# design 1

### src/rtl/alu_pkg.sv
// alu_pkg: definitions shared by the ALU, the arbiter interface and the
// arbiter top.
//   alu_op_t    : 3-bit ALUControl encoding
//   REQ_ID_W    : width of the requester tag carried with each response
//   rsp_state_t : occupancy of the one-entry response register
package alu_pkg;

  typedef enum logic [2:0] {
    ADD   = 3'b000,
    SUB   = 3'b001,
    AND   = 3'b010,
    OR    = 3'b011,
    PASSB = 3'b100,
    XOR   = 3'b101,
    SLL   = 3'b110,
    SRL   = 3'b111
  } alu_op_t;

  localparam int REQ_ID_W = 1;

  typedef enum logic {
    RSP_EMPTY = 1'b0,
    RSP_FULL  = 1'b1
  } rsp_state_t;

endpackage

### src/rtl/alu_arbiter_if.sv
// alu_arbiter_if: bundle of the two request ports and the response port of
// alu_arbiter.
//   master : the requester/consumer side (drives valids, operands, RspReady)
//   slave  : the arbiter side (drives readies and the response fields)
// Parameter DATA_WIDTH must match the arbiter's DATA_WIDTH.
interface alu_arbiter_if
  import alu_pkg::*;
#(
  parameter int DATA_WIDTH = 32
) ();

  logic                  Req0Valid;
  logic                  Req0Ready;
  logic [DATA_WIDTH-1:0] Req0SrcA;
  logic [DATA_WIDTH-1:0] Req0SrcB;
  logic [2:0]            Req0Op;

  logic                  Req1Valid;
  logic                  Req1Ready;
  logic [DATA_WIDTH-1:0] Req1SrcA;
  logic [DATA_WIDTH-1:0] Req1SrcB;
  logic [2:0]            Req1Op;

  logic                  RspValid;
  logic                  RspReady;
  logic [REQ_ID_W-1:0]   RspId;
  logic [DATA_WIDTH-1:0] RspResult;
  logic                  RspZero;

  modport master (
    output Req0Valid, Req0SrcA, Req0SrcB, Req0Op,
    output Req1Valid, Req1SrcA, Req1SrcB, Req1Op,
    output RspReady,
    input  Req0Ready, Req1Ready,
    input  RspValid, RspId, RspResult, RspZero
  );

  modport slave (
    input  Req0Valid, Req0SrcA, Req0SrcB, Req0Op,
    input  Req1Valid, Req1SrcA, Req1SrcB, Req1Op,
    input  RspReady,
    output Req0Ready, Req1Ready,
    output RspValid, RspId, RspResult, RspZero
  );

endinterface

### src/rtl/alu.sv
// alu: purely combinational ALU.
//   SrcA, SrcB  : operands (DATA_WIDTH)
//   ALUControl  : operation, alu_op_t encoding
//   ALUResult   : result, modulo 2^DATA_WIDTH
//   Zero        : 1 when SrcA == SrcB
// Shifts use the full SrcB value, so amounts >= DATA_WIDTH yield 0.
module alu
  import alu_pkg::*;
#(
  parameter int DATA_WIDTH = 32
) (
  input  logic [DATA_WIDTH-1:0] SrcA,
  input  logic [DATA_WIDTH-1:0] SrcB,
  input  logic [2:0]            ALUControl,
  output logic [DATA_WIDTH-1:0] ALUResult,
  output logic                  Zero
);

  always_comb begin
    ALUResult = '0;
    case (alu_op_t'(ALUControl))
      ADD:     ALUResult = SrcA + SrcB;
      SUB:     ALUResult = SrcA - SrcB;
      AND:     ALUResult = SrcA & SrcB;
      OR:      ALUResult = SrcA | SrcB;
      PASSB:   ALUResult = SrcB;
      XOR:     ALUResult = SrcA ^ SrcB;
      SLL:     ALUResult = SrcA << SrcB;
      SRL:     ALUResult = SrcA >> SrcB;
      default: ALUResult = '0;
    endcase
  end

  // Zero reports operand equality, which is what branch compares need.
  assign Zero = (SrcA == SrcB);

endmodule

### src/rtl/alu_arbiter.sv
// alu_arbiter: shares one alu between two requesters (0 = execute path,
// 1 = branch/address helper) and captures the result into a one-entry,
// requester-tagged response register.
//   clk, rst : clock and synchronous active-high reset
//   bus      : alu_arbiter_if.slave (request ports 0/1, response port)
// Build option: define ALU_ARB_FIXED_PRIO_EN for fixed priority (requester 0
// always wins contention, no last_grant state); default is round-robin.
module alu_arbiter
  import alu_pkg::*;
#(
  parameter int DATA_WIDTH = 32
) (
  input  logic          clk,
  input  logic          rst,
  alu_arbiter_if.slave  bus
);

  rsp_state_t            state_reg, state_next;
  logic [REQ_ID_W-1:0]   rsp_id_reg;
  logic [DATA_WIDTH-1:0] rsp_result_reg;
  logic                  rsp_zero_reg;

  logic                  slot_free;
  logic                  cand;
  logic                  grant0, grant1;
  logic                  xfer;
  logic [REQ_ID_W-1:0]   xfer_id;

  logic [DATA_WIDTH-1:0] alu_a, alu_b, alu_result;
  logic [2:0]            alu_op;
  logic                  alu_zero;

`ifndef ALU_ARB_FIXED_PRIO_EN
  logic                  last_grant_reg;
`endif

  // Candidate selection. Under contention the round-robin build favours the
  // requester that did not win last time.
  always_comb begin
    cand = 1'b0;
    if (bus.Req0Valid && bus.Req1Valid) begin
`ifdef ALU_ARB_FIXED_PRIO_EN
      cand = 1'b0;
`else
      cand = ~last_grant_reg;
`endif
    end else begin
      cand = !bus.Req0Valid;
    end
  end

  always_comb begin
    slot_free = (state_reg == RSP_EMPTY) || bus.RspReady;
    grant0    = !cand && bus.Req0Valid && slot_free && !rst;
    grant1    =  cand && bus.Req1Valid && slot_free && !rst;
    xfer      = grant0 || grant1;
    xfer_id   = grant1;
  end

  // The ALU is fed from the candidate; its output only matters on a transfer,
  // and the candidate is exactly the granted requester whenever one exists.
  always_comb begin
    if (cand) begin
      alu_a  = bus.Req1SrcA;
      alu_b  = bus.Req1SrcB;
      alu_op = bus.Req1Op;
    end else begin
      alu_a  = bus.Req0SrcA;
      alu_b  = bus.Req0SrcB;
      alu_op = bus.Req0Op;
    end
  end

  alu #(
    .DATA_WIDTH (DATA_WIDTH)
  ) u_alu (
    .SrcA       (alu_a),
    .SrcB       (alu_b),
    .ALUControl (alu_op),
    .ALUResult  (alu_result),
    .Zero       (alu_zero)
  );

  // Response-state FSM: state register.
  always_ff @(posedge clk) begin
    if (rst) begin
      state_reg <= RSP_EMPTY;
    end else begin
      state_reg <= state_next;
    end
  end

  // Response-state FSM: next state. A transfer always leaves the slot full,
  // including when it coincides with a drain.
  always_comb begin
    state_next = state_reg;
    case (state_reg)
      RSP_EMPTY: begin
        if (xfer) state_next = RSP_FULL;
      end
      RSP_FULL: begin
        if (xfer)              state_next = RSP_FULL;
        else if (bus.RspReady) state_next = RSP_EMPTY;
      end
      default: state_next = RSP_EMPTY;
    endcase
  end

  // Response-state FSM: outputs.
  always_comb begin
    bus.RspValid  = (state_reg == RSP_FULL);
    bus.Req0Ready = grant0;
    bus.Req1Ready = grant1;
  end

  // Payload register: loads only on a transfer, so a drain leaves the last
  // result visible.
  always_ff @(posedge clk) begin
    if (rst) begin
      rsp_id_reg     <= '0;
      rsp_result_reg <= '0;
      rsp_zero_reg   <= 1'b0;
    end else if (xfer) begin
      rsp_id_reg     <= xfer_id;
      rsp_result_reg <= alu_result;
      rsp_zero_reg   <= alu_zero;
    end
  end

`ifndef ALU_ARB_FIXED_PRIO_EN
  // Reset to 1 so requester 0 wins the first contention.
  always_ff @(posedge clk) begin
    if (rst) begin
      last_grant_reg <= 1'b1;
    end else if (xfer) begin
      last_grant_reg <= xfer_id;
    end
  end
`endif

  assign bus.RspId     = rsp_id_reg;
  assign bus.RspResult = rsp_result_reg;
  assign bus.RspZero   = rsp_zero_reg;

endmodule

### src/flat_wrapper.sv
// flat-port wrapper written by rule: the top's interface ports become plain ports
module alu_arbiter_flat import alu_pkg::*;
#(
  parameter int DATA_WIDTH = 32
)
  (clk, rst, bus_Req0Valid, bus_Req0SrcA, bus_Req0SrcB, bus_Req0Op, bus_Req1Valid, bus_Req1SrcA, bus_Req1SrcB, bus_Req1Op, bus_RspReady, bus_Req0Ready, bus_Req1Ready, bus_RspValid, bus_RspId, bus_RspResult, bus_RspZero);
  alu_arbiter_if #(.DATA_WIDTH(DATA_WIDTH)) bus_i ();
  input  logic clk;
  input  logic rst;
  input wire logic [$bits(bus_i.Req0Valid)-1:0] bus_Req0Valid;
  input wire logic [$bits(bus_i.Req0SrcA)-1:0] bus_Req0SrcA;
  input wire logic [$bits(bus_i.Req0SrcB)-1:0] bus_Req0SrcB;
  input wire logic [$bits(bus_i.Req0Op)-1:0] bus_Req0Op;
  input wire logic [$bits(bus_i.Req1Valid)-1:0] bus_Req1Valid;
  input wire logic [$bits(bus_i.Req1SrcA)-1:0] bus_Req1SrcA;
  input wire logic [$bits(bus_i.Req1SrcB)-1:0] bus_Req1SrcB;
  input wire logic [$bits(bus_i.Req1Op)-1:0] bus_Req1Op;
  input wire logic [$bits(bus_i.RspReady)-1:0] bus_RspReady;
  output wire logic [$bits(bus_i.Req0Ready)-1:0] bus_Req0Ready;
  output wire logic [$bits(bus_i.Req1Ready)-1:0] bus_Req1Ready;
  output wire logic [$bits(bus_i.RspValid)-1:0] bus_RspValid;
  output wire logic [$bits(bus_i.RspId)-1:0] bus_RspId;
  output wire logic [$bits(bus_i.RspResult)-1:0] bus_RspResult;
  output wire logic [$bits(bus_i.RspZero)-1:0] bus_RspZero;
  assign bus_i.Req0Valid = bus_Req0Valid;
  assign bus_i.Req0SrcA = bus_Req0SrcA;
  assign bus_i.Req0SrcB = bus_Req0SrcB;
  assign bus_i.Req0Op = bus_Req0Op;
  assign bus_i.Req1Valid = bus_Req1Valid;
  assign bus_i.Req1SrcA = bus_Req1SrcA;
  assign bus_i.Req1SrcB = bus_Req1SrcB;
  assign bus_i.Req1Op = bus_Req1Op;
  assign bus_i.RspReady = bus_RspReady;
  assign bus_Req0Ready = bus_i.Req0Ready;
  assign bus_Req1Ready = bus_i.Req1Ready;
  assign bus_RspValid = bus_i.RspValid;
  assign bus_RspId = bus_i.RspId;
  assign bus_RspResult = bus_i.RspResult;
  assign bus_RspZero = bus_i.RspZero;
  alu_arbiter #(.DATA_WIDTH(DATA_WIDTH)) u_core (.clk(clk), .rst(rst), .bus(bus_i));
endmodule
### config.mk
export PLATFORM = sky130hd
export DESIGN_NAME = alu_arbiter_flat
export DESIGN_NICKNAME = d
export VERILOG_FILES = /design/src/rtl/alu_pkg.sv /design/src/rtl/alu_arbiter_if.sv /design/src/rtl/alu.sv /design/src/rtl/alu_arbiter.sv /design/src/flat_wrapper.sv
export SDC_FILE = /design/constraint.sdc
export NUM_CORES = 1
export LEC_CHECK = 0
export CORE_MARGIN = 3
export CORE_UTILIZATION = 25
export DETAILED_ROUTE_END_ITERATION = 6
export GPL_ROUTABILITY_DRIVEN = 0
export PLACE_DENSITY = 0.43
export SLEW_MARGIN = 20
export SYNTH_ARGS = -nofsm -noshare
export SYNTH_HDL_FRONTEND = slang
export SYNTH_SLANG_ARGS = --single-unit
### constraint.sdc
create_clock -name clk -period 5.1 [get_ports clk]
set_input_delay 0.51 -clock clk [delete_from_list [all_inputs] [get_ports clk]]
set_output_delay 0.51 -clock clk [all_outputs]
set_load 0.02 [all_outputs]
# design 2

## config.mk

```make
export PLATFORM = sky130hd
export DESIGN_NAME = alu_ctrl_muldiv
export DESIGN_NICKNAME = d
export VERILOG_FILES = /design/src/rtl/alu_ctrl_pkg.sv /design/src/rtl/alu_ctrl_muldiv_iter.sv /design/src/rtl/alu_ctrl_muldiv.sv
export SDC_FILE = /design/constraint.sdc
export NUM_CORES = 1
export LEC_CHECK = 0
export CORE_MARGIN = 1
export CORE_UTILIZATION = 17
export DETAILED_ROUTE_END_ITERATION = 8
export PLACE_DENSITY = 0.78
export SLEW_MARGIN = 10
export SYNTH_ARGS = -nofsm -noshare
export SYNTH_HDL_FRONTEND = slang
export SYNTH_SLANG_ARGS = --single-unit
```

## constraint.sdc

```tcl
create_clock -name vclk -period 0.8
set_input_delay 0.12 -clock vclk [all_inputs]
set_output_delay 0.12 -clock vclk [all_outputs]
set_load 0.03 [all_outputs]
```

## src/rtl/alu_ctrl_pkg.sv

```systemverilog
// Shared constants for the EX-stage ALU control and the mul/div engine:
// ALU control codes, funct values, alu_op values and the mul/div state type.
package alu_ctrl_pkg;

  localparam logic [3:0] ALU_ADD  = 4'b0000;
  localparam logic [3:0] ALU_SUB  = 4'b0001;
  localparam logic [3:0] ALU_AND  = 4'b0010;
  localparam logic [3:0] ALU_OR   = 4'b0011;
  localparam logic [3:0] ALU_SLT  = 4'b0100;
  localparam logic [3:0] ALU_XOR  = 4'b0101;
  localparam logic [3:0] ALU_NOR  = 4'b0110;
  localparam logic [3:0] ALU_SLTU = 4'b0111;

  localparam logic [5:0] F_ADD   = 6'b100000;
  localparam logic [5:0] F_ADDU  = 6'b100001;
  localparam logic [5:0] F_SUB   = 6'b100010;
  localparam logic [5:0] F_SUBU  = 6'b100011;
  localparam logic [5:0] F_AND   = 6'b100100;
  localparam logic [5:0] F_OR    = 6'b100101;
  localparam logic [5:0] F_XOR   = 6'b100110;
  localparam logic [5:0] F_NOR   = 6'b100111;
  localparam logic [5:0] F_SLT   = 6'b101010;
  localparam logic [5:0] F_SLTU  = 6'b101011;
  localparam logic [5:0] F_MFHI  = 6'b010000;
  localparam logic [5:0] F_MFLO  = 6'b010010;
  localparam logic [5:0] F_MULT  = 6'b011000;
  localparam logic [5:0] F_MULTU = 6'b011001;
  localparam logic [5:0] F_DIV   = 6'b011010;
  localparam logic [5:0] F_DIVU  = 6'b011011;

  localparam logic [1:0] OP_ADD   = 2'b00;
  localparam logic [1:0] OP_SUB   = 2'b01;
  localparam logic [1:0] OP_RTYPE = 2'b10;
  localparam logic [1:0] OP_OR    = 2'b11;

  typedef enum logic [1:0] {
    IDLE = 2'b00,
    MUL  = 2'b01,
    DIV  = 2'b10,
    FIX  = 2'b11
  } md_state_t;

endpackage

```

## src/rtl/alu_ctrl_muldiv_iter.sv

```systemverilog
// Iterative multiply/divide engine with HI/LO registers.
// Only instanced when ALU_MULDIV_EN is defined.
//
// state | meaning
// IDLE  | waiting for a start; HI/LO hold the last result
// MUL   | shift-add, one multiplier bit per cycle, DATA_W cycles
// DIV   | restoring division, one quotient bit per cycle, DATA_W cycles
// FIX   | sign correction, HI/LO write, done pulse next cycle
module muldiv_iter
  import alu_ctrl_pkg::*;
#(
  parameter int DATA_W = 32
) (
  input  logic              clk,
  input  logic              rst_n,
  input  logic              start_i,
  input  logic              flush_i,
  input  logic              is_div_i,
  input  logic              is_signed_i,
  input  logic [DATA_W-1:0] a_i,
  input  logic [DATA_W-1:0] b_i,
  output logic [DATA_W-1:0] hi_o,
  output logic [DATA_W-1:0] lo_o,
  output logic              busy_o,
  output logic              done_o
);

  localparam int CNT_W = $clog2(DATA_W);
  localparam logic [CNT_W-1:0] CNT_LAST = CNT_W'(DATA_W - 1);

  md_state_t             state_q, state_d;
  logic [CNT_W-1:0]      cnt_q, cnt_d;
  logic [2*DATA_W-1:0]   acc_q, acc_d;
  logic [DATA_W-1:0]     mag_q, mag_d;
  logic                  res_neg_q, res_neg_d;
  logic                  rem_neg_q, rem_neg_d;
  logic                  div0_q, div0_d;
  logic                  is_div_q, is_div_d;
  logic [DATA_W-1:0]     hi_q, hi_d;
  logic [DATA_W-1:0]     lo_q, lo_d;
  logic                  done_q, done_d;

  logic                  a_neg, b_neg;
  logic [DATA_W-1:0]     a_mag, b_mag;
  logic [DATA_W:0]       mul_sum;
  logic [DATA_W:0]       div_trial;
  logic [2*DATA_W-1:0]   prod_fix;
  logic [DATA_W-1:0]     quot_fix, rem_fix;

  // Operand magnitudes: the most negative value maps to 2^(DATA_W-1), which still fits unsigned.
  assign a_neg = is_signed_i & a_i[DATA_W-1];
  assign b_neg = is_signed_i & b_i[DATA_W-1];
  assign a_mag = a_neg ? -a_i : a_i;
  assign b_mag = b_neg ? -b_i : b_i;

  // Multiply: acc = {partial product, remaining multiplier bits}; the carry lands in the top bit after the shift.
  assign mul_sum = {1'b0, acc_q[2*DATA_W-1:DATA_W]} + (acc_q[0] ? {1'b0, mag_q} : '0);

  // Divide: acc = {partial remainder, remaining dividend bits}; trial-subtract the shifted remainder.
  assign div_trial = acc_q[2*DATA_W-1:DATA_W-1] - {1'b0, mag_q};

  assign prod_fix = res_neg_q ? -acc_q : acc_q;
  assign quot_fix = res_neg_q ? -acc_q[DATA_W-1:0] : acc_q[DATA_W-1:0];
  assign rem_fix  = rem_neg_q ? -acc_q[2*DATA_W-1:DATA_W] : acc_q[2*DATA_W-1:DATA_W];

  // Next-state, datapath step and result write.
  always_comb begin
    state_d   = state_q;
    cnt_d     = cnt_q;
    acc_d     = acc_q;
    mag_d     = mag_q;
    res_neg_d = res_neg_q;
    rem_neg_d = rem_neg_q;
    div0_d    = div0_q;
    is_div_d  = is_div_q;
    hi_d      = hi_q;
    lo_d      = lo_q;
    done_d    = 1'b0;
    case (state_q)
      IDLE: begin
        if (start_i) begin
          cnt_d     = '0;
          res_neg_d = a_neg ^ b_neg;
          rem_neg_d = a_neg;
          is_div_d  = is_div_i;
          div0_d    = is_div_i & (b_i == '0);
          if (!is_div_i) begin
            mag_d   = a_mag;
            acc_d   = {{DATA_W{1'b0}}, b_mag};
            state_d = MUL;
          end else if (b_i == '0) begin
            // Divide by zero: HI = dividend as given, LO = all ones.
            acc_d   = {a_i, {DATA_W{1'b1}}};
            state_d = FIX;
          end else begin
            mag_d   = b_mag;
            acc_d   = {{DATA_W{1'b0}}, a_mag};
            state_d = DIV;
          end
        end
      end
      MUL: begin
        acc_d = {mul_sum, acc_q[DATA_W-1:1]};
        cnt_d = cnt_q + 1'b1;
        if (cnt_q == CNT_LAST) state_d = FIX;
      end
      DIV: begin
        if (!div_trial[DATA_W]) acc_d = {div_trial[DATA_W-1:0], acc_q[DATA_W-2:0], 1'b1};
        else                    acc_d = {acc_q[2*DATA_W-2:0], 1'b0};
        cnt_d = cnt_q + 1'b1;
        if (cnt_q == CNT_LAST) state_d = FIX;
      end
      FIX: begin
        state_d = IDLE;
        done_d  = 1'b1;
        if (!is_div_q) begin
          {hi_d, lo_d} = prod_fix;
        end else if (div0_q) begin
          {hi_d, lo_d} = acc_q;
        end else begin
          hi_d = rem_fix;
          lo_d = quot_fix;
        end
      end
      default: state_d = IDLE;
    endcase
    // A flush abandons the operation without touching HI/LO.
    if (flush_i && (state_q != IDLE)) begin
      state_d = IDLE;
      done_d  = 1'b0;
      hi_d    = hi_q;
      lo_d    = lo_q;
    end
  end

  // State and datapath registers.
  always_ff @(posedge clk or negedge rst_n) begin
    if (!rst_n) begin
      state_q   <= IDLE;
      cnt_q     <= '0;
      acc_q     <= '0;
      mag_q     <= '0;
      res_neg_q <= 1'b0;
      rem_neg_q <= 1'b0;
      div0_q    <= 1'b0;
      is_div_q  <= 1'b0;
      hi_q      <= '0;
      lo_q      <= '0;
      done_q    <= 1'b0;
    end else begin
      state_q   <= state_d;
      cnt_q     <= cnt_d;
      acc_q     <= acc_d;
      mag_q     <= mag_d;
      res_neg_q <= res_neg_d;
      rem_neg_q <= rem_neg_d;
      div0_q    <= div0_d;
      is_div_q  <= is_div_d;
      hi_q      <= hi_d;
      lo_q      <= lo_d;
      done_q    <= done_d;
    end
  end

  assign hi_o   = hi_q;
  assign lo_o   = lo_q;
  assign busy_o = (state_q != IDLE);
  assign done_o = done_q;

endmodule

```

## src/rtl/alu_ctrl_muldiv.sv

```systemverilog
// EX-stage ALU control decode plus optional iterative mul/div with HI/LO.
// The mul/div path, MFHI/MFLO mux and stall handshake exist only when
// ALU_MULDIV_EN is defined; otherwise those outputs are tied low.
module alu_ctrl_muldiv
  import alu_ctrl_pkg::*;
#(
  parameter int DATA_W = 32,
  parameter int CTRL_W = 4
) (
  input  logic              clk,
  input  logic              rst_n,
  input  logic              valid_in,
  input  logic [1:0]        alu_op,
  input  logic [5:0]        funct,
  input  logic [DATA_W-1:0] src_a,
  input  logic [DATA_W-1:0] src_b,
  input  logic              flush,
  output logic [CTRL_W-1:0] alu_ctrl,
  output logic              mf_sel,
  output logic [DATA_W-1:0] mf_data,
  output logic [DATA_W-1:0] hi,
  output logic [DATA_W-1:0] lo,
  output logic              md_busy,
  output logic              md_done,
  output logic              stall
);

  logic [3:0] ctrl_code;

  // ALU operation decode from alu_op, falling back to funct for R-type.
  always_comb begin
    ctrl_code = ALU_ADD;
    case (alu_op)
      OP_ADD: ctrl_code = ALU_ADD;
      OP_SUB: ctrl_code = ALU_SUB;
      OP_OR:  ctrl_code = ALU_OR;
      default: begin
        case (funct)
          F_ADD, F_ADDU: ctrl_code = ALU_ADD;
          F_SUB, F_SUBU: ctrl_code = ALU_SUB;
          F_AND:         ctrl_code = ALU_AND;
          F_OR:          ctrl_code = ALU_OR;
          F_SLT:         ctrl_code = ALU_SLT;
          F_XOR:         ctrl_code = ALU_XOR;
          F_NOR:         ctrl_code = ALU_NOR;
          F_SLTU:        ctrl_code = ALU_SLTU;
          default:       ctrl_code = ALU_ADD;
        endcase
      end
    endcase
  end

  assign alu_ctrl = CTRL_W'(ctrl_code);

`ifdef ALU_MULDIV_EN
  logic is_rtype, is_mf, is_md, md_start;

  assign is_rtype = valid_in & (alu_op == OP_RTYPE);
  assign is_mf    = (funct == F_MFHI) | (funct == F_MFLO);
  // MULT/MULTU/DIV/DIVU share funct[5:2] = 0110; funct[1] selects divide, funct[0] unsigned.
  assign is_md    = (funct[5:2] == 4'b0110);
  assign md_start = is_rtype & is_md & ~md_busy & ~flush;

  muldiv_iter #(
    .DATA_W(DATA_W)
  ) u_muldiv (
    .clk        (clk),
    .rst_n      (rst_n),
    .start_i    (md_start),
    .flush_i    (flush),
    .is_div_i   (funct[1]),
    .is_signed_i(~funct[0]),
    .a_i        (src_a),
    .b_i        (src_b),
    .hi_o       (hi),
    .lo_o       (lo),
    .busy_o     (md_busy),
    .done_o     (md_done)
  );

  assign mf_sel  = is_rtype & is_mf;
  assign mf_data = (funct == F_MFHI) ? hi : lo;
  // Only HI/LO consumers and further mul/div wait; plain ALU ops flow past a busy unit.
  assign stall   = is_rtype & (is_mf | is_md) & md_busy;
`else
  logic unused_disabled;

  assign unused_disabled = ^{clk, rst_n, valid_in, flush, src_a, src_b};
  assign mf_sel  = 1'b0;
  assign mf_data = '0;
  assign hi      = '0;
  assign lo      = '0;
  assign md_busy = 1'b0;
  assign md_done = 1'b0;
  assign stall   = 1'b0;
`endif

endmodule
```

# design 3

### src/rtl/axi_arb_pkg.sv
// Shared definitions for the AXI interconnect arbiters (m2s and s2m paths).
package axi_arb_pkg;

  localparam int LOCK_XACT = 1;
  localparam int LOCK_NONE = 0;

  typedef enum logic {
    ST_IDLE = 1'b0,
    ST_BUSY = 1'b1
  } arb_state_t;

  function automatic int idx_w(input int n);
    return (n > 1) ? $clog2(n) : 1;
  endfunction

endpackage

### src/rtl/rr_pick.sv
// Combinational round-robin pick: first requester after `last`, wrapping modulo N.
module rr_pick #(
  parameter int N     = 3,
  parameter int IDX_W = 2
) (
  input  logic [N-1:0]     req,
  input  logic [IDX_W-1:0] last,
  output logic [IDX_W-1:0] win_idx,
  output logic             win_vld
);

  // Lower half keeps only requesters above `last`; upper half is the full
  // vector, so the lowest set bit overall is the next one in rotation order.
  logic [2*N-1:0] w_dbl;

  generate
    for (genvar gi = 0; gi < N; gi++) begin : g_dbl
      assign w_dbl[gi]   = req[gi] & (IDX_W'(gi) > last);
      assign w_dbl[N+gi] = req[gi];
    end
  endgenerate

  always_comb begin
    win_idx = '0;
    win_vld = 1'b0;
    for (int i = 2*N-1; i >= 0; i--) begin
      if (w_dbl[i]) begin
        win_vld = 1'b1;
        win_idx = (i >= N) ? IDX_W'(i - N) : IDX_W'(i);
      end
    end
  end

endmodule

### src/rtl/round_robin_arb_n.sv
// N-way round-robin arbiter with registered one-hot grant and optional
// transaction lock (grant held from award until `done`).
module round_robin_arb_n
  import axi_arb_pkg::*;
#(
  parameter int N     = 3,
  parameter int LOCK  = LOCK_XACT,
  parameter int IDX_W = idx_w(N)
) (
  input  logic             clk,
  input  logic             rst,
  input  logic [N-1:0]     req,
  input  logic             done,
  output logic [N-1:0]     gnt,
  output logic             gnt_vld,
  output logic [IDX_W-1:0] gnt_idx
);

  arb_state_t       r_state;
  logic [IDX_W-1:0] r_last;
  logic [N-1:0]     r_gnt;
  logic             r_gnt_vld;
  logic [IDX_W-1:0] r_gnt_idx;

  logic [IDX_W-1:0] w_win_idx;
  logic             w_win_vld;
  logic [N-1:0]     w_win_onehot;

  rr_pick #(
    .N     (N),
    .IDX_W (IDX_W)
  ) u_pick (
    .req     (req),
    .last    (r_last),
    .win_idx (w_win_idx),
    .win_vld (w_win_vld)
  );

  generate
    for (genvar gi = 0; gi < N; gi++) begin : g_onehot
      assign w_win_onehot[gi] = w_win_vld & (w_win_idx == IDX_W'(gi));
    end
  endgenerate

  always_ff @(posedge clk) begin
    if (rst) begin
      r_state   <= ST_IDLE;
      r_last    <= IDX_W'(N - 1);
      r_gnt     <= '0;
      r_gnt_vld <= 1'b0;
      r_gnt_idx <= '0;
    end else if (LOCK == LOCK_XACT) begin
      case (r_state)
        ST_IDLE: begin
          if (w_win_vld) begin
            r_gnt     <= w_win_onehot;
            r_gnt_vld <= 1'b1;
            r_gnt_idx <= w_win_idx;
            r_last    <= w_win_idx;
            r_state   <= ST_BUSY;
          end
        end
        ST_BUSY: begin
          // Request changes are ignored until the holder signals done.
          if (done) begin
            if (w_win_vld) begin
              r_gnt     <= w_win_onehot;
              r_gnt_idx <= w_win_idx;
              r_last    <= w_win_idx;
            end else begin
              r_gnt     <= '0;
              r_gnt_vld <= 1'b0;
              r_state   <= ST_IDLE;
            end
          end
        end
        default: r_state <= ST_IDLE;
      endcase
    end else begin
      r_gnt     <= w_win_onehot;
      r_gnt_vld <= w_win_vld;
      if (w_win_vld) begin
        r_gnt_idx <= w_win_idx;
        r_last    <= w_win_idx;
      end
    end
  end

  assign gnt     = r_gnt;
  assign gnt_vld = r_gnt_vld;
  assign gnt_idx = r_gnt_idx;

endmodule

### config.mk
export PLATFORM = sky130hd
export DESIGN_NAME = round_robin_arb_n
export DESIGN_NICKNAME = d
export VERILOG_FILES = /design/src/rtl/axi_arb_pkg.sv /design/src/rtl/rr_pick.sv /design/src/rtl/round_robin_arb_n.sv
export SDC_FILE = /design/constraint.sdc
export NUM_CORES = 1
export LEC_CHECK = 0
export ABC_AREA = 1
export ABC_CLOCK_PERIOD_IN_PS = 1200
export CAP_MARGIN = 20
export CORE_AREA = 2 2 39 41
export CTS_CLUSTER_SIZE = 12
export DETAILED_ROUTE_END_ITERATION = 8
export DIE_AREA = 0 0 41 43
export GPL_ROUTABILITY_DRIVEN = 0
export PLACE_DENSITY = 0.53
export SYNTH_ARGS = -nofsm -noshare
export SYNTH_HDL_FRONTEND = slang
export SYNTH_HIERARCHICAL = 1
export SYNTH_SLANG_ARGS = --single-unit
### constraint.sdc
create_clock -name clk -period 1.2 [get_ports clk]
set_input_delay 0.12 -clock clk [delete_from_list [all_inputs] [get_ports clk]]
set_output_delay 0.12 -clock clk [all_outputs]
set_load 0.01 [all_outputs]
# design 4

$ cat config.mk
export PLATFORM = sky130hd
export DESIGN_NAME = serial_reg_bridge
export DESIGN_NICKNAME = d
export VERILOG_FILES = /design/src/rtl/serial_reg_bridge_pkg.sv /design/src/rtl/serial_reg_bridge_frame_timeout.sv /design/src/rtl/serial_reg_bridge.sv
export SDC_FILE = /design/constraint.sdc
export NUM_CORES = 1
export LEC_CHECK = 0
export CORE_MARGIN = 2
export CORE_UTILIZATION = 54
export DETAILED_ROUTE_END_ITERATION = 8
export PLACE_DENSITY = 0.85
export SYNTH_ARGS = -nofsm -noshare
export SYNTH_HDL_FRONTEND = slang
export SYNTH_HIERARCHICAL = 1
export SYNTH_SLANG_ARGS = --single-unit
$ cat constraint.sdc
create_clock -name clock -period 4.1 [get_ports clock]
set_input_delay 0.41 -clock clock [delete_from_list [all_inputs] [get_ports clock]]
set_output_delay 0.41 -clock clock [all_outputs]
set_load 0.05 [all_outputs]
$ cat src/rtl/serial_reg_bridge_pkg.sv
// Shared command codes and FSM state encoding
// for the serial register bridge.
package serial_reg_bridge_pkg;

  localparam logic [7:0] CMD_WR   = 8'h57;
  localparam logic [7:0] CMD_RD   = 8'h52;
  localparam logic [7:0] ACK_BYTE = 8'h4B;

  typedef enum logic [2:0] {
    IDLE,
    ADDR,
    DATA,
    WRITE,
    RLATCH,
    TX,
    ACK
  } state_t;

endpackage

$ cat src/rtl/serial_reg_bridge_frame_timeout.sv
// Inter-byte watchdog: counts idle cycles while enabled,
// pulses expire in the cycle the count reaches TIMEOUT.
module frame_timeout #(
  parameter int unsigned TIMEOUT = 50000
) (
  input  logic clk_i,
  input  logic rst_i,
  input  logic clear_i,
  input  logic enable_i,
  output logic expire_o
);

  localparam int unsigned TW = $clog2(TIMEOUT + 1);
  localparam logic [TW-1:0] LAST = TW'(TIMEOUT - 1);

  logic [TW-1:0] cnt_q;

  always_ff @(posedge clk_i) begin
    if (rst_i || clear_i || !enable_i) begin
      cnt_q <= '0;
    end else begin
      cnt_q <= cnt_q + TW'(1);
    end
  end

  // An accepted byte in the expiry cycle wins over the timeout.
  assign expire_o = enable_i && !clear_i && (cnt_q == LAST);

endmodule

$ cat src/rtl/serial_reg_bridge.sv
// Framed byte-stream parser driving the register bank write bus
// and streaming read data back to the host.
module serial_reg_bridge
  import serial_reg_bridge_pkg::*;
#(
  parameter int unsigned ADRSIZE = 8,
  parameter int unsigned REGSIZE = 32,
  parameter int unsigned TIMEOUT = 50000
) (
  input  logic               clock,
  input  logic               reset,
  input  logic [7:0]         rx_data,
  input  logic               rx_valid,
  output logic               rx_ready,
  output logic [7:0]         tx_data,
  output logic               tx_valid,
  input  logic               tx_ready,
  output logic [ADRSIZE-1:0] adr,
  output logic [REGSIZE-1:0] bus_wr,
  output logic               wr,
  input  logic [REGSIZE-1:0] bus_rd,
  output logic               err,
  output logic               busy
);

  localparam int unsigned NBYTES = REGSIZE / 8;
  localparam int unsigned BW = $clog2(NBYTES + 1);
  localparam logic [BW-1:0] LAST_B = BW'(NBYTES - 1);

  state_t             state_q;
  logic               rd_q;
  logic [BW-1:0]      bcnt_q;
  logic [REGSIZE-1:0] shift_q;
  logic [ADRSIZE-1:0] adr_q;
  logic [REGSIZE-1:0] bus_wr_q;
  logic               wr_q;
  logic               err_q;
  logic [7:0]         tx_data_q;
  logic               tx_valid_q;

  logic rx_fire;
  logic in_frame;
  logic expire;

  assign rx_ready = (state_q == IDLE) || (state_q == ADDR) ||
                    (state_q == DATA);
  assign rx_fire  = rx_valid && rx_ready;
  assign in_frame = (state_q == ADDR) || (state_q == DATA);

  frame_timeout #(
    .TIMEOUT(TIMEOUT)
  ) u_timeout (
    .clk_i   (clock),
    .rst_i   (reset),
    .clear_i (rx_fire),
    .enable_i(in_frame),
    .expire_o(expire)
  );

  always_ff @(posedge clock) begin
    if (reset) begin
      state_q    <= IDLE;
      rd_q       <= 1'b0;
      bcnt_q     <= '0;
      shift_q    <= '0;
      adr_q      <= '0;
      bus_wr_q   <= '0;
      wr_q       <= 1'b0;
      err_q      <= 1'b0;
      tx_data_q  <= '0;
      tx_valid_q <= 1'b0;
    end else begin
      wr_q  <= 1'b0;
      err_q <= 1'b0;
      unique case (state_q)
        IDLE: begin
          if (rx_fire) begin
            if (rx_data == CMD_WR || rx_data == CMD_RD) begin
              rd_q    <= (rx_data == CMD_RD);
              state_q <= ADDR;
            end else begin
              err_q <= 1'b1;
            end
          end
        end
        ADDR: begin
          if (rx_fire) begin
            adr_q   <= rx_data[ADRSIZE-1:0];
            bcnt_q  <= '0;
            state_q <= rd_q ? RLATCH : DATA;
          end else if (expire) begin
            err_q   <= 1'b1;
            state_q <= IDLE;
          end
        end
        DATA: begin
          if (rx_fire) begin
            bus_wr_q <= {bus_wr_q[REGSIZE-9:0], rx_data};
            bcnt_q   <= bcnt_q + BW'(1);
            if (bcnt_q == LAST_B) begin
              wr_q    <= 1'b1;
              state_q <= WRITE;
            end
          end else if (expire) begin
            err_q   <= 1'b1;
            state_q <= IDLE;
          end
        end
        WRITE: begin
          tx_data_q  <= ACK_BYTE;
          tx_valid_q <= 1'b1;
          state_q    <= ACK;
        end
        ACK: begin
          if (tx_ready) begin
            tx_valid_q <= 1'b0;
            state_q    <= IDLE;
          end
        end
        // adr settled last cycle, so the bank mux output is valid now
        RLATCH: begin
          shift_q    <= bus_rd;
          tx_data_q  <= bus_rd[REGSIZE-1 -: 8];
          tx_valid_q <= 1'b1;
          bcnt_q     <= '0;
          state_q    <= TX;
        end
        TX: begin
          if (tx_ready) begin
            bcnt_q <= bcnt_q + BW'(1);
            if (bcnt_q == LAST_B) begin
              tx_valid_q <= 1'b0;
              state_q    <= IDLE;
            end else begin
              shift_q   <= {shift_q[REGSIZE-9:0], 8'h00};
              tx_data_q <= shift_q[REGSIZE-9 -: 8];
            end
          end
        end
        default: state_q <= IDLE;
      endcase
    end
  end

  assign adr      = adr_q;
  assign bus_wr   = bus_wr_q;
  assign wr       = wr_q;
  assign err      = err_q;
  assign tx_data  = tx_data_q;
  assign tx_valid = tx_valid_q;
  assign busy     = (state_q != IDLE);

endmodule

==> notes/layouts.md <==
Pictures saved along the way, in no particular order.

Selected gate families.
Plate I
Drawn at 12 px/um.
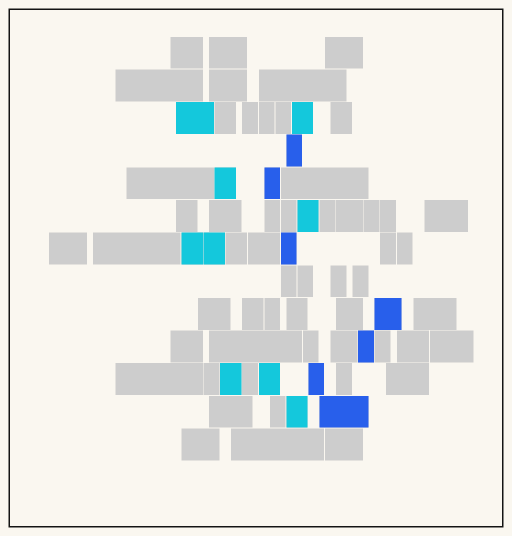
Plate II
Drawn at 4 px/um.
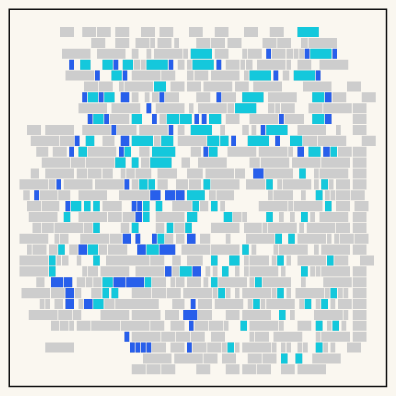
Plate III
Drawn at 6 px/um.
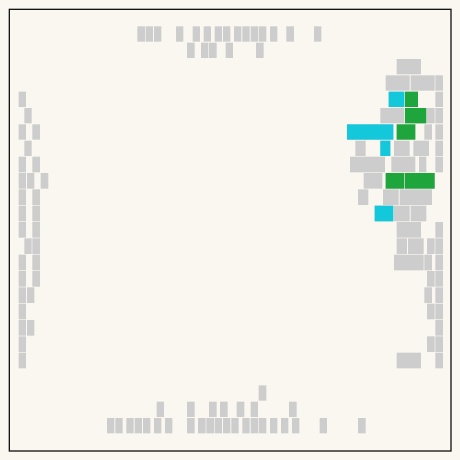
Plate IV
Drawn at 2 px/um.
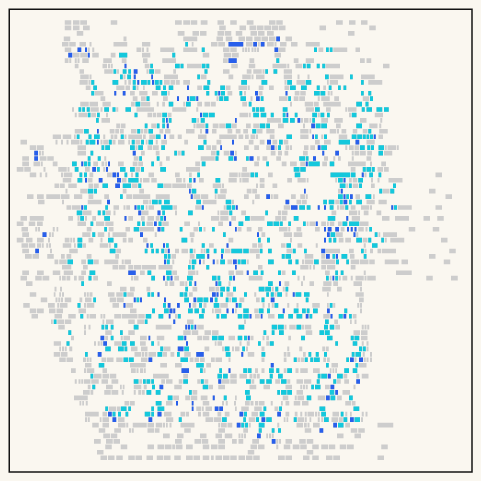
Plate II -> design 4
Plate I -> design 3
Plate III -> design 2
Plate IV -> design 1
The one with the smallest die is Plate I.
The one with the largest die is Plate IV.

**Design 1: cells by drive strength**

Drawn at 2 px/um.
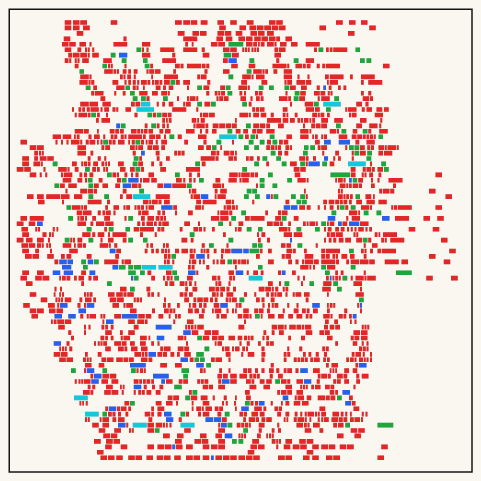
| colour | size | cells |
|---|---|---|
| red | drive 1 or less | 1791 |
| green | drive 3 to 4 | 203 |
| blue | drive 2 | 85 |
| cyan | drive 6 and up | 13 |
bufs w/o clock: 373
cell area after layout: 16200 sq um

==> run notes, design 1 <==
fresh numbers from the pnr run: worst hold slack=459 ps, Flops=36, failing checks=DRC, Worst Skew=9.96 ps, M1 GR Usage=34.2%, endpoints failing setup=0, Ports=176, Crit path top cell by count=buf_4, Synth flops=36, Critical Path AT=4990 ps, status=finished, violations left, number of flip-flops in the largest register=32, yosys stat chip area=12600 sq um, hold_buf cts=0, reported combinational group power=2.42 mW, core area=49400 sq um, Leak=6.74 nW, filler instances=5405, tap cell count=664, htree depth=2, cts repair resizes=0, clkbuf count=6, first-pass GRT wire length=103 mm, die y size=231 um, simple-gate area share of the yosys netlist=22.6%, final core occ=32.8%, Mapped Nets=2105, Critical R2R Launch=u_core.last_grant_reg$_SDFFE_PP1P_, Post-Layout Cell Count=2756, Syn. warnings=0, residual DRC count=11, Data buffer area share=20.5%, met3 wire length=5.76 mm, crit path kind=in -> reg, GR Util All Layers=25.5%, top-count cell post-synth=nand2_1, CP max stage delay=700 ps, Reg2Reg Depth=17, asr flop ratio synth=0%, area of the mapped netlist=12600 sq um, seq pwr=344 uW, Critical Path Stages=18, placed cell count=2748, Fin Setup TNS=0 ps, Power Internal=1.48 mW, Clock transition at path regs=70 ps, register area share after synthesis=5.71%, worst path cell trace=clkdlybuf4s50_1 -> inv_2 -> nor2_4 -> buf_12 -> mux2i_1 -> buf_4 -> ha_1 -> buf_4 -> inv_1 -> a21oi_1 -> o21bai_1 -> o311ai_2 -> a211oi_1 -> a2111oi_2 -> o41ai_2 -> xnor2_1 -> nor2_1 -> o221a_2, Power Clock=350 uW, switch share=52.7%, Seq pwr share=11.0%, grt met3 use=5.38%, n_diodes=0
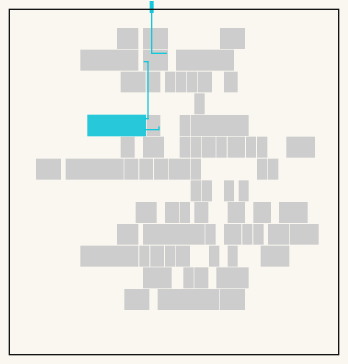
**Above:** design 3 (port wiring).
Drawn at 8 px/um.
| colour | port | bits | direction | edge | end cells | buffers | wire |
|---|---|---|---|---|---|---|---|
| cyan | gnt_vld | 1 | output | top | 1 | 1 | 17.3 um |
IO Port Bufs: 11
Ports: 12

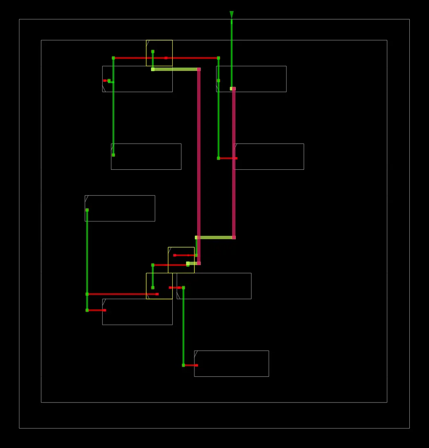
**Above:** design 3 (clock wiring as the flow saved it).
clkbuf count: 3
Power Clock: 203 uW
TritonCTS buffer count: 3
clock sink count: 8
Late-Pin Clk Latency: 250 ps

==> run notes, design 3 <==
fresh numbers from the pnr run: # Cells Yosys=57, actual slew at the worst max-slew pin=302 ps, CP delay by family, top=buffers and inverters, worst path cell trace=clkdlybuf4s50_1 -> nor2_2 -> nor2_1 -> nor2_4 -> inv_1 -> nand2_1 -> nor2_1 -> nand2_1 -> a21oi_1, Gate power share=21.4%, GR Util All Layers=10.2%, most numerous logic cell after layout=nand2_1, CP max stage delay=510 ps, endpoints failing setup=0, Worst Setup EP=gnt[1]$_SDFFE_PP0P_, buffer and inverter count on the worst path=2, asr flop ratio synth=0%, Seq pwr share=46.8%, Placed Instance Area=509 sq um, crit path kind=in -> reg, register area share after synthesis=42.7%, DP HPWL=548 um, htree depth=1, cycle use final=90.8%, Worst Skew=1.36 ps, r2r endpoint=gnt[2]$_SDFFE_PP0P_, Synth top area share=42.7%, Reg2Reg Depth=8, DP Worst Slack=-209 ps, Max FO, Critical Path=4, Yosys top cell by area=dfxtp_1, Hold Startpoint=r_last[1]$_SDFFE_PP1P_, Adder Share, Synth=0%, Flops=8, final core occ=39.2%, Fin Setup TNS=0 ps, WHS Path Cells=2, largest net degree at the start of global routing=9, area of the mapped netlist=375 sq um, CP max-delay cell=clkdlybuf4s50_1, status=finished, final reports clean, P&R area growth vs syn=44.7%, clk root buf=clkbuf_4, biggest area cells=dfxtp_1 43%, nand2_1 16%, a21oi_1 11%, number of signal-net inverters in the final layout=7, XORs/XNORs by Area=0%, Mapped Cells=57, drt first pass iters=4, Routed WL=780 um, total die size=1760 sq um, core area=1380 sq um, cts repair resizes=6, filler instances=147, Power Total=637 uW, CTS tree=built
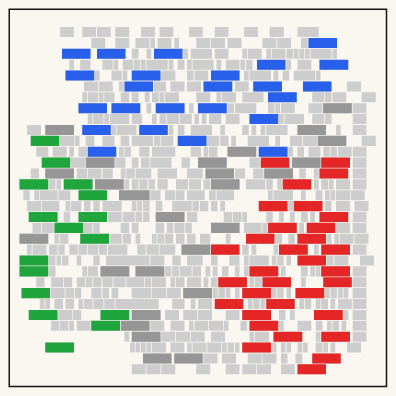
**Above:** design 4 (sequential cells coloured by netlist name).
Drawn at 4 px/um. Other sequential cells in the stronger grey, the rest of the logic in the fainter grey.
| colour | netlist name | placed flops |
|---|---|---|
| green | u_timeout/cnt_q | 16 |
| red | bus_wr | 32 |
| blue | shift_q | 24 |

==> run notes, design 4 <==
fresh numbers from the pnr run: DP HPWL=7.14 mm, beginning of the critical path=state_q[0]$_SDFFE_PP0P_, initial DRC count=191, Main synth FF type=dfxtp_1, # Cells Yosys=502, IO Port Bufs=96, routed wire length per instance=14.9 um, total tool warning count=26, Adder Share, Synth=0.860%, yosys stat chip area=4370 sq um, GR Overflow Total=0, max layer used=met4, clock network power share=33.3%, Ports=97, P&R area growth vs syn=26.1%, Largest cell class=multi-input combinational cells, CP Launch Type=flip-flop, grt met2 use=37.9%, DP Worst Slack=1410 ps, Reg2Reg Depth=8, FP Rows=32, Flops=98, biggest area cells=dfxtp_1 45%, nand2_1 7.8%, a21oi_1 5.7%, worst vdd ir=0.000236 V, placed cell count=667, status=finished, final reports clean, Routed WL=10.2 mm, WHS Path Cells=2, reported combinational group power=319 uW, Detail Route Antenna Nets=0, clkbuf count=11, cell area after layout=5500 sq um, M1 GR Usage=30.3%, Clock-cell share=3.96%
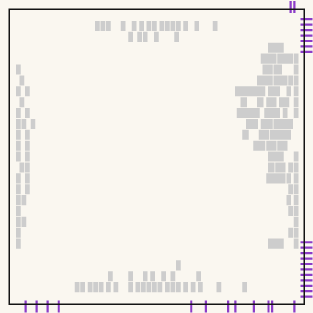
**Above:** design 2 (port wiring).
Drawn at 4 px/um.
| colour | port | bits | direction | edge | end cells | buffers |
|---|---|---|---|---|---|---|
| purple | src_b | 32 | input | 18 right, 12 bottom, 2 top | 0 | 0 |
IO Port Bufs: 11
Ports: 180

==> run notes, design 2 <==
fresh numbers from the pnr run: Max Freq=1.03 GHz, crit path kind=in -> out, Mapped Cells=117, DP HPWL=796 um, met2 WL post-DR=493 um, met3 wire length=201 um, die y size=73.4 um, beginning of the critical path=funct[3], routed wire length per instance=4.38 um, placed cell count=197, residual DRC count=0, vias per inst=2.29, Adder Share, Synth=0%, endpoints failing setup=3, Compound Share, Synth=5.92%, Flops=0, vias in the first global route=199, fraction of area in multi-input gates=70.1%, number of signal-net inverters in the final layout=1, Leak=0.459 nW, initial DRC count=0, failing checks=setup timing, grt met3 use=0.412%, largest net degree at the start of global routing=7, M1 GR Usage=0.899%, fin worst setup slack=-172 ps, Critical Path Stages=5, share of layout cells above drive strength 1=16.0%, Critical Path AT=850 ps, status=finished, violations left, Dominant comb cell=buffers and inverters, worst path cell trace=buf_8 -> nand2b_4 -> o211ai_1 -> a41o_2 -> buf_6, cell area after layout=749 sq um, Syn. warnings=0, switch share=88.9%, Yosys top cell by area=buf_4, M1 WL=172 um, yosys stat chip area=866 sq um, NetSw=688 uW, simple-gate area share of the yosys netlist=5.64%, Comb area=526 sq um, Fin. Hold Viols=0, Seq pwr share=0%, register area share after synthesis=0%, Power Total=774 uW, clkbuf count=0, seq pwr=0 uW, Tightest Hold Check Type=in -> out, most numerous logic cell after layout=conb_1, crit path time final=972 ps

# design 5

**Design 5: port wiring**

Drawn at 1 px/um.
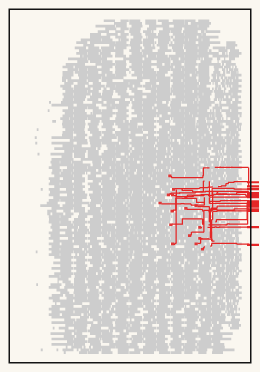

## config.mk

```make
export PLATFORM = sky130hd
export DESIGN_NAME = iob_vga_pixel_fetch_flat
export DESIGN_NICKNAME = d
export VERILOG_FILES = /design/src/rtl/iob_vga_pkg.sv /design/src/rtl/iob_vga_pixel_fetch_if.sv /design/src/rtl/iob_vga_pixel_fifo.sv /design/src/rtl/iob_vga_pixel_fetch.sv /design/src/flat_wrapper.sv
export SDC_FILE = /design/constraint.sdc
export NUM_CORES = 1
export LEC_CHECK = 0
export CAP_MARGIN = 0
export CORE_ASPECT_RATIO = 1.5
export CORE_MARGIN = 8
export CORE_UTILIZATION = 60
export CTS_CLUSTER_DIAMETER = 30
export CTS_CLUSTER_SIZE = 12
export DETAILED_ROUTE_END_ITERATION = 10
export PLACE_DENSITY = 0.87
export SLEW_MARGIN = 20
export SYNTH_ARGS = -nofsm -noshare
export SYNTH_HDL_FRONTEND = slang
export SYNTH_SLANG_ARGS = --single-unit
```

## constraint.sdc

```tcl
create_clock -name clk -period 4.7 [get_ports clk]
set_input_delay 0.94 -clock clk [delete_from_list [all_inputs] [get_ports clk]]
set_output_delay 0.94 -clock clk [all_outputs]
set_load 0.03 [all_outputs]
```

## src/rtl/iob_vga_pkg.sv

```systemverilog
// Shared definitions for the VGA frame-buffer pixel fetch stage.
package iob_vga_pkg;

    localparam int unsigned PIX_W     = 16;
    localparam int unsigned WORD_W    = 32;

    // RGB444 field positions inside a 16-bit pixel
    localparam int unsigned RGB_CH_W  = 4;
    localparam int unsigned RGB_B_LSB = 0;
    localparam int unsigned RGB_G_LSB = 4;
    localparam int unsigned RGB_R_LSB = 8;

    localparam int unsigned H_RES_DEF = 640;
    localparam int unsigned V_RES_DEF = 480;

    // Two pixels are packed per 32-bit memory word
    function automatic int unsigned words_per_frame(input int unsigned h, input int unsigned v);
        return (h * v) / 2;
    endfunction

    localparam int unsigned WORDS_PER_FRAME = words_per_frame(H_RES_DEF, V_RES_DEF);

    // Fetch FSM encoding
    localparam logic [1:0] ST_IDLE  = 2'd0;
    localparam logic [1:0] ST_FETCH = 2'd1;
    localparam logic [1:0] ST_DRAIN = 2'd2;
    localparam logic [1:0] ST_DONE  = 2'd3;

endpackage

```

## src/rtl/iob_vga_pixel_fetch_if.sv

```systemverilog
// IOb native read channel between the fetch stage and frame memory.
interface iob_vga_pixel_fetch_if #(
    parameter int unsigned ADDR_W = 32
);
    logic              valid;
    logic [ADDR_W-1:0] addr;
    logic [31:0]       rdata;
    logic              ready;

    modport master (output valid, output addr, input rdata, input ready);
    modport slave  (input valid, input addr, output rdata, output ready);
endinterface

```

## src/rtl/iob_vga_pixel_fifo.sv

```systemverilog
// First-word-fall-through FIFO with synchronous flush.
module iob_vga_pixel_fifo #(
    parameter int unsigned AW = 5,
    parameter int unsigned W  = 32
) (
    input  logic          clk,
    input  logic          rst,
    input  logic          flush,
    input  logic          push,
    input  logic [W-1:0]  wdata,
    input  logic          pop,
    output logic [W-1:0]  rdata,
    output logic          full,
    output logic          empty,
    output logic [AW:0]   count
);
    localparam int unsigned DEPTH = 2 ** AW;

    logic [W-1:0]  mem [DEPTH];
    logic [AW-1:0] wr_ptr;
    logic [AW-1:0] rd_ptr;
    logic [AW:0]   cnt_q;
    logic          push_ok;
    logic          pop_ok;

    // A pop in the same cycle frees the slot, so a full FIFO still accepts a push
    assign push_ok = push && (!full || pop);
    assign pop_ok  = pop && !empty;

    // Pointer and occupancy tracking; flush wins over push/pop
    always_ff @(posedge clk or posedge rst) begin
        if (rst) begin
            wr_ptr <= '0;
            rd_ptr <= '0;
            cnt_q  <= '0;
        end else if (flush) begin
            wr_ptr <= '0;
            rd_ptr <= '0;
            cnt_q  <= '0;
        end else begin
            if (push_ok) wr_ptr <= wr_ptr + AW'(1);
            if (pop_ok)  rd_ptr <= rd_ptr + AW'(1);
            cnt_q <= cnt_q + (AW+1)'(push_ok) - (AW+1)'(pop_ok);
        end
    end

    // Storage array, no reset needed
    always_ff @(posedge clk) begin
        if (push_ok && !flush) mem[wr_ptr] <= wdata;
    end

    assign rdata = mem[rd_ptr];
    assign empty = (cnt_q == '0);
    assign full  = (cnt_q == (AW+1)'(DEPTH));
    assign count = cnt_q;

endmodule

```

## src/rtl/iob_vga_pixel_fetch.sv

```systemverilog
// Frame-buffer fetch: IOb word reads -> FWFT FIFO -> one 16-bit pixel per strobe.
module iob_vga_pixel_fetch
    import iob_vga_pkg::*;
#(
    parameter int unsigned ADDR_W  = 32,
    parameter int unsigned H_RES   = 640,
    parameter int unsigned V_RES   = 480,
    parameter int unsigned FIFO_AW = 5
) (
    input  logic                 clk,
    input  logic                 rst,
    input  logic                 enable,
    input  logic [ADDR_W-1:0]    fb_base,
    input  logic                 frame_start,
    iob_vga_pixel_fetch_if.master m,
    input  logic                 pixel_rd,
    output logic [PIX_W-1:0]     pixel,
    output logic                 pixel_valid,
    output logic                 underrun
);
    localparam int unsigned WORDS = words_per_frame(H_RES, V_RES);
    localparam int unsigned CNT_W = $clog2(WORDS + 1);
    localparam int unsigned DEPTH = 2 ** FIFO_AW;
    localparam int unsigned OCC_W = FIFO_AW + 2;

    logic [1:0]        state_q, state_d;
    logic [ADDR_W-1:0] addr_q,  addr_d;
    logic [ADDR_W-1:0] base_q,  base_d;
    logic [CNT_W-1:0]  wcnt_q,  wcnt_d;
    logic              valid_q, valid_d;
    logic              half_q;
    logic              underrun_q;

    logic              push;
    logic              pop;
    logic [WORD_W-1:0] head;
    logic              fifo_full;
    logic              fifo_empty;
    logic [FIFO_AW:0]  fifo_count;
    logic [OCC_W-1:0]  occ_after;
    logic              last_word;

    // Second pixel of the head word consumed -> retire the word
    assign pop = pixel_rd && !fifo_empty && half_q && !frame_start;

    // Occupancy once the word accepted this cycle lands, for back-to-back requests
    assign occ_after = OCC_W'(fifo_count) + OCC_W'(1) - OCC_W'(pop);
    assign last_word = ((wcnt_q + CNT_W'(1)) == CNT_W'(WORDS));

    iob_vga_pixel_fifo #(
        .AW (FIFO_AW),
        .W  (WORD_W)
    ) u_fifo (
        .clk   (clk),
        .rst   (rst),
        .flush (frame_start),
        .push  (push),
        .wdata (m.rdata),
        .pop   (pop),
        .rdata (head),
        .full  (fifo_full),
        .empty (fifo_empty),
        .count (fifo_count)
    );

    // Fetch FSM state and request registers
    always_ff @(posedge clk or posedge rst) begin
        if (rst) begin
            state_q <= ST_IDLE;
            addr_q  <= '0;
            base_q  <= '0;
            wcnt_q  <= '0;
            valid_q <= 1'b0;
        end else begin
            state_q <= state_d;
            addr_q  <= addr_d;
            base_q  <= base_d;
            wcnt_q  <= wcnt_d;
            valid_q <= valid_d;
        end
    end

    // Next-state and request logic; frame_start overrides every state
    always_comb begin
        state_d = state_q;
        addr_d  = addr_q;
        base_d  = base_q;
        wcnt_d  = wcnt_q;
        valid_d = valid_q;
        push    = 1'b0;

        if (frame_start) begin
            base_d = fb_base;
            wcnt_d = '0;
            if (valid_q && !m.ready) begin
                // Outstanding request must complete before restarting
                state_d = ST_DRAIN;
            end else begin
                state_d = ST_FETCH;
                valid_d = 1'b0;
                addr_d  = fb_base;
            end
        end else begin
            case (state_q)
                ST_IDLE: valid_d = 1'b0;
                ST_FETCH: begin
                    if (valid_q) begin
                        if (m.ready) begin
                            push   = 1'b1;
                            addr_d = addr_q + ADDR_W'(4);
                            wcnt_d = wcnt_q + CNT_W'(1);
                            if (last_word) begin
                                state_d = ST_DONE;
                                valid_d = 1'b0;
                            end else begin
                                valid_d = enable && (occ_after < OCC_W'(DEPTH));
                            end
                        end
                    end else begin
                        valid_d = enable && !fifo_full;
                    end
                end
                ST_DRAIN: begin
                    if (m.ready) begin
                        state_d = ST_FETCH;
                        valid_d = 1'b0;
                        addr_d  = base_q;
                    end
                end
                ST_DONE: valid_d = 1'b0;
                default: begin
                    state_d = ST_IDLE;
                    valid_d = 1'b0;
                end
            endcase
        end
    end

    // Half-word select and sticky underrun flag
    always_ff @(posedge clk or posedge rst) begin
        if (rst) begin
            half_q     <= 1'b0;
            underrun_q <= 1'b0;
        end else if (frame_start) begin
            half_q     <= 1'b0;
            underrun_q <= 1'b0;
        end else if (pixel_rd) begin
            if (!fifo_empty) half_q <= ~half_q;
            else             underrun_q <= 1'b1;
        end
    end

    assign m.valid     = valid_q;
    assign m.addr      = addr_q;
    assign pixel_valid = !fifo_empty;
    assign underrun    = underrun_q;
    assign pixel       = fifo_empty ? '0
                       : (half_q ? head[2*PIX_W-1:PIX_W] : head[PIX_W-1:0]);

endmodule

```

## src/flat_wrapper.sv

```systemverilog
// flat-port wrapper written by rule: the top's interface ports become plain ports
module iob_vga_pixel_fetch_flat import iob_vga_pkg::*;
#(
    parameter int unsigned ADDR_W  = 32,
    parameter int unsigned H_RES   = 640,
    parameter int unsigned V_RES   = 480,
    parameter int unsigned FIFO_AW = 5
)
  (clk, rst, enable, fb_base, frame_start, pixel_rd, pixel, pixel_valid, underrun, m_valid, m_addr, m_rdata, m_ready);
  iob_vga_pixel_fetch_if #(.ADDR_W(ADDR_W)) m_i ();
  input  logic clk;
  input  logic rst;
  input  logic enable;
  input  logic [ADDR_W-1:0] fb_base;
  input  logic frame_start;
  input  logic pixel_rd;
  output logic [PIX_W-1:0] pixel;
  output logic pixel_valid;
  output logic underrun;
  output wire logic [$bits(m_i.valid)-1:0] m_valid;
  output wire logic [$bits(m_i.addr)-1:0] m_addr;
  input wire logic [$bits(m_i.rdata)-1:0] m_rdata;
  input wire logic [$bits(m_i.ready)-1:0] m_ready;
  assign m_valid = m_i.valid;
  assign m_addr = m_i.addr;
  assign m_i.rdata = m_rdata;
  assign m_i.ready = m_ready;
  iob_vga_pixel_fetch #(.ADDR_W(ADDR_W), .H_RES(H_RES), .V_RES(V_RES), .FIFO_AW(FIFO_AW)) u_core (.clk(clk), .rst(rst), .enable(enable), .fb_base(fb_base), .frame_start(frame_start), .m(m_i), .pixel_rd(pixel_rd), .pixel(pixel), .pixel_valid(pixel_valid), .underrun(underrun));
endmodule
```

# design 6

[src/rtl/fifo_sync_bypass_cfg_pkg.sv]
// ---------------------------------------------------------------------------
// fifo_pkg
// Shared types and helpers for the cache-datapath synchronous FIFO
// (fifo_sync_bypass_cfg) and the blocks that consume its status.
//
// Contents:
//   fifo_status_t : packed status word for cache status buses
//                   {full, empty, almostFull, almostEmpty, overflow, underflow}
//   ptr_inc()     : wrapping pointer increment for any depth (DEPTH-1 -> 0)
//   clog2_cnt()   : width of an occupancy counter that must hold 0..depth
// ---------------------------------------------------------------------------
package fifo_pkg;

  typedef struct packed {
    logic full;
    logic empty;
    logic almostFull;
    logic almostEmpty;
    logic overflow;
    logic underflow;
  } fifo_status_t;

  // Depth need not be a power of two, so the wrap is an explicit compare
  // rather than a natural binary rollover.
  function automatic int unsigned ptr_inc(input int unsigned ptr,
                                          input int unsigned depth);
    return (ptr == depth - 1) ? 32'd0 : ptr + 32'd1;
  endfunction

  // The counter must represent 'depth' itself (full), hence depth+1 values.
  function automatic int clog2_cnt(input int depth);
    return $clog2(depth + 1);
  endfunction

endpackage

[src/rtl/fifo_sync_bypass_cfg_if.sv]
// ---------------------------------------------------------------------------
// fifo_sync_bypass_cfg_if
// Handshake/data bundle between a FIFO user and fifo_sync_bypass_cfg.
//
// Parameters: DEPTH (entries), WIDTH (data bits). CW is derived internally.
//
// Signals:
//   flush, write, writeData, read          : user -> FIFO
//   readData, rdValid                      : FIFO -> user, head word
//   full, empty, almostFull, almostEmpty   : FIFO -> user, occupancy flags
//   count                                  : FIFO -> user, stored entries
//   overflow, underflow                    : FIFO -> user, sticky errors
//
// Modports:
//   master : the FIFO user (drives requests)
//   slave  : the FIFO itself
// ---------------------------------------------------------------------------
interface fifo_sync_bypass_cfg_if #(
  parameter int DEPTH = 4,
  parameter int WIDTH = 32
);
  localparam int CW = $clog2(DEPTH + 1);

  logic             flush;
  logic             write;
  logic [WIDTH-1:0] writeData;
  logic             read;
  logic [WIDTH-1:0] readData;
  logic             rdValid;
  logic             full;
  logic             empty;
  logic             almostFull;
  logic             almostEmpty;
  logic [CW-1:0]    count;
  logic             overflow;
  logic             underflow;

  modport master (
    output flush, write, writeData, read,
    input  readData, rdValid, full, empty, almostFull, almostEmpty,
           count, overflow, underflow
  );

  modport slave (
    input  flush, write, writeData, read,
    output readData, rdValid, full, empty, almostFull, almostEmpty,
           count, overflow, underflow
  );

endinterface

[src/rtl/fifo_sync_bypass_cfg_ram.sv]
// ---------------------------------------------------------------------------
// fifo_ram_1r1w
// Storage array for fifo_sync_bypass_cfg: one synchronous write port and one
// asynchronous (combinational) read port. Contents are never reset.
//
// Parameters: WIDTH (data bits), DEPTH (entries, any value >= 2).
//
// Ports:
//   clk     : clock, rising edge
//   we_i    : write enable
//   waddr_i : write address, 0..DEPTH-1
//   wdata_i : write data
//   raddr_i : read address, 0..DEPTH-1
//   rdata_o : read data, combinational from raddr_i
// ---------------------------------------------------------------------------
module fifo_ram_1r1w #(
  parameter int WIDTH = 32,
  parameter int DEPTH = 4,
  parameter int AW    = $clog2(DEPTH)
) (
  input  logic             clk,
  input  logic             we_i,
  input  logic [AW-1:0]    waddr_i,
  input  logic [WIDTH-1:0] wdata_i,
  input  logic [AW-1:0]    raddr_i,
  output logic [WIDTH-1:0] rdata_o
);

  logic [WIDTH-1:0] mem_q [DEPTH];

  always_ff @(posedge clk) begin
    if (we_i) begin
      mem_q[waddr_i] <= wdata_i;
    end
  end

  // Addresses stay within 0..DEPTH-1 because the pointers wrap explicitly.
  assign rdata_o = mem_q[raddr_i];

endmodule

[src/rtl/fifo_sync_bypass_cfg.sv]
// ---------------------------------------------------------------------------
// fifo_sync_bypass_cfg
// Synchronous FIFO for the cache datapath (miss/refill and write-back
// queues). Any depth 2..256, occupancy count, programmable almost-full /
// almost-empty thresholds, synchronous flush, pass-through when full, and
// sticky overflow/underflow flags. Single clock domain.
//
// Build option:
//   FIFO_SYNC_BYPASS_EN : when defined, a write into an empty FIFO is visible
//                         at readData in the same cycle; with a concurrent
//                         read the word passes straight through unstored.
//                         When undefined, minimum latency is one cycle.
//
// Parameters:
//   DEPTH     : entries, 2..256
//   WIDTH     : data bits, 1..512
//   AFULL_TH  : almostFull when count >= AFULL_TH (1..DEPTH)
//   AEMPTY_TH : almostEmpty when count <= AEMPTY_TH (0..DEPTH-1)
//   CW        : count width, derived; do not override
//
// Ports:
//   clk  : clock, rising edge
//   rest : synchronous reset, active-low
//   bus  : fifo_sync_bypass_cfg_if.slave (requests, head data, flags, count)
// ---------------------------------------------------------------------------
module fifo_sync_bypass_cfg
  import fifo_pkg::*;
#(
  parameter int DEPTH     = 4,
  parameter int WIDTH     = 32,
  parameter int AFULL_TH  = DEPTH - 1,
  parameter int AEMPTY_TH = 1,
  parameter int CW        = clog2_cnt(DEPTH)
) (
  input logic                 clk,
  input logic                 rest,
  fifo_sync_bypass_cfg_if.slave bus
);

  localparam int            PW       = $clog2(DEPTH);
  localparam logic [CW-1:0] DEPTH_C  = CW'(DEPTH);
  localparam logic [CW-1:0] AFULL_C  = CW'(AFULL_TH);
  localparam logic [CW-1:0] AEMPTY_C = CW'(AEMPTY_TH);
  localparam logic [CW-1:0] ONE_C    = CW'(1);

  logic [PW-1:0]    front_q, front_d;
  logic [PW-1:0]    rear_q,  rear_d;
  logic [CW-1:0]    count_q, count_d;
  logic             ovf_q,   ovf_d;
  logic             udf_q,   udf_d;

  logic [WIDTH-1:0] head;
  logic             is_full;
  logic             is_empty;
  logic             byp;
  logic             push;
  logic             pop;
  logic             ram_we;
  fifo_status_t     status;

  assign is_full  = (count_q == DEPTH_C);
  assign is_empty = (count_q == '0);

`ifdef FIFO_SYNC_BYPASS_EN
  // Word written into an empty FIFO is presented at the output immediately.
  assign byp = is_empty && bus.write;
`else
  assign byp = 1'b0;
`endif

  assign pop = bus.read && !is_empty;

  // Full + read + write is a pass-through: the head leaves as the new word
  // lands in the slot it vacates. A bypassed word consumed in the same
  // cycle is never stored.
  assign push = bus.write && (!is_full || bus.read) && !(byp && bus.read);

  always_comb begin
    front_d = front_q;
    rear_d  = rear_q;
    count_d = count_q;
    ovf_d   = ovf_q;
    udf_d   = udf_q;
    if (bus.flush) begin
      front_d = '0;
      rear_d  = '0;
      count_d = '0;
      ovf_d   = 1'b0;
      udf_d   = 1'b0;
    end else begin
      if (push) begin
        rear_d = PW'(ptr_inc(int'(rear_q), DEPTH));
      end
      if (pop) begin
        front_d = PW'(ptr_inc(int'(front_q), DEPTH));
      end
      case ({push, pop})
        2'b10:   count_d = count_q + ONE_C;
        2'b01:   count_d = count_q - ONE_C;
        default: count_d = count_q;
      endcase
      if (bus.write && is_full && !bus.read) begin
        ovf_d = 1'b1;
      end
      if (bus.read && is_empty && !byp) begin
        udf_d = 1'b1;
      end
    end
  end

  always_ff @(posedge clk) begin
    if (!rest) begin
      front_q <= '0;
      rear_q  <= '0;
      count_q <= '0;
      ovf_q   <= 1'b0;
      udf_q   <= 1'b0;
    end else begin
      front_q <= front_d;
      rear_q  <= rear_d;
      count_q <= count_d;
      ovf_q   <= ovf_d;
      udf_q   <= udf_d;
    end
  end

  // Reset and flush both win over a concurrent write, so the array must not
  // capture it either.
  assign ram_we = push && rest && !bus.flush;

  fifo_ram_1r1w #(
    .WIDTH (WIDTH),
    .DEPTH (DEPTH)
  ) u_ram (
    .clk     (clk),
    .we_i    (ram_we),
    .waddr_i (rear_q),
    .wdata_i (bus.writeData),
    .raddr_i (front_q),
    .rdata_o (head)
  );

  // Stored head takes precedence; otherwise the bypassed word, otherwise 0.
  assign bus.readData = !is_empty ? head :
                        (byp ? bus.writeData : '0);
  assign bus.rdValid  = !is_empty || byp;

  assign status.full        = is_full;
  assign status.empty       = is_empty;
  assign status.almostFull  = (count_q >= AFULL_C);
  assign status.almostEmpty = (count_q <= AEMPTY_C);
  assign status.overflow    = ovf_q;
  assign status.underflow   = udf_q;

  assign bus.full        = status.full;
  assign bus.empty       = status.empty;
  assign bus.almostFull  = status.almostFull;
  assign bus.almostEmpty = status.almostEmpty;
  assign bus.overflow    = status.overflow;
  assign bus.underflow   = status.underflow;
  assign bus.count       = count_q;

endmodule
[src/flat_wrapper.sv]
// flat-port wrapper written by rule: the top's interface ports become plain ports
module fifo_sync_bypass_cfg_flat import fifo_pkg::*;
#(
  parameter int DEPTH     = 4,
  parameter int WIDTH     = 32,
  parameter int AFULL_TH  = DEPTH - 1,
  parameter int AEMPTY_TH = 1,
  parameter int CW        = clog2_cnt(DEPTH)
)
  (clk, rest, bus_flush, bus_write, bus_writeData, bus_read, bus_readData, bus_rdValid, bus_full, bus_empty, bus_almostFull, bus_almostEmpty, bus_count, bus_overflow, bus_underflow);
  fifo_sync_bypass_cfg_if #(.DEPTH(DEPTH), .WIDTH(WIDTH)) bus_i ();
  input logic clk;
  input logic rest;
  input wire logic [$bits(bus_i.flush)-1:0] bus_flush;
  input wire logic [$bits(bus_i.write)-1:0] bus_write;
  input wire logic [$bits(bus_i.writeData)-1:0] bus_writeData;
  input wire logic [$bits(bus_i.read)-1:0] bus_read;
  output wire logic [$bits(bus_i.readData)-1:0] bus_readData;
  output wire logic [$bits(bus_i.rdValid)-1:0] bus_rdValid;
  output wire logic [$bits(bus_i.full)-1:0] bus_full;
  output wire logic [$bits(bus_i.empty)-1:0] bus_empty;
  output wire logic [$bits(bus_i.almostFull)-1:0] bus_almostFull;
  output wire logic [$bits(bus_i.almostEmpty)-1:0] bus_almostEmpty;
  output wire logic [$bits(bus_i.count)-1:0] bus_count;
  output wire logic [$bits(bus_i.overflow)-1:0] bus_overflow;
  output wire logic [$bits(bus_i.underflow)-1:0] bus_underflow;
  assign bus_i.flush = bus_flush;
  assign bus_i.write = bus_write;
  assign bus_i.writeData = bus_writeData;
  assign bus_i.read = bus_read;
  assign bus_readData = bus_i.readData;
  assign bus_rdValid = bus_i.rdValid;
  assign bus_full = bus_i.full;
  assign bus_empty = bus_i.empty;
  assign bus_almostFull = bus_i.almostFull;
  assign bus_almostEmpty = bus_i.almostEmpty;
  assign bus_count = bus_i.count;
  assign bus_overflow = bus_i.overflow;
  assign bus_underflow = bus_i.underflow;
  fifo_sync_bypass_cfg #(.DEPTH(DEPTH), .WIDTH(WIDTH), .AFULL_TH(AFULL_TH), .AEMPTY_TH(AEMPTY_TH), .CW(CW)) u_core (.clk(clk), .rest(rest), .bus(bus_i));
endmodule
[config.mk]
export PLATFORM = sky130hd
export DESIGN_NAME = fifo_sync_bypass_cfg_flat
export DESIGN_NICKNAME = d
export VERILOG_FILES = /design/src/rtl/fifo_sync_bypass_cfg_pkg.sv /design/src/rtl/fifo_sync_bypass_cfg_if.sv /design/src/rtl/fifo_sync_bypass_cfg_ram.sv /design/src/rtl/fifo_sync_bypass_cfg.sv /design/src/flat_wrapper.sv
export SDC_FILE = /design/constraint.sdc
export NUM_CORES = 1
export LEC_CHECK = 0
export CORE_UTILIZATION = 40
export CTS_BUF_LIST = sky130_fd_sc_hd__clkbuf_8 sky130_fd_sc_hd__clkbuf_16
export CTS_CLUSTER_SIZE = 30
export DETAILED_ROUTE_END_ITERATION = 12
export PLACE_DENSITY = 0.7
export SLEW_MARGIN = 20
export SYNTH_ARGS = -nofsm -noshare
export SYNTH_HDL_FRONTEND = slang
export SYNTH_SLANG_ARGS = --single-unit
[constraint.sdc]
create_clock -name clk -period 2.6 [get_ports clk]
set_input_delay 0.52 -clock clk [delete_from_list [all_inputs] [get_ports clk]]
set_output_delay 0.52 -clock clk [all_outputs]
set_load 0.02 [all_outputs]
# design 7

--- config.mk ---
export PLATFORM = sky130hd
export DESIGN_NAME = instruction_fetch_unit
export DESIGN_NICKNAME = d
export VERILOG_FILES = /design/src/rtl/ifu_pkg.sv /design/src/rtl/instruction_fetch_unit_fetch_fifo.sv /design/src/rtl/instruction_fetch_unit.sv
export SDC_FILE = /design/constraint.sdc
export NUM_CORES = 1
export LEC_CHECK = 0
export CORE_UTILIZATION = 35
export DETAILED_ROUTE_END_ITERATION = 12
export DONT_BUFFER_PORTS = 1
export SYNTH_ARGS = -nofsm -noshare
export SYNTH_HDL_FRONTEND = slang
export SYNTH_SLANG_ARGS = --single-unit
--- constraint.sdc ---
create_clock -name clk -period 17.8 [get_ports clk]
set_input_delay 3.56 -clock clk [delete_from_list [all_inputs] [get_ports clk]]
set_output_delay 3.56 -clock clk [all_outputs]
set_load 0.02 [all_outputs]
--- src/rtl/ifu_pkg.sv ---
// ifu_pkg: shared types and constants for the instruction fetch unit
package ifu_pkg;
  localparam int INSTR_W = 32;
  localparam int PC_W = 32;
  localparam logic [PC_W-1:0] PC_STEP = 32'd4;
  typedef enum logic [1:0] {RUN, WAIT, FAULT} state_t;
  typedef struct packed {
    logic [PC_W-1:0]    pc;
    logic [INSTR_W-1:0] instr;
  } entry_t;
endpackage

--- src/rtl/instruction_fetch_unit_fetch_fifo.sv ---
// fetch_fifo: prefetch buffer of {pc, instr} entries with flush and combinational head read
// Ports: clk, reset (async, active-high), push/din write, pop removes head,
// flush empties the buffer, dout is the head entry, count is current occupancy.
import ifu_pkg::*;
module fetch_fifo #(
  parameter int DEPTH = 4
) (
  input  logic                       clk,
  input  logic                       reset,
  input  logic                       push,
  input  logic                       pop,
  input  logic                       flush,
  input  entry_t                     din,
  output entry_t                     dout,
  output logic [$clog2(DEPTH+1)-1:0] count
);
  localparam int PW = $clog2(DEPTH);
  localparam int CW = $clog2(DEPTH+1);
  entry_t mem [DEPTH];
  logic [PW-1:0] rd_ptr, wr_ptr;
  // Storage is cleared on reset so the head reads as zero until the first push.
  always_ff @(posedge clk or posedge reset) begin
    if (reset) begin
      rd_ptr <= '0;
      wr_ptr <= '0;
      count <= '0;
      for (int i = 0; i < DEPTH; i++) mem[i] <= '0;
    end else if (flush) begin
      rd_ptr <= '0;
      wr_ptr <= '0;
      count <= '0;
    end else begin
      if (push) begin
        mem[wr_ptr] <= din;
        wr_ptr <= wr_ptr + PW'(1);
      end
      if (pop) rd_ptr <= rd_ptr + PW'(1);
      count <= count + CW'(push) - CW'(pop);
    end
  end
  assign dout = mem[rd_ptr];
endmodule

--- src/rtl/instruction_fetch_unit.sv ---
// instruction_fetch_unit: PC generation, imem request credit and prefetch to decode
// Ports: clk, reset (async, active-high); imem_req/imem_addr/imem_rdata to a
// synchronous instruction memory (one-cycle read latency); if_valid/if_ready/
// if_instr/if_pc handshake to decode; redirect_valid/redirect_pc from the
// datapath; fetch_fault flags a misaligned redirect.
// Optional feature: define IFU_ALIGN_CHECK_EN to trap misaligned redirects
// in a sticky FAULT state; otherwise redirect targets are forced word-aligned.
import ifu_pkg::*;
module instruction_fetch_unit #(
  parameter int              FIFO_DEPTH = 4,
  parameter int              ADDR_W     = 5,
  parameter logic [PC_W-1:0] RESET_PC   = 32'h0000_0000
) (
  input  logic               clk,
  input  logic               reset,
  output logic               imem_req,
  output logic [ADDR_W-1:0]  imem_addr,
  input  logic [INSTR_W-1:0] imem_rdata,
  output logic               if_valid,
  input  logic               if_ready,
  output logic [INSTR_W-1:0] if_instr,
  output logic [PC_W-1:0]    if_pc,
  input  logic               redirect_valid,
  input  logic [PC_W-1:0]    redirect_pc,
  output logic               fetch_fault
);
  localparam int CW = $clog2(FIFO_DEPTH+1);
  state_t state, next_state;
  logic [PC_W-1:0] fetch_pc, inflight_pc, target;
  logic inflight, credit, pop, push, misaligned;
  logic [CW-1:0] count;
  entry_t din, head;
`ifdef IFU_ALIGN_CHECK_EN
  assign target = redirect_pc;
  assign misaligned = |redirect_pc[1:0];
`else
  assign target = redirect_pc & ~PC_W'(3);
  assign misaligned = 1'b0;
`endif
  // An outstanding request already owns a FIFO slot, so it counts against credit.
  assign credit = ({1'b0, count} + (CW+1)'(inflight)) < (CW+1)'(FIFO_DEPTH);
  assign pop = if_valid && if_ready;
  assign push = inflight && !redirect_valid;
  always_ff @(posedge clk or posedge reset) begin
    if (reset) state <= RUN;
    else state <= next_state;
  end
  // A pop in the same cycle frees a slot, so RUN only parks in WAIT when none occurs.
  always_comb begin
    next_state = redirect_valid ? (misaligned ? FAULT : RUN) :
                 state == RUN   ? ((credit || pop) ? RUN : WAIT) :
                 state == WAIT  ? (pop ? RUN : WAIT) : state;
  end
  always_comb begin
    imem_req = !reset && state == RUN && credit && !redirect_valid;
`ifdef IFU_ALIGN_CHECK_EN
    fetch_fault = state == FAULT;
`else
    fetch_fault = 1'b0;
`endif
  end
  always_ff @(posedge clk or posedge reset) begin
    if (reset) begin
      fetch_pc <= RESET_PC;
      inflight <= 1'b0;
      inflight_pc <= '0;
    end else begin
      inflight <= imem_req;
      if (imem_req) inflight_pc <= fetch_pc;
      fetch_pc <= redirect_valid ? target : imem_req ? fetch_pc + PC_STEP : fetch_pc;
    end
  end
  assign din = '{pc: inflight_pc, instr: imem_rdata};
  fetch_fifo #(.DEPTH(FIFO_DEPTH)) u_fifo (
    .clk   (clk),
    .reset (reset),
    .push  (push),
    .pop   (pop),
    .flush (redirect_valid),
    .din   (din),
    .dout  (head),
    .count (count)
  );
  assign imem_addr = fetch_pc[ADDR_W+1:2];
  assign if_valid = count != '0 && !redirect_valid;
  assign if_instr = head.instr;
  assign if_pc = head.pc;
endmodule

# design 8

## src/rtl/mult_sc_pkg.sv

```systemverilog
// Shared types and helpers for the self-composed shift-add multiplier.
package mult_sc_pkg;

    typedef enum logic [1:0] {
        IDLE = 2'd0,
        RUN  = 2'd1,
        DONE = 2'd2
    } state_t;

    function automatic int cw_f(input int w);
        return $clog2(w + 1);
    endfunction

endpackage

```

## src/rtl/mult_seq.sv

```systemverilog
// One shift-add multiplier copy: FSM, datapath and cycle counter.
module mult_seq
    import mult_sc_pkg::*;
#(
    parameter int WIDTH = 8,
    parameter int CW    = cw_f(WIDTH)
) (
    input  logic               clk,
    input  logic               rst,
    input  logic               start,
    input  logic               const_time,
    input  logic [WIDTH-1:0]   in1,
    input  logic [WIDTH-1:0]   in2,
    output logic [2*WIDTH-1:0] out,
    output logic               finish,
    output logic [CW-1:0]      cycles
);

    state_t               state;
    state_t               state_nx;
    logic [2*WIDTH-1:0]   a;
    logic [WIDTH-1:0]     b;
    logic [2*WIDTH-1:0]   acc;
    logic [2*WIDTH-1:0]   acc_nx;
    logic [CW-1:0]        cnt;
    logic                 ct;
    logic                 load;
    logic                 run;
    logic                 last;

    assign acc_nx = acc + (b[0] ? a : '0);

    always_ff @(posedge clk or posedge rst) begin
        if (rst) state <= IDLE;
        else     state <= state_nx;
    end

    always_comb begin
        state_nx = state;
        load     = 1'b0;
        run      = 1'b0;
        last     = 1'b0;
        unique case (state)
            IDLE, DONE: begin
                if (start) begin
                    load     = 1'b1;
                    state_nx = RUN;
                end
            end
            RUN: begin
                run  = 1'b1;
                // early exit only when no multiplier bits remain
                last = (cnt == CW'(WIDTH - 1)) ||
                       (!ct && (b[WIDTH-1:1] == '0));
                if (last) state_nx = DONE;
            end
            default: state_nx = IDLE;
        endcase
    end

    always_ff @(posedge clk or posedge rst) begin
        if (rst) begin
            a      <= '0;
            b      <= '0;
            acc    <= '0;
            cnt    <= '0;
            ct     <= 1'b0;
            out    <= '0;
            finish <= 1'b0;
            cycles <= '0;
        end else if (load) begin
            a      <= {{WIDTH{1'b0}}, in1};
            b      <= in2;
            acc    <= '0;
            cnt    <= '0;
            ct     <= const_time;
            finish <= 1'b0;
        end else if (run) begin
            acc <= acc_nx;
            a   <= a << 1;
            b   <= b >> 1;
            cnt <= cnt + CW'(1);
            if (last) begin
                out    <= acc_nx;
                cycles <= cnt + CW'(1);
                finish <= 1'b1;
            end
        end
    end

endmodule

```

## src/rtl/mult_sc_n.sv

```systemverilog
// N-copy self-composition of mult_seq with a sticky completion-mismatch monitor.
module mult_sc_n
    import mult_sc_pkg::*;
#(
    parameter int  WIDTH = 8,
    parameter int  NCOPY = 2,
    localparam int CW    = cw_f(WIDTH)
) (
    input  logic                     clk,
    input  logic                     rst,
    input  logic                     start,
    input  logic                     const_time,
    input  logic [NCOPY*WIDTH-1:0]   in1,
    input  logic [NCOPY*WIDTH-1:0]   in2,
    output logic [NCOPY*2*WIDTH-1:0] out,
    output logic [NCOPY-1:0]         finish,
    output logic [NCOPY*CW-1:0]      cycles,
    output logic                     done_all,
    output logic                     leak
);

    for (genvar i = 0; i < NCOPY; i++) begin : g_copy
        mult_seq #(
            .WIDTH (WIDTH),
            .CW    (CW)
        ) u_seq (
            .clk        (clk),
            .rst        (rst),
            .start      (start),
            .const_time (const_time),
            .in1        (in1[i*WIDTH +: WIDTH]),
            .in2        (in2[i*WIDTH +: WIDTH]),
            .out        (out[i*2*WIDTH +: 2*WIDTH]),
            .finish     (finish[i]),
            .cycles     (cycles[i*CW +: CW])
        );
    end

    assign done_all = &finish;

    // copies that disagree on completion reveal operand-dependent timing
    always_ff @(posedge clk or posedge rst) begin
        if (rst)                          leak <= 1'b0;
        else if (|finish && !(&finish))   leak <= 1'b1;
    end

endmodule

```

## config.mk

```make
export PLATFORM = sky130hd
export DESIGN_NAME = mult_sc_n
export DESIGN_NICKNAME = d
export VERILOG_FILES = /design/src/rtl/mult_sc_pkg.sv /design/src/rtl/mult_seq.sv /design/src/rtl/mult_sc_n.sv
export SDC_FILE = /design/constraint.sdc
export NUM_CORES = 1
export LEC_CHECK = 0
export CORE_MARGIN = 2
export CORE_UTILIZATION = 51
export DETAILED_ROUTE_END_ITERATION = 7
export GPL_TIMING_DRIVEN = 0
export PLACE_DENSITY_LB_ADDON = 0.05
export SLEW_MARGIN = 40
export SYNTH_ARGS = -nofsm -noshare
export SYNTH_HDL_FRONTEND = slang
export SYNTH_SLANG_ARGS = --single-unit
export TNS_END_PERCENT = 30
```

## constraint.sdc

```tcl
create_clock -name clk -period 5.8 [get_ports clk]
set_clock_uncertainty 0.15 [all_clocks]
set_input_delay 1.74 -clock clk [delete_from_list [all_inputs] [get_ports clk]]
set_output_delay 1.74 -clock clk [all_outputs]
set_load 0.02 [all_outputs]
```

**Design 7: port wiring**

Drawn at 2 px/um.
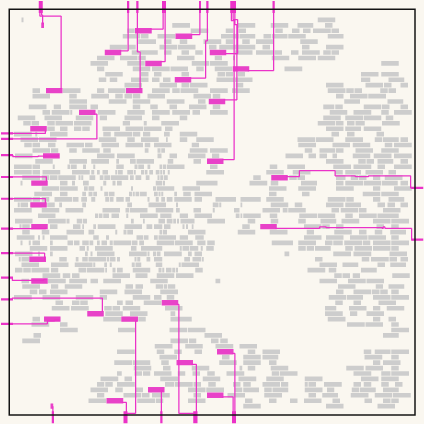
| colour | port | bits | direction | edge | end cells | buffers | wire |
|---|---|---|---|---|---|---|---|
| magenta | if_pc | 32 | output | 12 top, 10 left, 8 bottom, 2 right | 32 | 0 | 1080 um |

==> run notes, design 7 <==
fresh numbers from the pnr run: status=finished, final reports clean, placed cell count=1383, CP max stage delay=540 ps, reg2reg setup slack=15180 ps, largest net degree at the start of global routing=119, Sequential Area=7940 sq um, routed wire length per instance=21.1 um, Placed Instance Area=14500 sq um, switch share=31.2%, cts repair resizes=0, endpoints failing setup=0, M1 WL=13.3 mm, Adder Share, Synth=0.857%, crit path time final=7680 ps, top cells by count=317 x dfrtp_1, 283 x mux2_2, 62 x mux4_2, cycle use final=43.1%, fp util=35.9%, Leak=7.03 nW, Nets=981, crit end category=primary output, tap cell count=518, Max Freq=0.130 GHz, combinational gate count=531, Post-synth EDFFs=0, Worst Setup EP=if_valid, Reg2Reg Depth=6, buffer and inverter count on the worst path=0, final core occ=40.3%, Mapped Cells=919, TritonCTS buffer count=37, beginning of the critical path=redirect_valid, drt first pass iters=4, clk root buf=clkbuf_16, Routed WL=30.5 mm, Dominant comb cell=multiplexers, DP Worst Slack=10190 ps, share of layout cells above drive strength 1=45.4%, met2 WL post-DR=14.1 mm, Detail Route Antenna Nets=0, core area=39100 sq um, Critical Path AT=4120 ps, clock network power share=30.5%, actual slew at the worst max-slew pin=1130 ps, Die Span X=202 um, top-count cell post-synth=dfrtp_1, r2r endpoint=fetch_pc[26]$_DFFE_PP0P_, Post-Layout Cell Count=1447, Critical Path Stages=1, Max Cap Viol=0, Yosys top cell by area=dfrtp_1, most numerous logic cell after layout=dfrtp_1, crit path DRT=14240 ps, total die size=40900 sq um, vias in the first global route=8038, FP Rows=72, syn avg cell area=15.3 sq um, # Cells Yosys=919, most flop-heavy register=u_fifo.mem, htree depth=2, Power Total=2.56 mW, Synth top area share=56.6%, Clock-cell share=7.94%, registers with the most flip-flops=u_fifo.mem: 248 flops, fetch_pc: 30 flops, inflight_pc: 30 flops, Ports=140, reported combinational group power=674 uW, Final Slew Violations=0
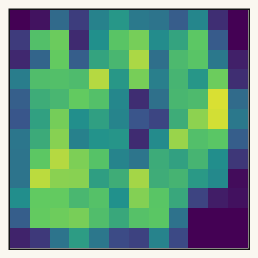
**Above:** design 6 (cell area per tile).
Drawn at 2 px/um. The die is cut into 12 by 12 equal tiles; dark purple is low, yellow is high, 0 to 100% covered.
emptiest ninth of the die: lower right
tiles over 75% full: 18%
mean over tiles: 49%
final core occ: 54.1%
fp util: 41.3%
core area: 13300 sq um

==> run notes, design 6 <==
fresh numbers from the pnr run: Power Internal=4.28 mW, Seq/total area=56.6%, total tool warning count=32, r2r endpoint=u_core.bus.count[2]$_SDFFE_PP0P_, # Cells Yosys=275, Fin. Hold Viols=0, Top power group=clock, global placement routability congestion=0.687, Largest cell class=sequential cells, Data buffer area share=13.0%, Nets=431, status=finished, final reports clean, grt met2 use=24.8%, Sequential Area=4070 sq um, largest net degree at the start of global routing=33, hold path endpoint=u_core.bus.underflow$_SDFFE_PP0P_, number of flip-flops in the largest register=128, switch share=20.8%, Critical R2R Launch=u_core.bus.count[1]$_SDFFE_PP0P_, die y size=119 um, unique cell type count in the Yosys netlist=31, bufs w/o clock=102, Synth flops=139, Detail Route Antenna Nets=0, clock network power share=46.3%, Compound Share, Synth=1.48%, clk root buf=clkbuf_16, Post-Layout Cell Count=573, worst hold slack=491 ps, Max FO, Critical Path=10, most frequent cells in the layout=128 x edfxtp_1, 44 x clkdlybuf4s50_1, 33 x and2_1, M1 WL=4.28 mm, NetSw=1.13 mW, FP Rows=42, met3 wire length=505 um, # Post-CTS Setup Buffers=7, Reg2Reg Depth=8, reg2reg setup slack=650 ps, Critical Path Stages=4, register area share after synthesis=74.0%, filler instances=1063, Power Total=5.41 mW, Mapped Cells=275, Max Freq=0.397 GHz, Mapped Nets=322, Critical Path AT=2000 ps, TritonCTS buffer count=17, Fin Setup TNS=0 ps, actual slew at the worst max-slew pin=400 ps, tap cell count=176, via count=2847, cell area after layout=7190 sq um, Seq pwr share=45.8%, DP HPWL=6.15 mm, fin worst setup slack=82.3 ps, DP Worst Slack=159 ps, reported combinational group power=424 uW, crit path time final=2520 ps, Hold Startpoint=u_core.bus.underflow$_SDFFE_PP0P_, Yosys top cell by area=edfxtp_1
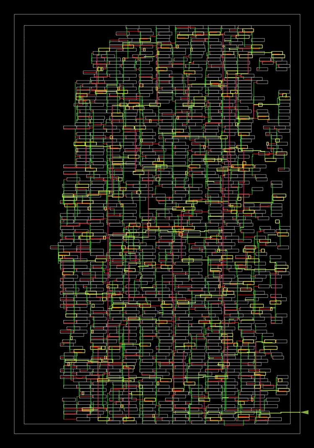
**Above:** design 5 (clock wiring as the flow saved it).
clkbuf count: 160
TritonCTS buffer count: 135
Power Clock: 10.2 mW
Late-Pin Clk Latency: 720 ps

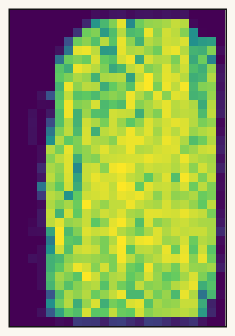
**Above:** design 5 (cell area per tile).
The die is cut into 24 by 35 equal tiles; dark purple is low, yellow is high, 0 to 100% covered.
tiles over 75% full: 57%
emptiest ninth of the die: upper left
fullest tile: 100%
nearly empty tiles: 19%

## Picture notes: 'port wiring' of design 5
| colour | port | bits | direction | edge | end cells | buffers | wire |
|---|---|---|---|---|---|---|---|
| red | pixel | 16 | output | right | 16 | 16 | 1370 um |
Ports: 121
IO Port Bufs: 120

==> run notes, design 5 <==
fresh numbers from the pnr run: status=finished, final reports clean, global placement routability congestion=0.887, Mapped Cells=2400, share of layout cells above drive strength 1=23.8%, # Cells Yosys=2400, Crit path top cell by count=buf_12, M1 WL=40.2 mm, GR peak layer=met2, cycle use final=99.1%, clock sink count=1127, Worst Skew=36.9 ps, unique cell type count in the Yosys netlist=71, grt met3 use=6.11%, Fin. Hold Viols=0, first-pass GRT wire length=184 mm, DP Worst Slack=730 ps, seq pwr=11.3 mW, Data buffer area share=3.98%, most flop-heavy register=u_core.u_fifo.mem, reg2reg setup slack=1060 ps, worst hold slack=515 ps, Clock transition at path regs=60 ps, crit path kind=reg -> out, syn avg cell area=18.8 sq um, Hold Startpoint=u_core.base_q[2]$_DFFE_PP0P_, drt first pass iters=7, htree depth=4, met2 WL post-DR=63.6 mm, Power Total=25.0 mW, hold_buf cts=0, Max Freq=0.215 GHz, Adder Share, Synth=0.570%, clk root buf=clkbuf_16, worst vdd ir=0.000381 V, Max FO, Critical Path=27, Yosys top cell by area=edfxtp_1, Routed WL=127 mm, Power Internal=18.6 mW
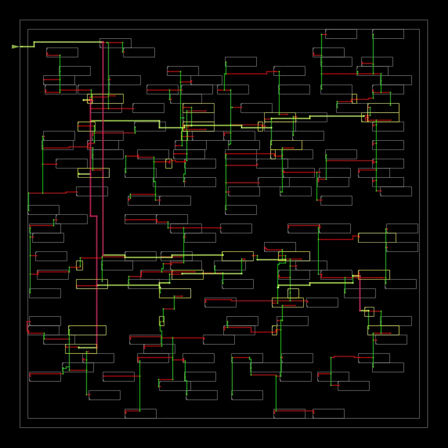
**Above:** design 8 (clock wiring as the flow saved it).
clock sink count: 137
TritonCTS buffer count: 17
Power Clock: 1.04 mW

==> run notes, design 8 <==
fresh numbers from the pnr run: Max FO, Critical Path=10, vias per inst=5.63, core area=13100 sq um, placed cell count=916, Clock transition at path regs=60 ps, Worst slew margin=48.5%, clkbuf count=24, Top power group=combinational cells, NetSw=2.03 mW, Mapped Cells=660, P&R area growth vs syn=23.5%, Sequential Area=3430 sq um, Max Freq=0.270 GHz, GR Util All Layers=23.8%, hold path endpoint=g_copy[1].u_seq.out[9]$_DFFE_PP0P_, Worst Setup EP=g_copy[1].u_seq.cnt[2]$_DFFE_PP0P_, reported combinational group power=2.39 mW, Adder Share, Synth=6.63%, max layer used=met4, cycle use final=63.8%, Yosys top cell by area=dfrtp_1, unique cell type count in the Yosys netlist=53, reg2reg setup slack=2700 ps, registers with the most flip-flops=g_copy.u_seq.a: 32 flops, g_copy.u_seq.acc: 32 flops, g_copy.u_seq.out: 32 flops, largest net degree at the start of global routing=75, fp util=52.0%, vias in the first global route=5368, combinational gate count=475, M1 WL=6.79 mm, Syn. warnings=0, Seq/total area=40.7%, cell area after layout=8430 sq um, Seq pwr share=32.7%, RSZ-0062 raised after global routing=false, clk root buf=clkbuf_16, bufs w/o clock=112, fraction of area in multi-input gates=38.1%, syn avg cell area=10.3 sq um, Largest cell class=sequential cells, Pwr per Cell Area=603 nW/um^2, # Post-CTS Setup Buffers=0, Crit path top cell by count=o21ai_0, FP Rows=42, Reg2Reg Depth=12, beginning of the critical path=start, n_diodes=0, area of the mapped netlist=6830 sq um, most numerous logic cell after layout=dfrtp_1, via count=5334, status=finished, final reports clean, Nets=830, Power Total=5.08 mW, Compound Share, Synth=18.5%, Leak=3.91 nW, Gate power share=46.9%, buffer and inverter count on the worst path=2, Synth flops=137

# design 9

**Design 9: selected gate families**

Drawn at 4 px/um.
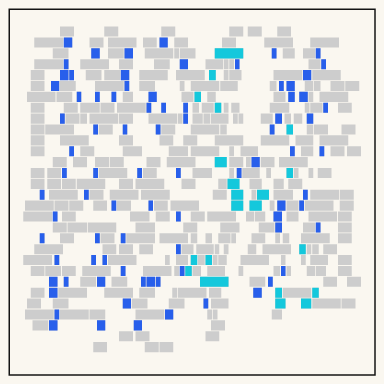

$ cat src/rtl/v_demux_pkg.sv
// Shared types for the 1-to-2 packet demultiplexer: FSM states, destination codes,
// the stored beat layout and the routing rule.
package v_demux_pkg;

  typedef enum logic [1:0] {
    IDLE = 2'd0,
    TO_A = 2'd1,
    TO_B = 2'd2
  } state_t;

  localparam logic DEST_A = 1'b0;
  localparam logic DEST_B = 1'b1;

  localparam int BEAT_W = 8;

  typedef struct packed {
    logic [BEAT_W-1:0] data;
    logic              last;
  } beat_t;

  // Sel only matters between packets; mid-packet the destination is locked by the state.
  function automatic logic route(input state_t st, input logic sel);
    case (st)
      IDLE:    return sel;
      TO_B:    return DEST_B;
      default: return DEST_A;
    endcase
  endfunction

endpackage

$ cat src/rtl/v_demux_slot.sv
// Two-entry FIFO with a registered head; a pushed beat is visible on dout the cycle after
// the push edge, and push+pop at occupancy 1 sustains one beat per cycle.
module v_demux_slot #(
  parameter int W = 8
) (
  input  logic         clk,
  input  logic         rst,
  input  logic         push,
  input  logic [W-1:0] push_data,
  input  logic         push_last,
  input  logic         pop_ready,
  output logic [W-1:0] dout,
  output logic         dout_last,
  output logic         dout_valid,
  output logic         full
);

  logic [W:0] head_reg;
  logic [W:0] tail_reg;
  logic [1:0] count_reg;
  logic       do_push;
  logic       do_pop;

  assign full       = (count_reg == 2'd2);
  assign dout_valid = (count_reg != 2'd0);
  assign dout       = head_reg[W-1:0];
  assign dout_last  = head_reg[W];

  assign do_pop  = dout_valid && pop_ready;
  assign do_push = push && !full;

  always_ff @(posedge clk) begin
    if (rst) begin
      head_reg  <= '0;
      tail_reg  <= '0;
      count_reg <= 2'd0;
    end else begin
      case ({do_push, do_pop})
        2'b10: begin
          if (count_reg == 2'd0) head_reg <= {push_last, push_data};
          else                   tail_reg <= {push_last, push_data};
          count_reg <= count_reg + 2'd1;
        end
        2'b01: begin
          if (count_reg == 2'd2) head_reg <= tail_reg;
          count_reg <= count_reg - 2'd1;
        end
        // Only reachable at occupancy 1: the departing head is replaced in place.
        2'b11: head_reg <= {push_last, push_data};
        default: ;
      endcase
    end
  end

endmodule

$ cat src/rtl/v_demux_stream.sv
// 1-to-2 packet demultiplexer: the first beat's Sel picks A or B, the packet stays on that
// output until its last beat, and each output drains through its own two-entry slot.
module v_demux_stream
  import v_demux_pkg::*;
#(
  parameter int W     = 8,
  parameter int CNT_W = 8
) (
  input  logic             clk,
  input  logic             rst,
  input  logic [W-1:0]     Ent,
  input  logic             Ent_valid,
  input  logic             Ent_last,
  output logic             Ent_ready,
  input  logic             Sel,
  output logic [W-1:0]     SalA,
  output logic             SalA_valid,
  output logic             SalA_last,
  input  logic             SalA_ready,
  output logic [W-1:0]     SalB,
  output logic             SalB_valid,
  output logic             SalB_last,
  input  logic             SalB_ready,
  output logic [CNT_W-1:0] PktA_cnt,
  output logic [CNT_W-1:0] PktB_cnt,
  output logic             busy
);

  state_t           state_reg;
  state_t           state_next;
  logic             target;
  logic             accept;
  logic [1:0]       push_vec;
  logic [1:0]       full_vec;
  logic [1:0]       valid_vec;
  logic [1:0]       last_vec;
  logic [1:0]       ready_vec;
  logic [W-1:0]     data_vec [2];
  logic [CNT_W-1:0] cnt_vec  [2];

  assign target    = route(state_reg, Sel);
  // Readiness depends only on registered slot occupancy, never on the consumers' ready.
  assign Ent_ready = !rst && !full_vec[target];
  assign accept    = Ent_valid && Ent_ready;
  assign busy      = (state_reg != IDLE);
  assign ready_vec = {SalB_ready, SalA_ready};

  always_ff @(posedge clk) begin
    if (rst) state_reg <= IDLE;
    else     state_reg <= state_next;
  end

  always_comb begin
    state_next = state_reg;
    case (state_reg)
      IDLE:       if (accept && !Ent_last) state_next = (Sel == DEST_A) ? TO_A : TO_B;
      TO_A, TO_B: if (accept && Ent_last)  state_next = IDLE;
      default:    state_next = IDLE;
    endcase
  end

  genvar gi;
  generate
    for (gi = 0; gi < 2; gi++) begin : g_out
      logic [CNT_W-1:0] cnt_reg;

      assign push_vec[gi] = accept && (target == ((gi == 1) ? DEST_B : DEST_A));

      v_demux_slot #(.W(W)) u_slot (
        .clk        (clk),
        .rst        (rst),
        .push       (push_vec[gi]),
        .push_data  (Ent),
        .push_last  (Ent_last),
        .pop_ready  (ready_vec[gi]),
        .dout       (data_vec[gi]),
        .dout_last  (last_vec[gi]),
        .dout_valid (valid_vec[gi]),
        .full       (full_vec[gi])
      );

      always_ff @(posedge clk) begin
        if (rst)                          cnt_reg <= '0;
        else if (push_vec[gi] && Ent_last) cnt_reg <= cnt_reg + 1'b1;
      end

      assign cnt_vec[gi] = cnt_reg;
    end
  endgenerate

  assign SalA       = data_vec[0];
  assign SalA_last  = last_vec[0];
  assign SalA_valid = valid_vec[0];
  assign SalB       = data_vec[1];
  assign SalB_last  = last_vec[1];
  assign SalB_valid = valid_vec[1];
  assign PktA_cnt   = cnt_vec[0];
  assign PktB_cnt   = cnt_vec[1];

endmodule

$ cat config.mk
export PLATFORM = sky130hd
export DESIGN_NAME = v_demux_stream
export DESIGN_NICKNAME = d
export VERILOG_FILES = /design/src/rtl/v_demux_pkg.sv /design/src/rtl/v_demux_slot.sv /design/src/rtl/v_demux_stream.sv
export SDC_FILE = /design/constraint.sdc
export NUM_CORES = 1
export LEC_CHECK = 0
export CORE_MARGIN = 3
export CORE_UTILIZATION = 40
export CTS_CLUSTER_SIZE = 24
export DETAILED_ROUTE_END_ITERATION = 8
export GPL_TIMING_DRIVEN = 0
export SYNTH_ARGS = -nofsm -noshare
export SYNTH_HDL_FRONTEND = slang
export SYNTH_HIERARCHICAL = 1
export SYNTH_SLANG_ARGS = --single-unit
$ cat constraint.sdc
create_clock -name clk -period 5.08 [get_ports clk]
set_input_delay 0.508 -clock clk [delete_from_list [all_inputs] [get_ports clk]]
set_output_delay 0.508 -clock clk [all_outputs]
set_load 0.03 [all_outputs]
# design 10

==> src/rtl/key_gen_pkg.sv <==
// rtl/key_gen_pkg.sv - shared types and LFSR helper for the key bounce generator
package key_gen_pkg;

    typedef enum logic [2:0] {
        IDLE     = 3'd0,
        P_BOUNCE = 3'd1,
        HOLD     = 3'd2,
        R_BOUNCE = 3'd3,
        FIN      = 3'd4
    } key_state_e;

    // Right-shifting Galois form of x^16+x^14+x^13+x^11+1
    localparam logic [15:0] LFSR_TAPS = 16'hB400;
    localparam logic        KEY_IDLE  = 1'b1;

    function automatic logic [15:0] lfsr_next(input logic [15:0] s);
        return s[0] ? ((s >> 1) ^ LFSR_TAPS) : (s >> 1);
    endfunction

endpackage

==> src/rtl/key_lfsr16.sv <==
// rtl/key_lfsr16.sv - 16-bit Galois LFSR that advances one step per step pulse
module key_lfsr16
    import key_gen_pkg::*;
#(
    parameter logic [15:0] SEED = 16'hACE1
) (
    input  logic        clk,
    input  logic        rst,
    input  logic        step,
    output logic [15:0] q
);

    logic [15:0] q_q, q_d;

    always_comb begin
        q_d = step ? lfsr_next(q_q) : q_q;
    end

    always_ff @(posedge clk) begin
        if (rst) begin
            q_q <= SEED;
        end else begin
            q_q <= q_d;
        end
    end

    assign q = q_q;

endmodule

==> src/rtl/key_bounce_gen.sv <==
// rtl/key_bounce_gen.sv - pushbutton waveform generator; KEY_BOUNCE_GEN_BOUNCE_EN adds press/release bounce
module key_bounce_gen
    import key_gen_pkg::*;
#(
    parameter int          BOUNCE_CYCLES = 200000,
    parameter int          SEG_BITS      = 8,
    parameter int          HOLD_W        = 24,
    parameter logic [15:0] LFSR_SEED     = 16'hACE1
) (
    input  logic              clk,
    input  logic              rst,
    input  logic              start,
    input  logic [HOLD_W-1:0] hold_cycles,
    output logic              busy,
    output logic              done,
    output logic              Key
);

    key_state_e        state_q, state_d;
    logic [HOLD_W-1:0] hold_q, hold_d, hold_load;
    logic              key_q, key_d;

    // A hold of 0 behaves like 1: the counter holds cycles-minus-one
    assign hold_load = hold_cycles - HOLD_W'(hold_cycles != '0);

`ifdef KEY_BOUNCE_GEN_BOUNCE_EN
    localparam int            BW          = (BOUNCE_CYCLES > 1) ? $clog2(BOUNCE_CYCLES) : 1;
    localparam logic [BW-1:0] BOUNCE_LOAD = BW'(BOUNCE_CYCLES - 1);

    logic [BW-1:0]       bounce_q, bounce_d;
    logic [SEG_BITS-1:0] seg_q, seg_d;
    logic [15:0]         lfsr_q, lfsr_nx;
    logic                lfsr_step;

    key_lfsr16 #(.SEED(LFSR_SEED)) u_lfsr (
        .clk  (clk),
        .rst  (rst),
        .step (lfsr_step),
        .q    (lfsr_q)
    );

    assign lfsr_nx = lfsr_next(lfsr_q);
`endif

    always_ff @(posedge clk) begin
        if (rst) begin
            state_q  <= IDLE;
            hold_q   <= '0;
            key_q    <= KEY_IDLE;
`ifdef KEY_BOUNCE_GEN_BOUNCE_EN
            bounce_q <= '0;
            seg_q    <= '0;
`endif
        end else begin
            state_q  <= state_d;
            hold_q   <= hold_d;
            key_q    <= key_d;
`ifdef KEY_BOUNCE_GEN_BOUNCE_EN
            bounce_q <= bounce_d;
            seg_q    <= seg_d;
`endif
        end
    end

    always_comb begin
        state_d = state_q;
        hold_d  = hold_q;
        key_d   = key_q;
`ifdef KEY_BOUNCE_GEN_BOUNCE_EN
        bounce_d  = bounce_q;
        seg_d     = seg_q;
        lfsr_step = 1'b0;
`endif
        case (state_q)
            IDLE: begin
                key_d = KEY_IDLE;
                if (start) begin
                    hold_d = hold_load;
                    key_d  = ~KEY_IDLE;
`ifdef KEY_BOUNCE_GEN_BOUNCE_EN
                    state_d  = P_BOUNCE;
                    bounce_d = BOUNCE_LOAD;
                    seg_d    = lfsr_q[SEG_BITS-1:0];
`else
                    state_d  = HOLD;
`endif
                end
            end
`ifdef KEY_BOUNCE_GEN_BOUNCE_EN
            P_BOUNCE, R_BOUNCE: begin
                if (seg_q == '0) begin
                    lfsr_step = 1'b1;
                    seg_d     = lfsr_nx[SEG_BITS-1:0];
                    key_d     = ~key_q;
                end else begin
                    seg_d = seg_q - SEG_BITS'(1);
                end
                // End of bounce overrides any toggle from a coinciding segment expiry
                if (bounce_q == '0) begin
                    if (state_q == P_BOUNCE) begin
                        key_d   = ~KEY_IDLE;
                        state_d = HOLD;
                    end else begin
                        key_d   = KEY_IDLE;
                        state_d = FIN;
                    end
                end else begin
                    bounce_d = bounce_q - BW'(1);
                end
            end
`endif
            HOLD: begin
                if (hold_q == '0) begin
                    key_d = KEY_IDLE;
`ifdef KEY_BOUNCE_GEN_BOUNCE_EN
                    state_d  = R_BOUNCE;
                    bounce_d = BOUNCE_LOAD;
                    seg_d    = lfsr_q[SEG_BITS-1:0];
`else
                    state_d  = FIN;
`endif
                end else begin
                    hold_d = hold_q - HOLD_W'(1);
                end
            end
            FIN: begin
                key_d   = KEY_IDLE;
                state_d = IDLE;
            end
            default: begin
                key_d   = KEY_IDLE;
                state_d = IDLE;
            end
        endcase
    end

    always_comb begin
        busy = 1'b0;
        done = 1'b0;
        case (state_q)
            P_BOUNCE, HOLD, R_BOUNCE: busy = 1'b1;
            FIN:                      done = 1'b1;
            default:                  ;
        endcase
        Key = key_q;
    end

endmodule

==> config.mk <==
export PLATFORM = sky130hd
export DESIGN_NAME = key_bounce_gen
export DESIGN_NICKNAME = d
export VERILOG_FILES = /design/src/rtl/key_gen_pkg.sv /design/src/rtl/key_lfsr16.sv /design/src/rtl/key_bounce_gen.sv
export SDC_FILE = /design/constraint.sdc
export NUM_CORES = 1
export LEC_CHECK = 0
export CORE_MARGIN = 3
export CORE_UTILIZATION = 35
export CTS_BUF_LIST = sky130_fd_sc_hd__clkbuf_4
export DETAILED_ROUTE_END_ITERATION = 10
export HOLD_SLACK_MARGIN = 0.05
export PLACE_DENSITY = 0.56
export SETUP_SLACK_MARGIN = 0.5
export SYNTH_ARGS = -nofsm -noshare
export SYNTH_HDL_FRONTEND = slang
export SYNTH_SLANG_ARGS = --single-unit
==> constraint.sdc <==
create_clock -name clk -period 5.07 [get_ports clk]
set_input_delay 0.507 -clock clk [delete_from_list [all_inputs] [get_ports clk]]
set_output_delay 0.507 -clock clk [all_outputs]
set_load 0.03 [all_outputs]
# design 11

### src/rtl/time_keeper_if.sv
// -----------------------------------------------------------------------------
// time_keeper_if
// Bundles the button inputs and time/status outputs of the time_keeper clock.
//
// Signals
//   mode_btn  1  one-cycle pulse, advances RUN -> SET_HR -> SET_MIN -> RUN
//   up_btn    1  one-cycle pulse, increments the field selected in a SET mode
//   sec       6  seconds 0..59
//   min       6  minutes 0..59
//   hr        5  hours 0..23
//   mode      2  00 RUN, 01 SET_HR, 10 SET_MIN
//   sec_tick  1  one-cycle pulse in the cycle after each 1 s update
//   day_wrap  1  one-cycle pulse in the cycle after hr wraps 23 -> 0
//
// Modports
//   master  drives the buttons, observes the time (user / host side)
//   slave   the clock core itself
// -----------------------------------------------------------------------------
interface time_keeper_if;
  logic       mode_btn;
  logic       up_btn;
  logic [5:0] sec;
  logic [5:0] min;
  logic [4:0] hr;
  logic [1:0] mode;
  logic       sec_tick;
  logic       day_wrap;

  modport master (
    output mode_btn,
    output up_btn,
    input  sec,
    input  min,
    input  hr,
    input  mode,
    input  sec_tick,
    input  day_wrap
  );

  modport slave (
    input  mode_btn,
    input  up_btn,
    output sec,
    output min,
    output hr,
    output mode,
    output sec_tick,
    output day_wrap
  );
endinterface

### src/rtl/time_keeper.sv
// -----------------------------------------------------------------------------
// time_keeper
// 24-hour time-of-day clock with a 1 s prescaler and a three-state setting FSM.
// In RUN the prescaler divides clk by TICK_DIV and each tick advances
// sec/min/hr with carries applied on one edge. In SET_HR / SET_MIN the
// prescaler is parked at 0 and up_btn steps the selected field without carry.
// Leaving SET_MIN clears sec and the prescaler so the next second is full.
//
// Ports
//   clk    in   system clock, rising edge
//   reset  in   synchronous, active-high
//   bus    slave modport of time_keeper_if (buttons in, time/status out)
//
// Parameters
//   TICK_DIV  clock cycles per 1 s tick, >= 2
//
// FSM states
//   state   | meaning
//   RUN     | time advances on prescaler ticks, up_btn ignored
//   SET_HR  | clock frozen, up_btn steps hr 0..23 (wraps, no carry)
//   SET_MIN | clock frozen, up_btn steps min 0..59 (wraps, no carry)
// -----------------------------------------------------------------------------
module time_keeper #(
  parameter int TICK_DIV = 50000000
) (
  input  logic          clk,
  input  logic          reset,
  time_keeper_if.slave  bus
);

  localparam int             CW = (TICK_DIV > 1) ? $clog2(TICK_DIV) : 1;
  localparam logic [CW-1:0]  TC = CW'(TICK_DIV - 1);

  typedef enum logic [1:0] {
    RUN     = 2'b00,
    SET_HR  = 2'b01,
    SET_MIN = 2'b10
  } state_t;

  state_t         state;
  state_t         state_next;

  logic [CW-1:0]  presc;
  logic [5:0]     sec_q;
  logic [5:0]     min_q;
  logic [4:0]     hr_q;
  logic           sec_tick_q;
  logic           day_wrap_q;

  // decoded actions for the current cycle
  logic           tick;
  logic           hr_step;
  logic           min_step;
  logic           run_entry;

  logic           sec_last;
  logic           min_last;
  logic           hr_last;

  assign sec_last = (sec_q == 6'd59);
  assign min_last = (min_q == 6'd59);
  assign hr_last  = (hr_q  == 5'd23);

  // ---------------------------------------------------------------------------
  // FSM: state register
  // ---------------------------------------------------------------------------
  always_ff @(posedge clk) begin
    if (reset) begin
      state <= RUN;
    end else begin
      state <= state_next;
    end
  end

  // ---------------------------------------------------------------------------
  // FSM: next state
  // ---------------------------------------------------------------------------
  always_comb begin
    state_next = state;
    case (state)
      RUN:     if (bus.mode_btn) state_next = SET_HR;
      SET_HR:  if (bus.mode_btn) state_next = SET_MIN;
      SET_MIN: if (bus.mode_btn) state_next = RUN;
      default: state_next = RUN;  // unused encoding recovers to RUN
    endcase
  end

  // ---------------------------------------------------------------------------
  // FSM: outputs / action decode
  // mode_btn wins over up_btn, so the step enables are masked by it.
  // ---------------------------------------------------------------------------
  always_comb begin
    tick      = 1'b0;
    hr_step   = 1'b0;
    min_step  = 1'b0;
    run_entry = 1'b0;
    case (state)
      RUN: begin
        tick = (presc == TC);
      end
      SET_HR: begin
        hr_step = bus.up_btn & ~bus.mode_btn;
      end
      SET_MIN: begin
        min_step  = bus.up_btn & ~bus.mode_btn;
        run_entry = bus.mode_btn;
      end
      default: begin
        tick = 1'b0;
      end
    endcase
  end

  assign bus.mode = state;

  // ---------------------------------------------------------------------------
  // Prescaler: counts only in RUN, parked at 0 otherwise. Because SET_MIN
  // already holds it at 0, the SET_MIN -> RUN edge leaves it cleared and the
  // first tick lands TICK_DIV cycles later.
  // ---------------------------------------------------------------------------
  always_ff @(posedge clk) begin
    if (reset) begin
      presc <= '0;
    end else if (state != RUN) begin
      presc <= '0;
    end else if (tick) begin
      presc <= '0;
    end else begin
      presc <= presc + 1'b1;
    end
  end

  // ---------------------------------------------------------------------------
  // Time fields. tick only occurs in RUN and the step / run_entry actions only
  // in SET states, so the branches below are mutually exclusive. The carry
  // chain is resolved combinationally from the current values, so all fields
  // move on the same edge.
  // ---------------------------------------------------------------------------
  always_ff @(posedge clk) begin
    if (reset) begin
      sec_q <= 6'd0;
      min_q <= 6'd0;
      hr_q  <= 5'd0;
    end else if (tick) begin
      if (!sec_last) begin
        sec_q <= sec_q + 6'd1;
      end else begin
        sec_q <= 6'd0;
        if (!min_last) begin
          min_q <= min_q + 6'd1;
        end else begin
          min_q <= 6'd0;
          hr_q  <= hr_last ? 5'd0 : hr_q + 5'd1;
        end
      end
    end else if (run_entry) begin
      sec_q <= 6'd0;
    end else if (hr_step) begin
      hr_q <= hr_last ? 5'd0 : hr_q + 5'd1;
    end else if (min_step) begin
      min_q <= min_last ? 6'd0 : min_q + 6'd1;
    end
  end

  // ---------------------------------------------------------------------------
  // Status pulses, registered alongside the fields they describe.
  // ---------------------------------------------------------------------------
  always_ff @(posedge clk) begin
    if (reset) begin
      sec_tick_q <= 1'b0;
      day_wrap_q <= 1'b0;
    end else begin
      sec_tick_q <= tick;
      day_wrap_q <= tick & sec_last & min_last & hr_last;
    end
  end

  assign bus.sec      = sec_q;
  assign bus.min      = min_q;
  assign bus.hr       = hr_q;
  assign bus.sec_tick = sec_tick_q;
  assign bus.day_wrap = day_wrap_q;

endmodule

### src/flat_wrapper.sv
// flat-port wrapper written by rule: the top's interface ports become plain ports
module time_keeper_flat 
#(
  parameter int TICK_DIV = 50000000
)
  (clk, reset, bus_mode_btn, bus_up_btn, bus_sec, bus_min, bus_hr, bus_mode, bus_sec_tick, bus_day_wrap);
  time_keeper_if bus_i ();
  input  logic clk;
  input  logic reset;
  input wire logic [$bits(bus_i.mode_btn)-1:0] bus_mode_btn;
  input wire logic [$bits(bus_i.up_btn)-1:0] bus_up_btn;
  output wire logic [$bits(bus_i.sec)-1:0] bus_sec;
  output wire logic [$bits(bus_i.min)-1:0] bus_min;
  output wire logic [$bits(bus_i.hr)-1:0] bus_hr;
  output wire logic [$bits(bus_i.mode)-1:0] bus_mode;
  output wire logic [$bits(bus_i.sec_tick)-1:0] bus_sec_tick;
  output wire logic [$bits(bus_i.day_wrap)-1:0] bus_day_wrap;
  assign bus_i.mode_btn = bus_mode_btn;
  assign bus_i.up_btn = bus_up_btn;
  assign bus_sec = bus_i.sec;
  assign bus_min = bus_i.min;
  assign bus_hr = bus_i.hr;
  assign bus_mode = bus_i.mode;
  assign bus_sec_tick = bus_i.sec_tick;
  assign bus_day_wrap = bus_i.day_wrap;
  time_keeper #(.TICK_DIV(TICK_DIV)) u_core (.clk(clk), .reset(reset), .bus(bus_i));
endmodule
### config.mk
export PLATFORM = sky130hd
export DESIGN_NAME = time_keeper_flat
export DESIGN_NICKNAME = d
export VERILOG_FILES = /design/src/rtl/time_keeper_if.sv /design/src/rtl/time_keeper.sv /design/src/flat_wrapper.sv
export SDC_FILE = /design/constraint.sdc
export NUM_CORES = 1
export LEC_CHECK = 0
export ABC_CLOCK_PERIOD_IN_PS = 2100
export CORE_ASPECT_RATIO = 0.6
export CORE_MARGIN = 8
export CORE_UTILIZATION = 52
export CTS_BUF_LIST = sky130_fd_sc_hd__clkbuf_4
export DETAILED_ROUTE_END_ITERATION = 10
export PLACE_DENSITY_LB_ADDON = 0.08
export SYNTH_ARGS = -nofsm -noshare
export SYNTH_HDL_FRONTEND = slang
export SYNTH_SLANG_ARGS = --single-unit
### constraint.sdc
create_clock -name clk -period 2.1 [get_ports clk]
set_input_delay 0.315 -clock clk [delete_from_list [all_inputs] [get_ports clk]]
set_output_delay 0.315 -clock clk [all_outputs]
set_load 0.05 [all_outputs]
**Design 11: port wiring**

Drawn at 4 px/um.
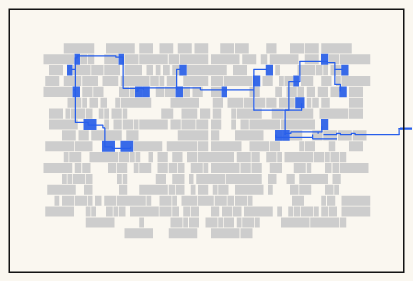
| colour | port | bits | direction | edge | end cells | buffers | wire |
|---|---|---|---|---|---|---|---|
| blue | reset | 1 | input | right | 22 | 2 | 221 um |
IO Port Bufs: 24
Ports: 25

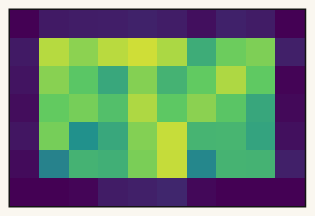
**Above:** design 11 (cell area per tile).
Drawn at 3 px/um. The die is cut into 10 by 7 equal tiles; dark purple is low, yellow is high, 0 to 100% covered.
nearly empty tiles: 13%
densest ninth of the die: centre
tiles over 75% full: 30%
mean over tiles: 44%
fullest tile: 93%

==> run notes, design 11 <==
fresh numbers from the pnr run: status=finished, violations left, failing checks=setup timing, RSZ-0062 raised after global routing=true, CP delay by family, top=simple AND/OR/NAND/NOR gates, fin worst setup slack=-213 ps, simple-gate area share of the yosys netlist=31.5%, buffer and inverter count on the worst path=0, clk root buf=clkbuf_4, via count=1922, crit path kind=reg -> reg, Fin. Hold Viols=0, endpoints failing setup=42, biggest area cells=dfxtp_1 45%, nor2_1 6.8%, xor2_1 5.0%, bufs w/o clock=61, htree depth=2, cycle use final=110%, vias per inst=5.38, Comb area=1230 sq um, Sequential Area=956 sq um, Seq/total area=33.1%, Post-Layout Cell Count=357, Worst Setup EP=u_core.bus.hr[4]$_SDFFE_PP0P_, M1 WL=2.67 mm, Post-synth EDFFs=0, Max Freq=0.432 GHz, Max FO, Critical Path=5, Placed Instance Area=2660 sq um, Worst slew margin=43.6%, CP max stage delay=550 ps, Critical Path AT=2610 ps, cell area after layout=2890 sq um, Gate power share=10.4%, combinational gate count=188, routed wire length per instance=14.4 um, Pwr per Cell Area=518 nW/um^2, clock sink count=47, crit path time final=2310 ps, actual slew at the worst max-slew pin=840 ps, most numerous logic cell after layout=dfxtp_1, Clock-cell share=1.82%, syn avg cell area=8.62 sq um, FP Rows=18, grt met2 use=22.3%, unique cell type count in the Yosys netlist=40, total die size=6420 sq um, Detail Route Antenna Nets=0, top-count cell post-synth=dfxtp_1, reg2reg setup slack=-210 ps, CTS tree=built, residual DRC count=0, Synth top area share=44.6%, GR peak layer=met2, initial antenna violation count=0, Main synth FF type=dfxtp_1, asr flop ratio synth=0%, core area=4010 sq um, GR Overflow Total=0, max layer used=met4, Seq pwr share=60.8%, yosys stat chip area=2110 sq um, beginning of the critical path=u_core.presc[16]$_SDFF_PP0_, # Cells Yosys=245, Leak=1.03 nW, TritonCTS buffer count=5
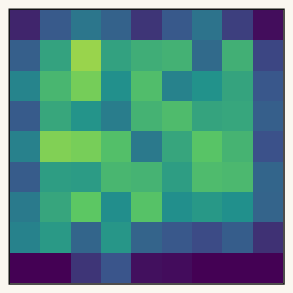
**Above:** design 9 (cell area per tile).
Drawn at 3 px/um. The die is cut into 9 by 9 equal tiles; dark purple is low, yellow is high, 0 to 100% covered.
emptiest ninth of the die: lower right
mean over tiles: 43%
densest ninth of the die: centre
tiles over 75% full: 4.9%
fullest tile: 84%

Notes on 'selected gate families' of design 9 above:
| colour | family | cells |
|---|---|---|
| cyan | inverting AOI/OAI gates | 21 |
| blue | NOR gates | 83 |
most numerous logic cell after layout: dfxtp_1
Post-Layout Cell Count: 473
fraction of area in multi-input gates: 43.7%

==> run notes, design 9 <==
fresh numbers from the pnr run: Gate power share=27.9%, top cells by count=58 x dfxtp_1, 54 x nor2_1, 37 x mux2i_1, asr flop ratio synth=0%, Seq pwr share=41.1%, actual slew at the worst max-slew pin=516 ps, share of layout cells above drive strength 1=13.5%, residual DRC count=0, CP max stage delay=590 ps, beginning of the critical path=rst, Adder Share, Synth=3.46%, Critical Path Stages=10, crit path DRT=5300 ps, IO Port Bufs=52, status=finished, final reports clean, crit end category=flip-flop, XORs/XNORs by Area=4.24%, GR Util All Layers=14.5%, Power Clock=378 uW
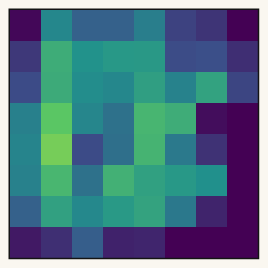
**Above:** design 10 (cell area per tile).
Drawn at 3 px/um. The die is cut into 8 by 8 equal tiles; dark purple is low, yellow is high, 0 to 100% covered.
nearly empty tiles: 14%
emptiest ninth of the die: lower right
mean over tiles: 35%
fullest tile: 79%
tiles over 75% full: 1.6%

==> run notes, design 10 <==
fresh numbers from the pnr run: endpoints failing setup=0, GR Overflow Total=0, first-pass GRT wire length=9.27 mm, yosys stat chip area=2050 sq um, # Post-CTS Setup Buffers=0, cell area after layout=2450 sq um, GR Util All Layers=17.4%, beginning of the critical path=hold_cycles[12], Detail Route Antenna Nets=0, cts repair resizes=0, hold_buf cts=0, htree depth=1, grt met2 use=25.7%, GR peak layer=met1, DP Worst Slack=1280 ps, clkbuf count=3, Flops=27, most frequent cells in the layout=30 x nor2_1, 30 x a21oi_1, 29 x o21ai_0, 29 x clkdlybuf4s50_1, 27 x dfxtp_1, Final Slew Violations=0, Comb area=1440 sq um, Sequential Area=541 sq um, status=finished, final reports clean, crit end category=flip-flop, drt first pass iters=4, M1 WL=2.97 mm, number of flip-flops in the largest register=24, met2 WL post-DR=2.37 mm, NetSw=211 uW, actual slew at the worst max-slew pin=890 ps, Critical Path Stages=13

## Gallery

Sequential cells coloured by netlist name.
Drawn at 4 px/um. Other sequential cells in the stronger grey, the rest of the logic in the fainter grey.
picture 1
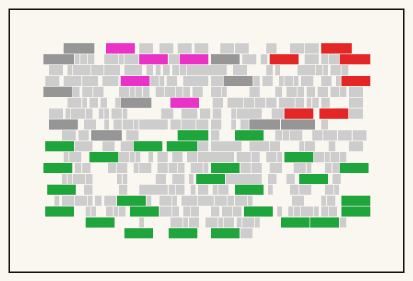
picture 2
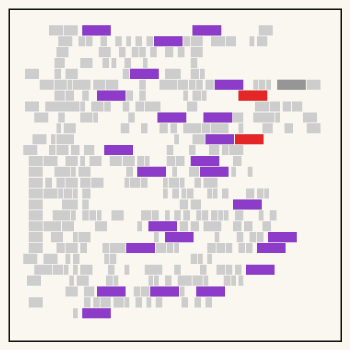
picture 3
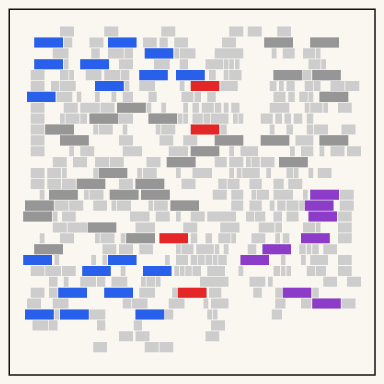
- largest die: picture 3
picture 1 -> design 11
picture 2 -> design 10
picture 3 -> design 9



==> gallery <==
Sequential cells coloured by netlist name.
shot_01.png
Drawn at 3 px/um. Other sequential cells in the stronger grey, the rest of the logic in the fainter grey.
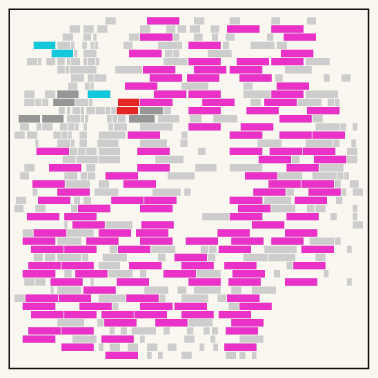
shot_02.png
Drawn at 2 px/um. Other sequential cells in the stronger grey, the rest of the logic in the fainter grey.
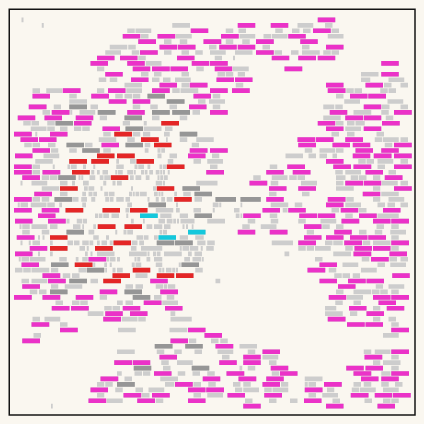
shot_03.png
Drawn at 1 px/um. Other sequential cells in the stronger grey, the rest of the logic in the fainter grey.
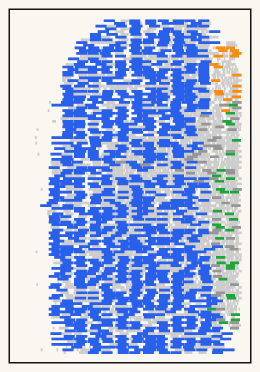
shot_04.png
Drawn at 8 px/um. Other sequential cells in the stronger grey, the rest of the logic in the fainter grey.
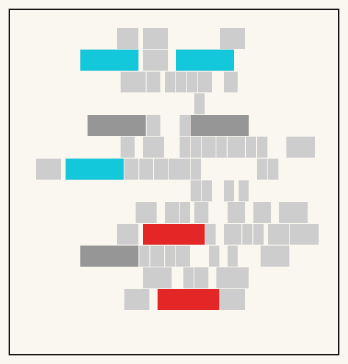
shot_05.png
Drawn at 3 px/um. Other sequential cells in the stronger grey, the rest of the logic in the fainter grey.
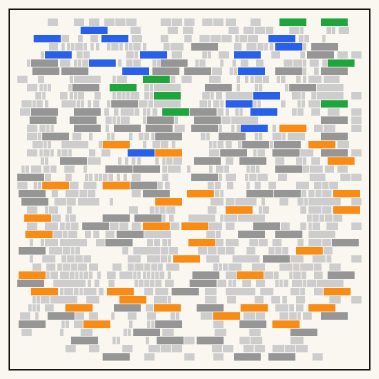
shot_03.png: design 5
shot_01.png: design 6
shot_05.png: design 8
shot_04.png: design 3
shot_02.png: design 7
- most sequential cells: shot_03.png

Key to shot_02.png:
| colour | netlist name | placed flops |
|---|---|---|
| magenta | u_fifo.mem | 248 |
| red | fetch_pc | 30 |
| cyan | u_fifo.count | 3 |


==> notes/layouts.md <==
Pictures saved along the way, in no particular order.

Cell area per tile.
panel A
Drawn at 2 px/um. The die is cut into 12 by 12 equal tiles; dark purple is low, yellow is high, 0 to 100% covered.
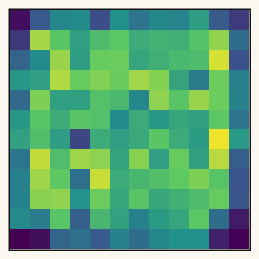
panel B
Drawn at 1.5 px/um. The die is cut into 20 by 20 equal tiles; dark purple is low, yellow is high, 0 to 100% covered.
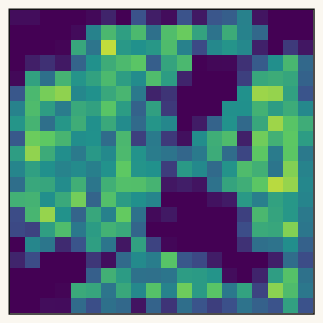
panel C
Drawn at 6 px/um. The die is cut into 8 by 9 equal tiles; dark purple is low, yellow is high, 0 to 100% covered.
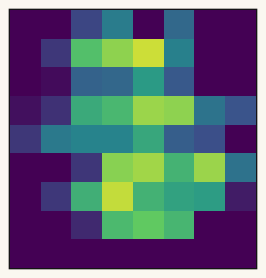
panel D
Drawn at 3 px/um. The die is cut into 9 by 9 equal tiles; dark purple is low, yellow is high, 0 to 100% covered.
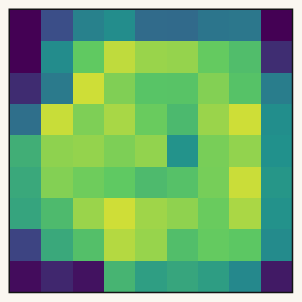
panel E
Drawn at 1 px/um. The die is cut into 23 by 23 equal tiles; dark purple is low, yellow is high, 0 to 100% covered.
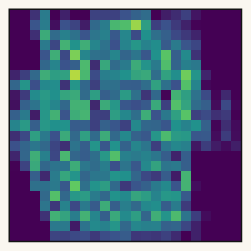
panel F
Drawn at 4 px/um. The die is cut into 7 by 7 equal tiles; dark purple is low, yellow is high, 0 to 100% covered.
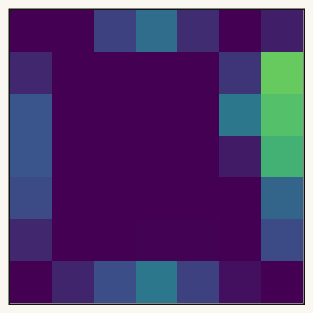
Design 8 is panel A.
Design 3 is panel C.
Design 1 is panel E.
Design 7 is panel B.
Design 4 is panel D.
Design 2 is panel F.
The one with the smallest die is panel C.
The one with the lowest utilization is panel F.

Key to panel D:
fullest tile: 93%
nearly empty tiles: 3.7%
emptiest ninth of the die: upper left
mean over tiles: 61%

Power figures rest on the tool's default switching activity, not on a simulated workload.
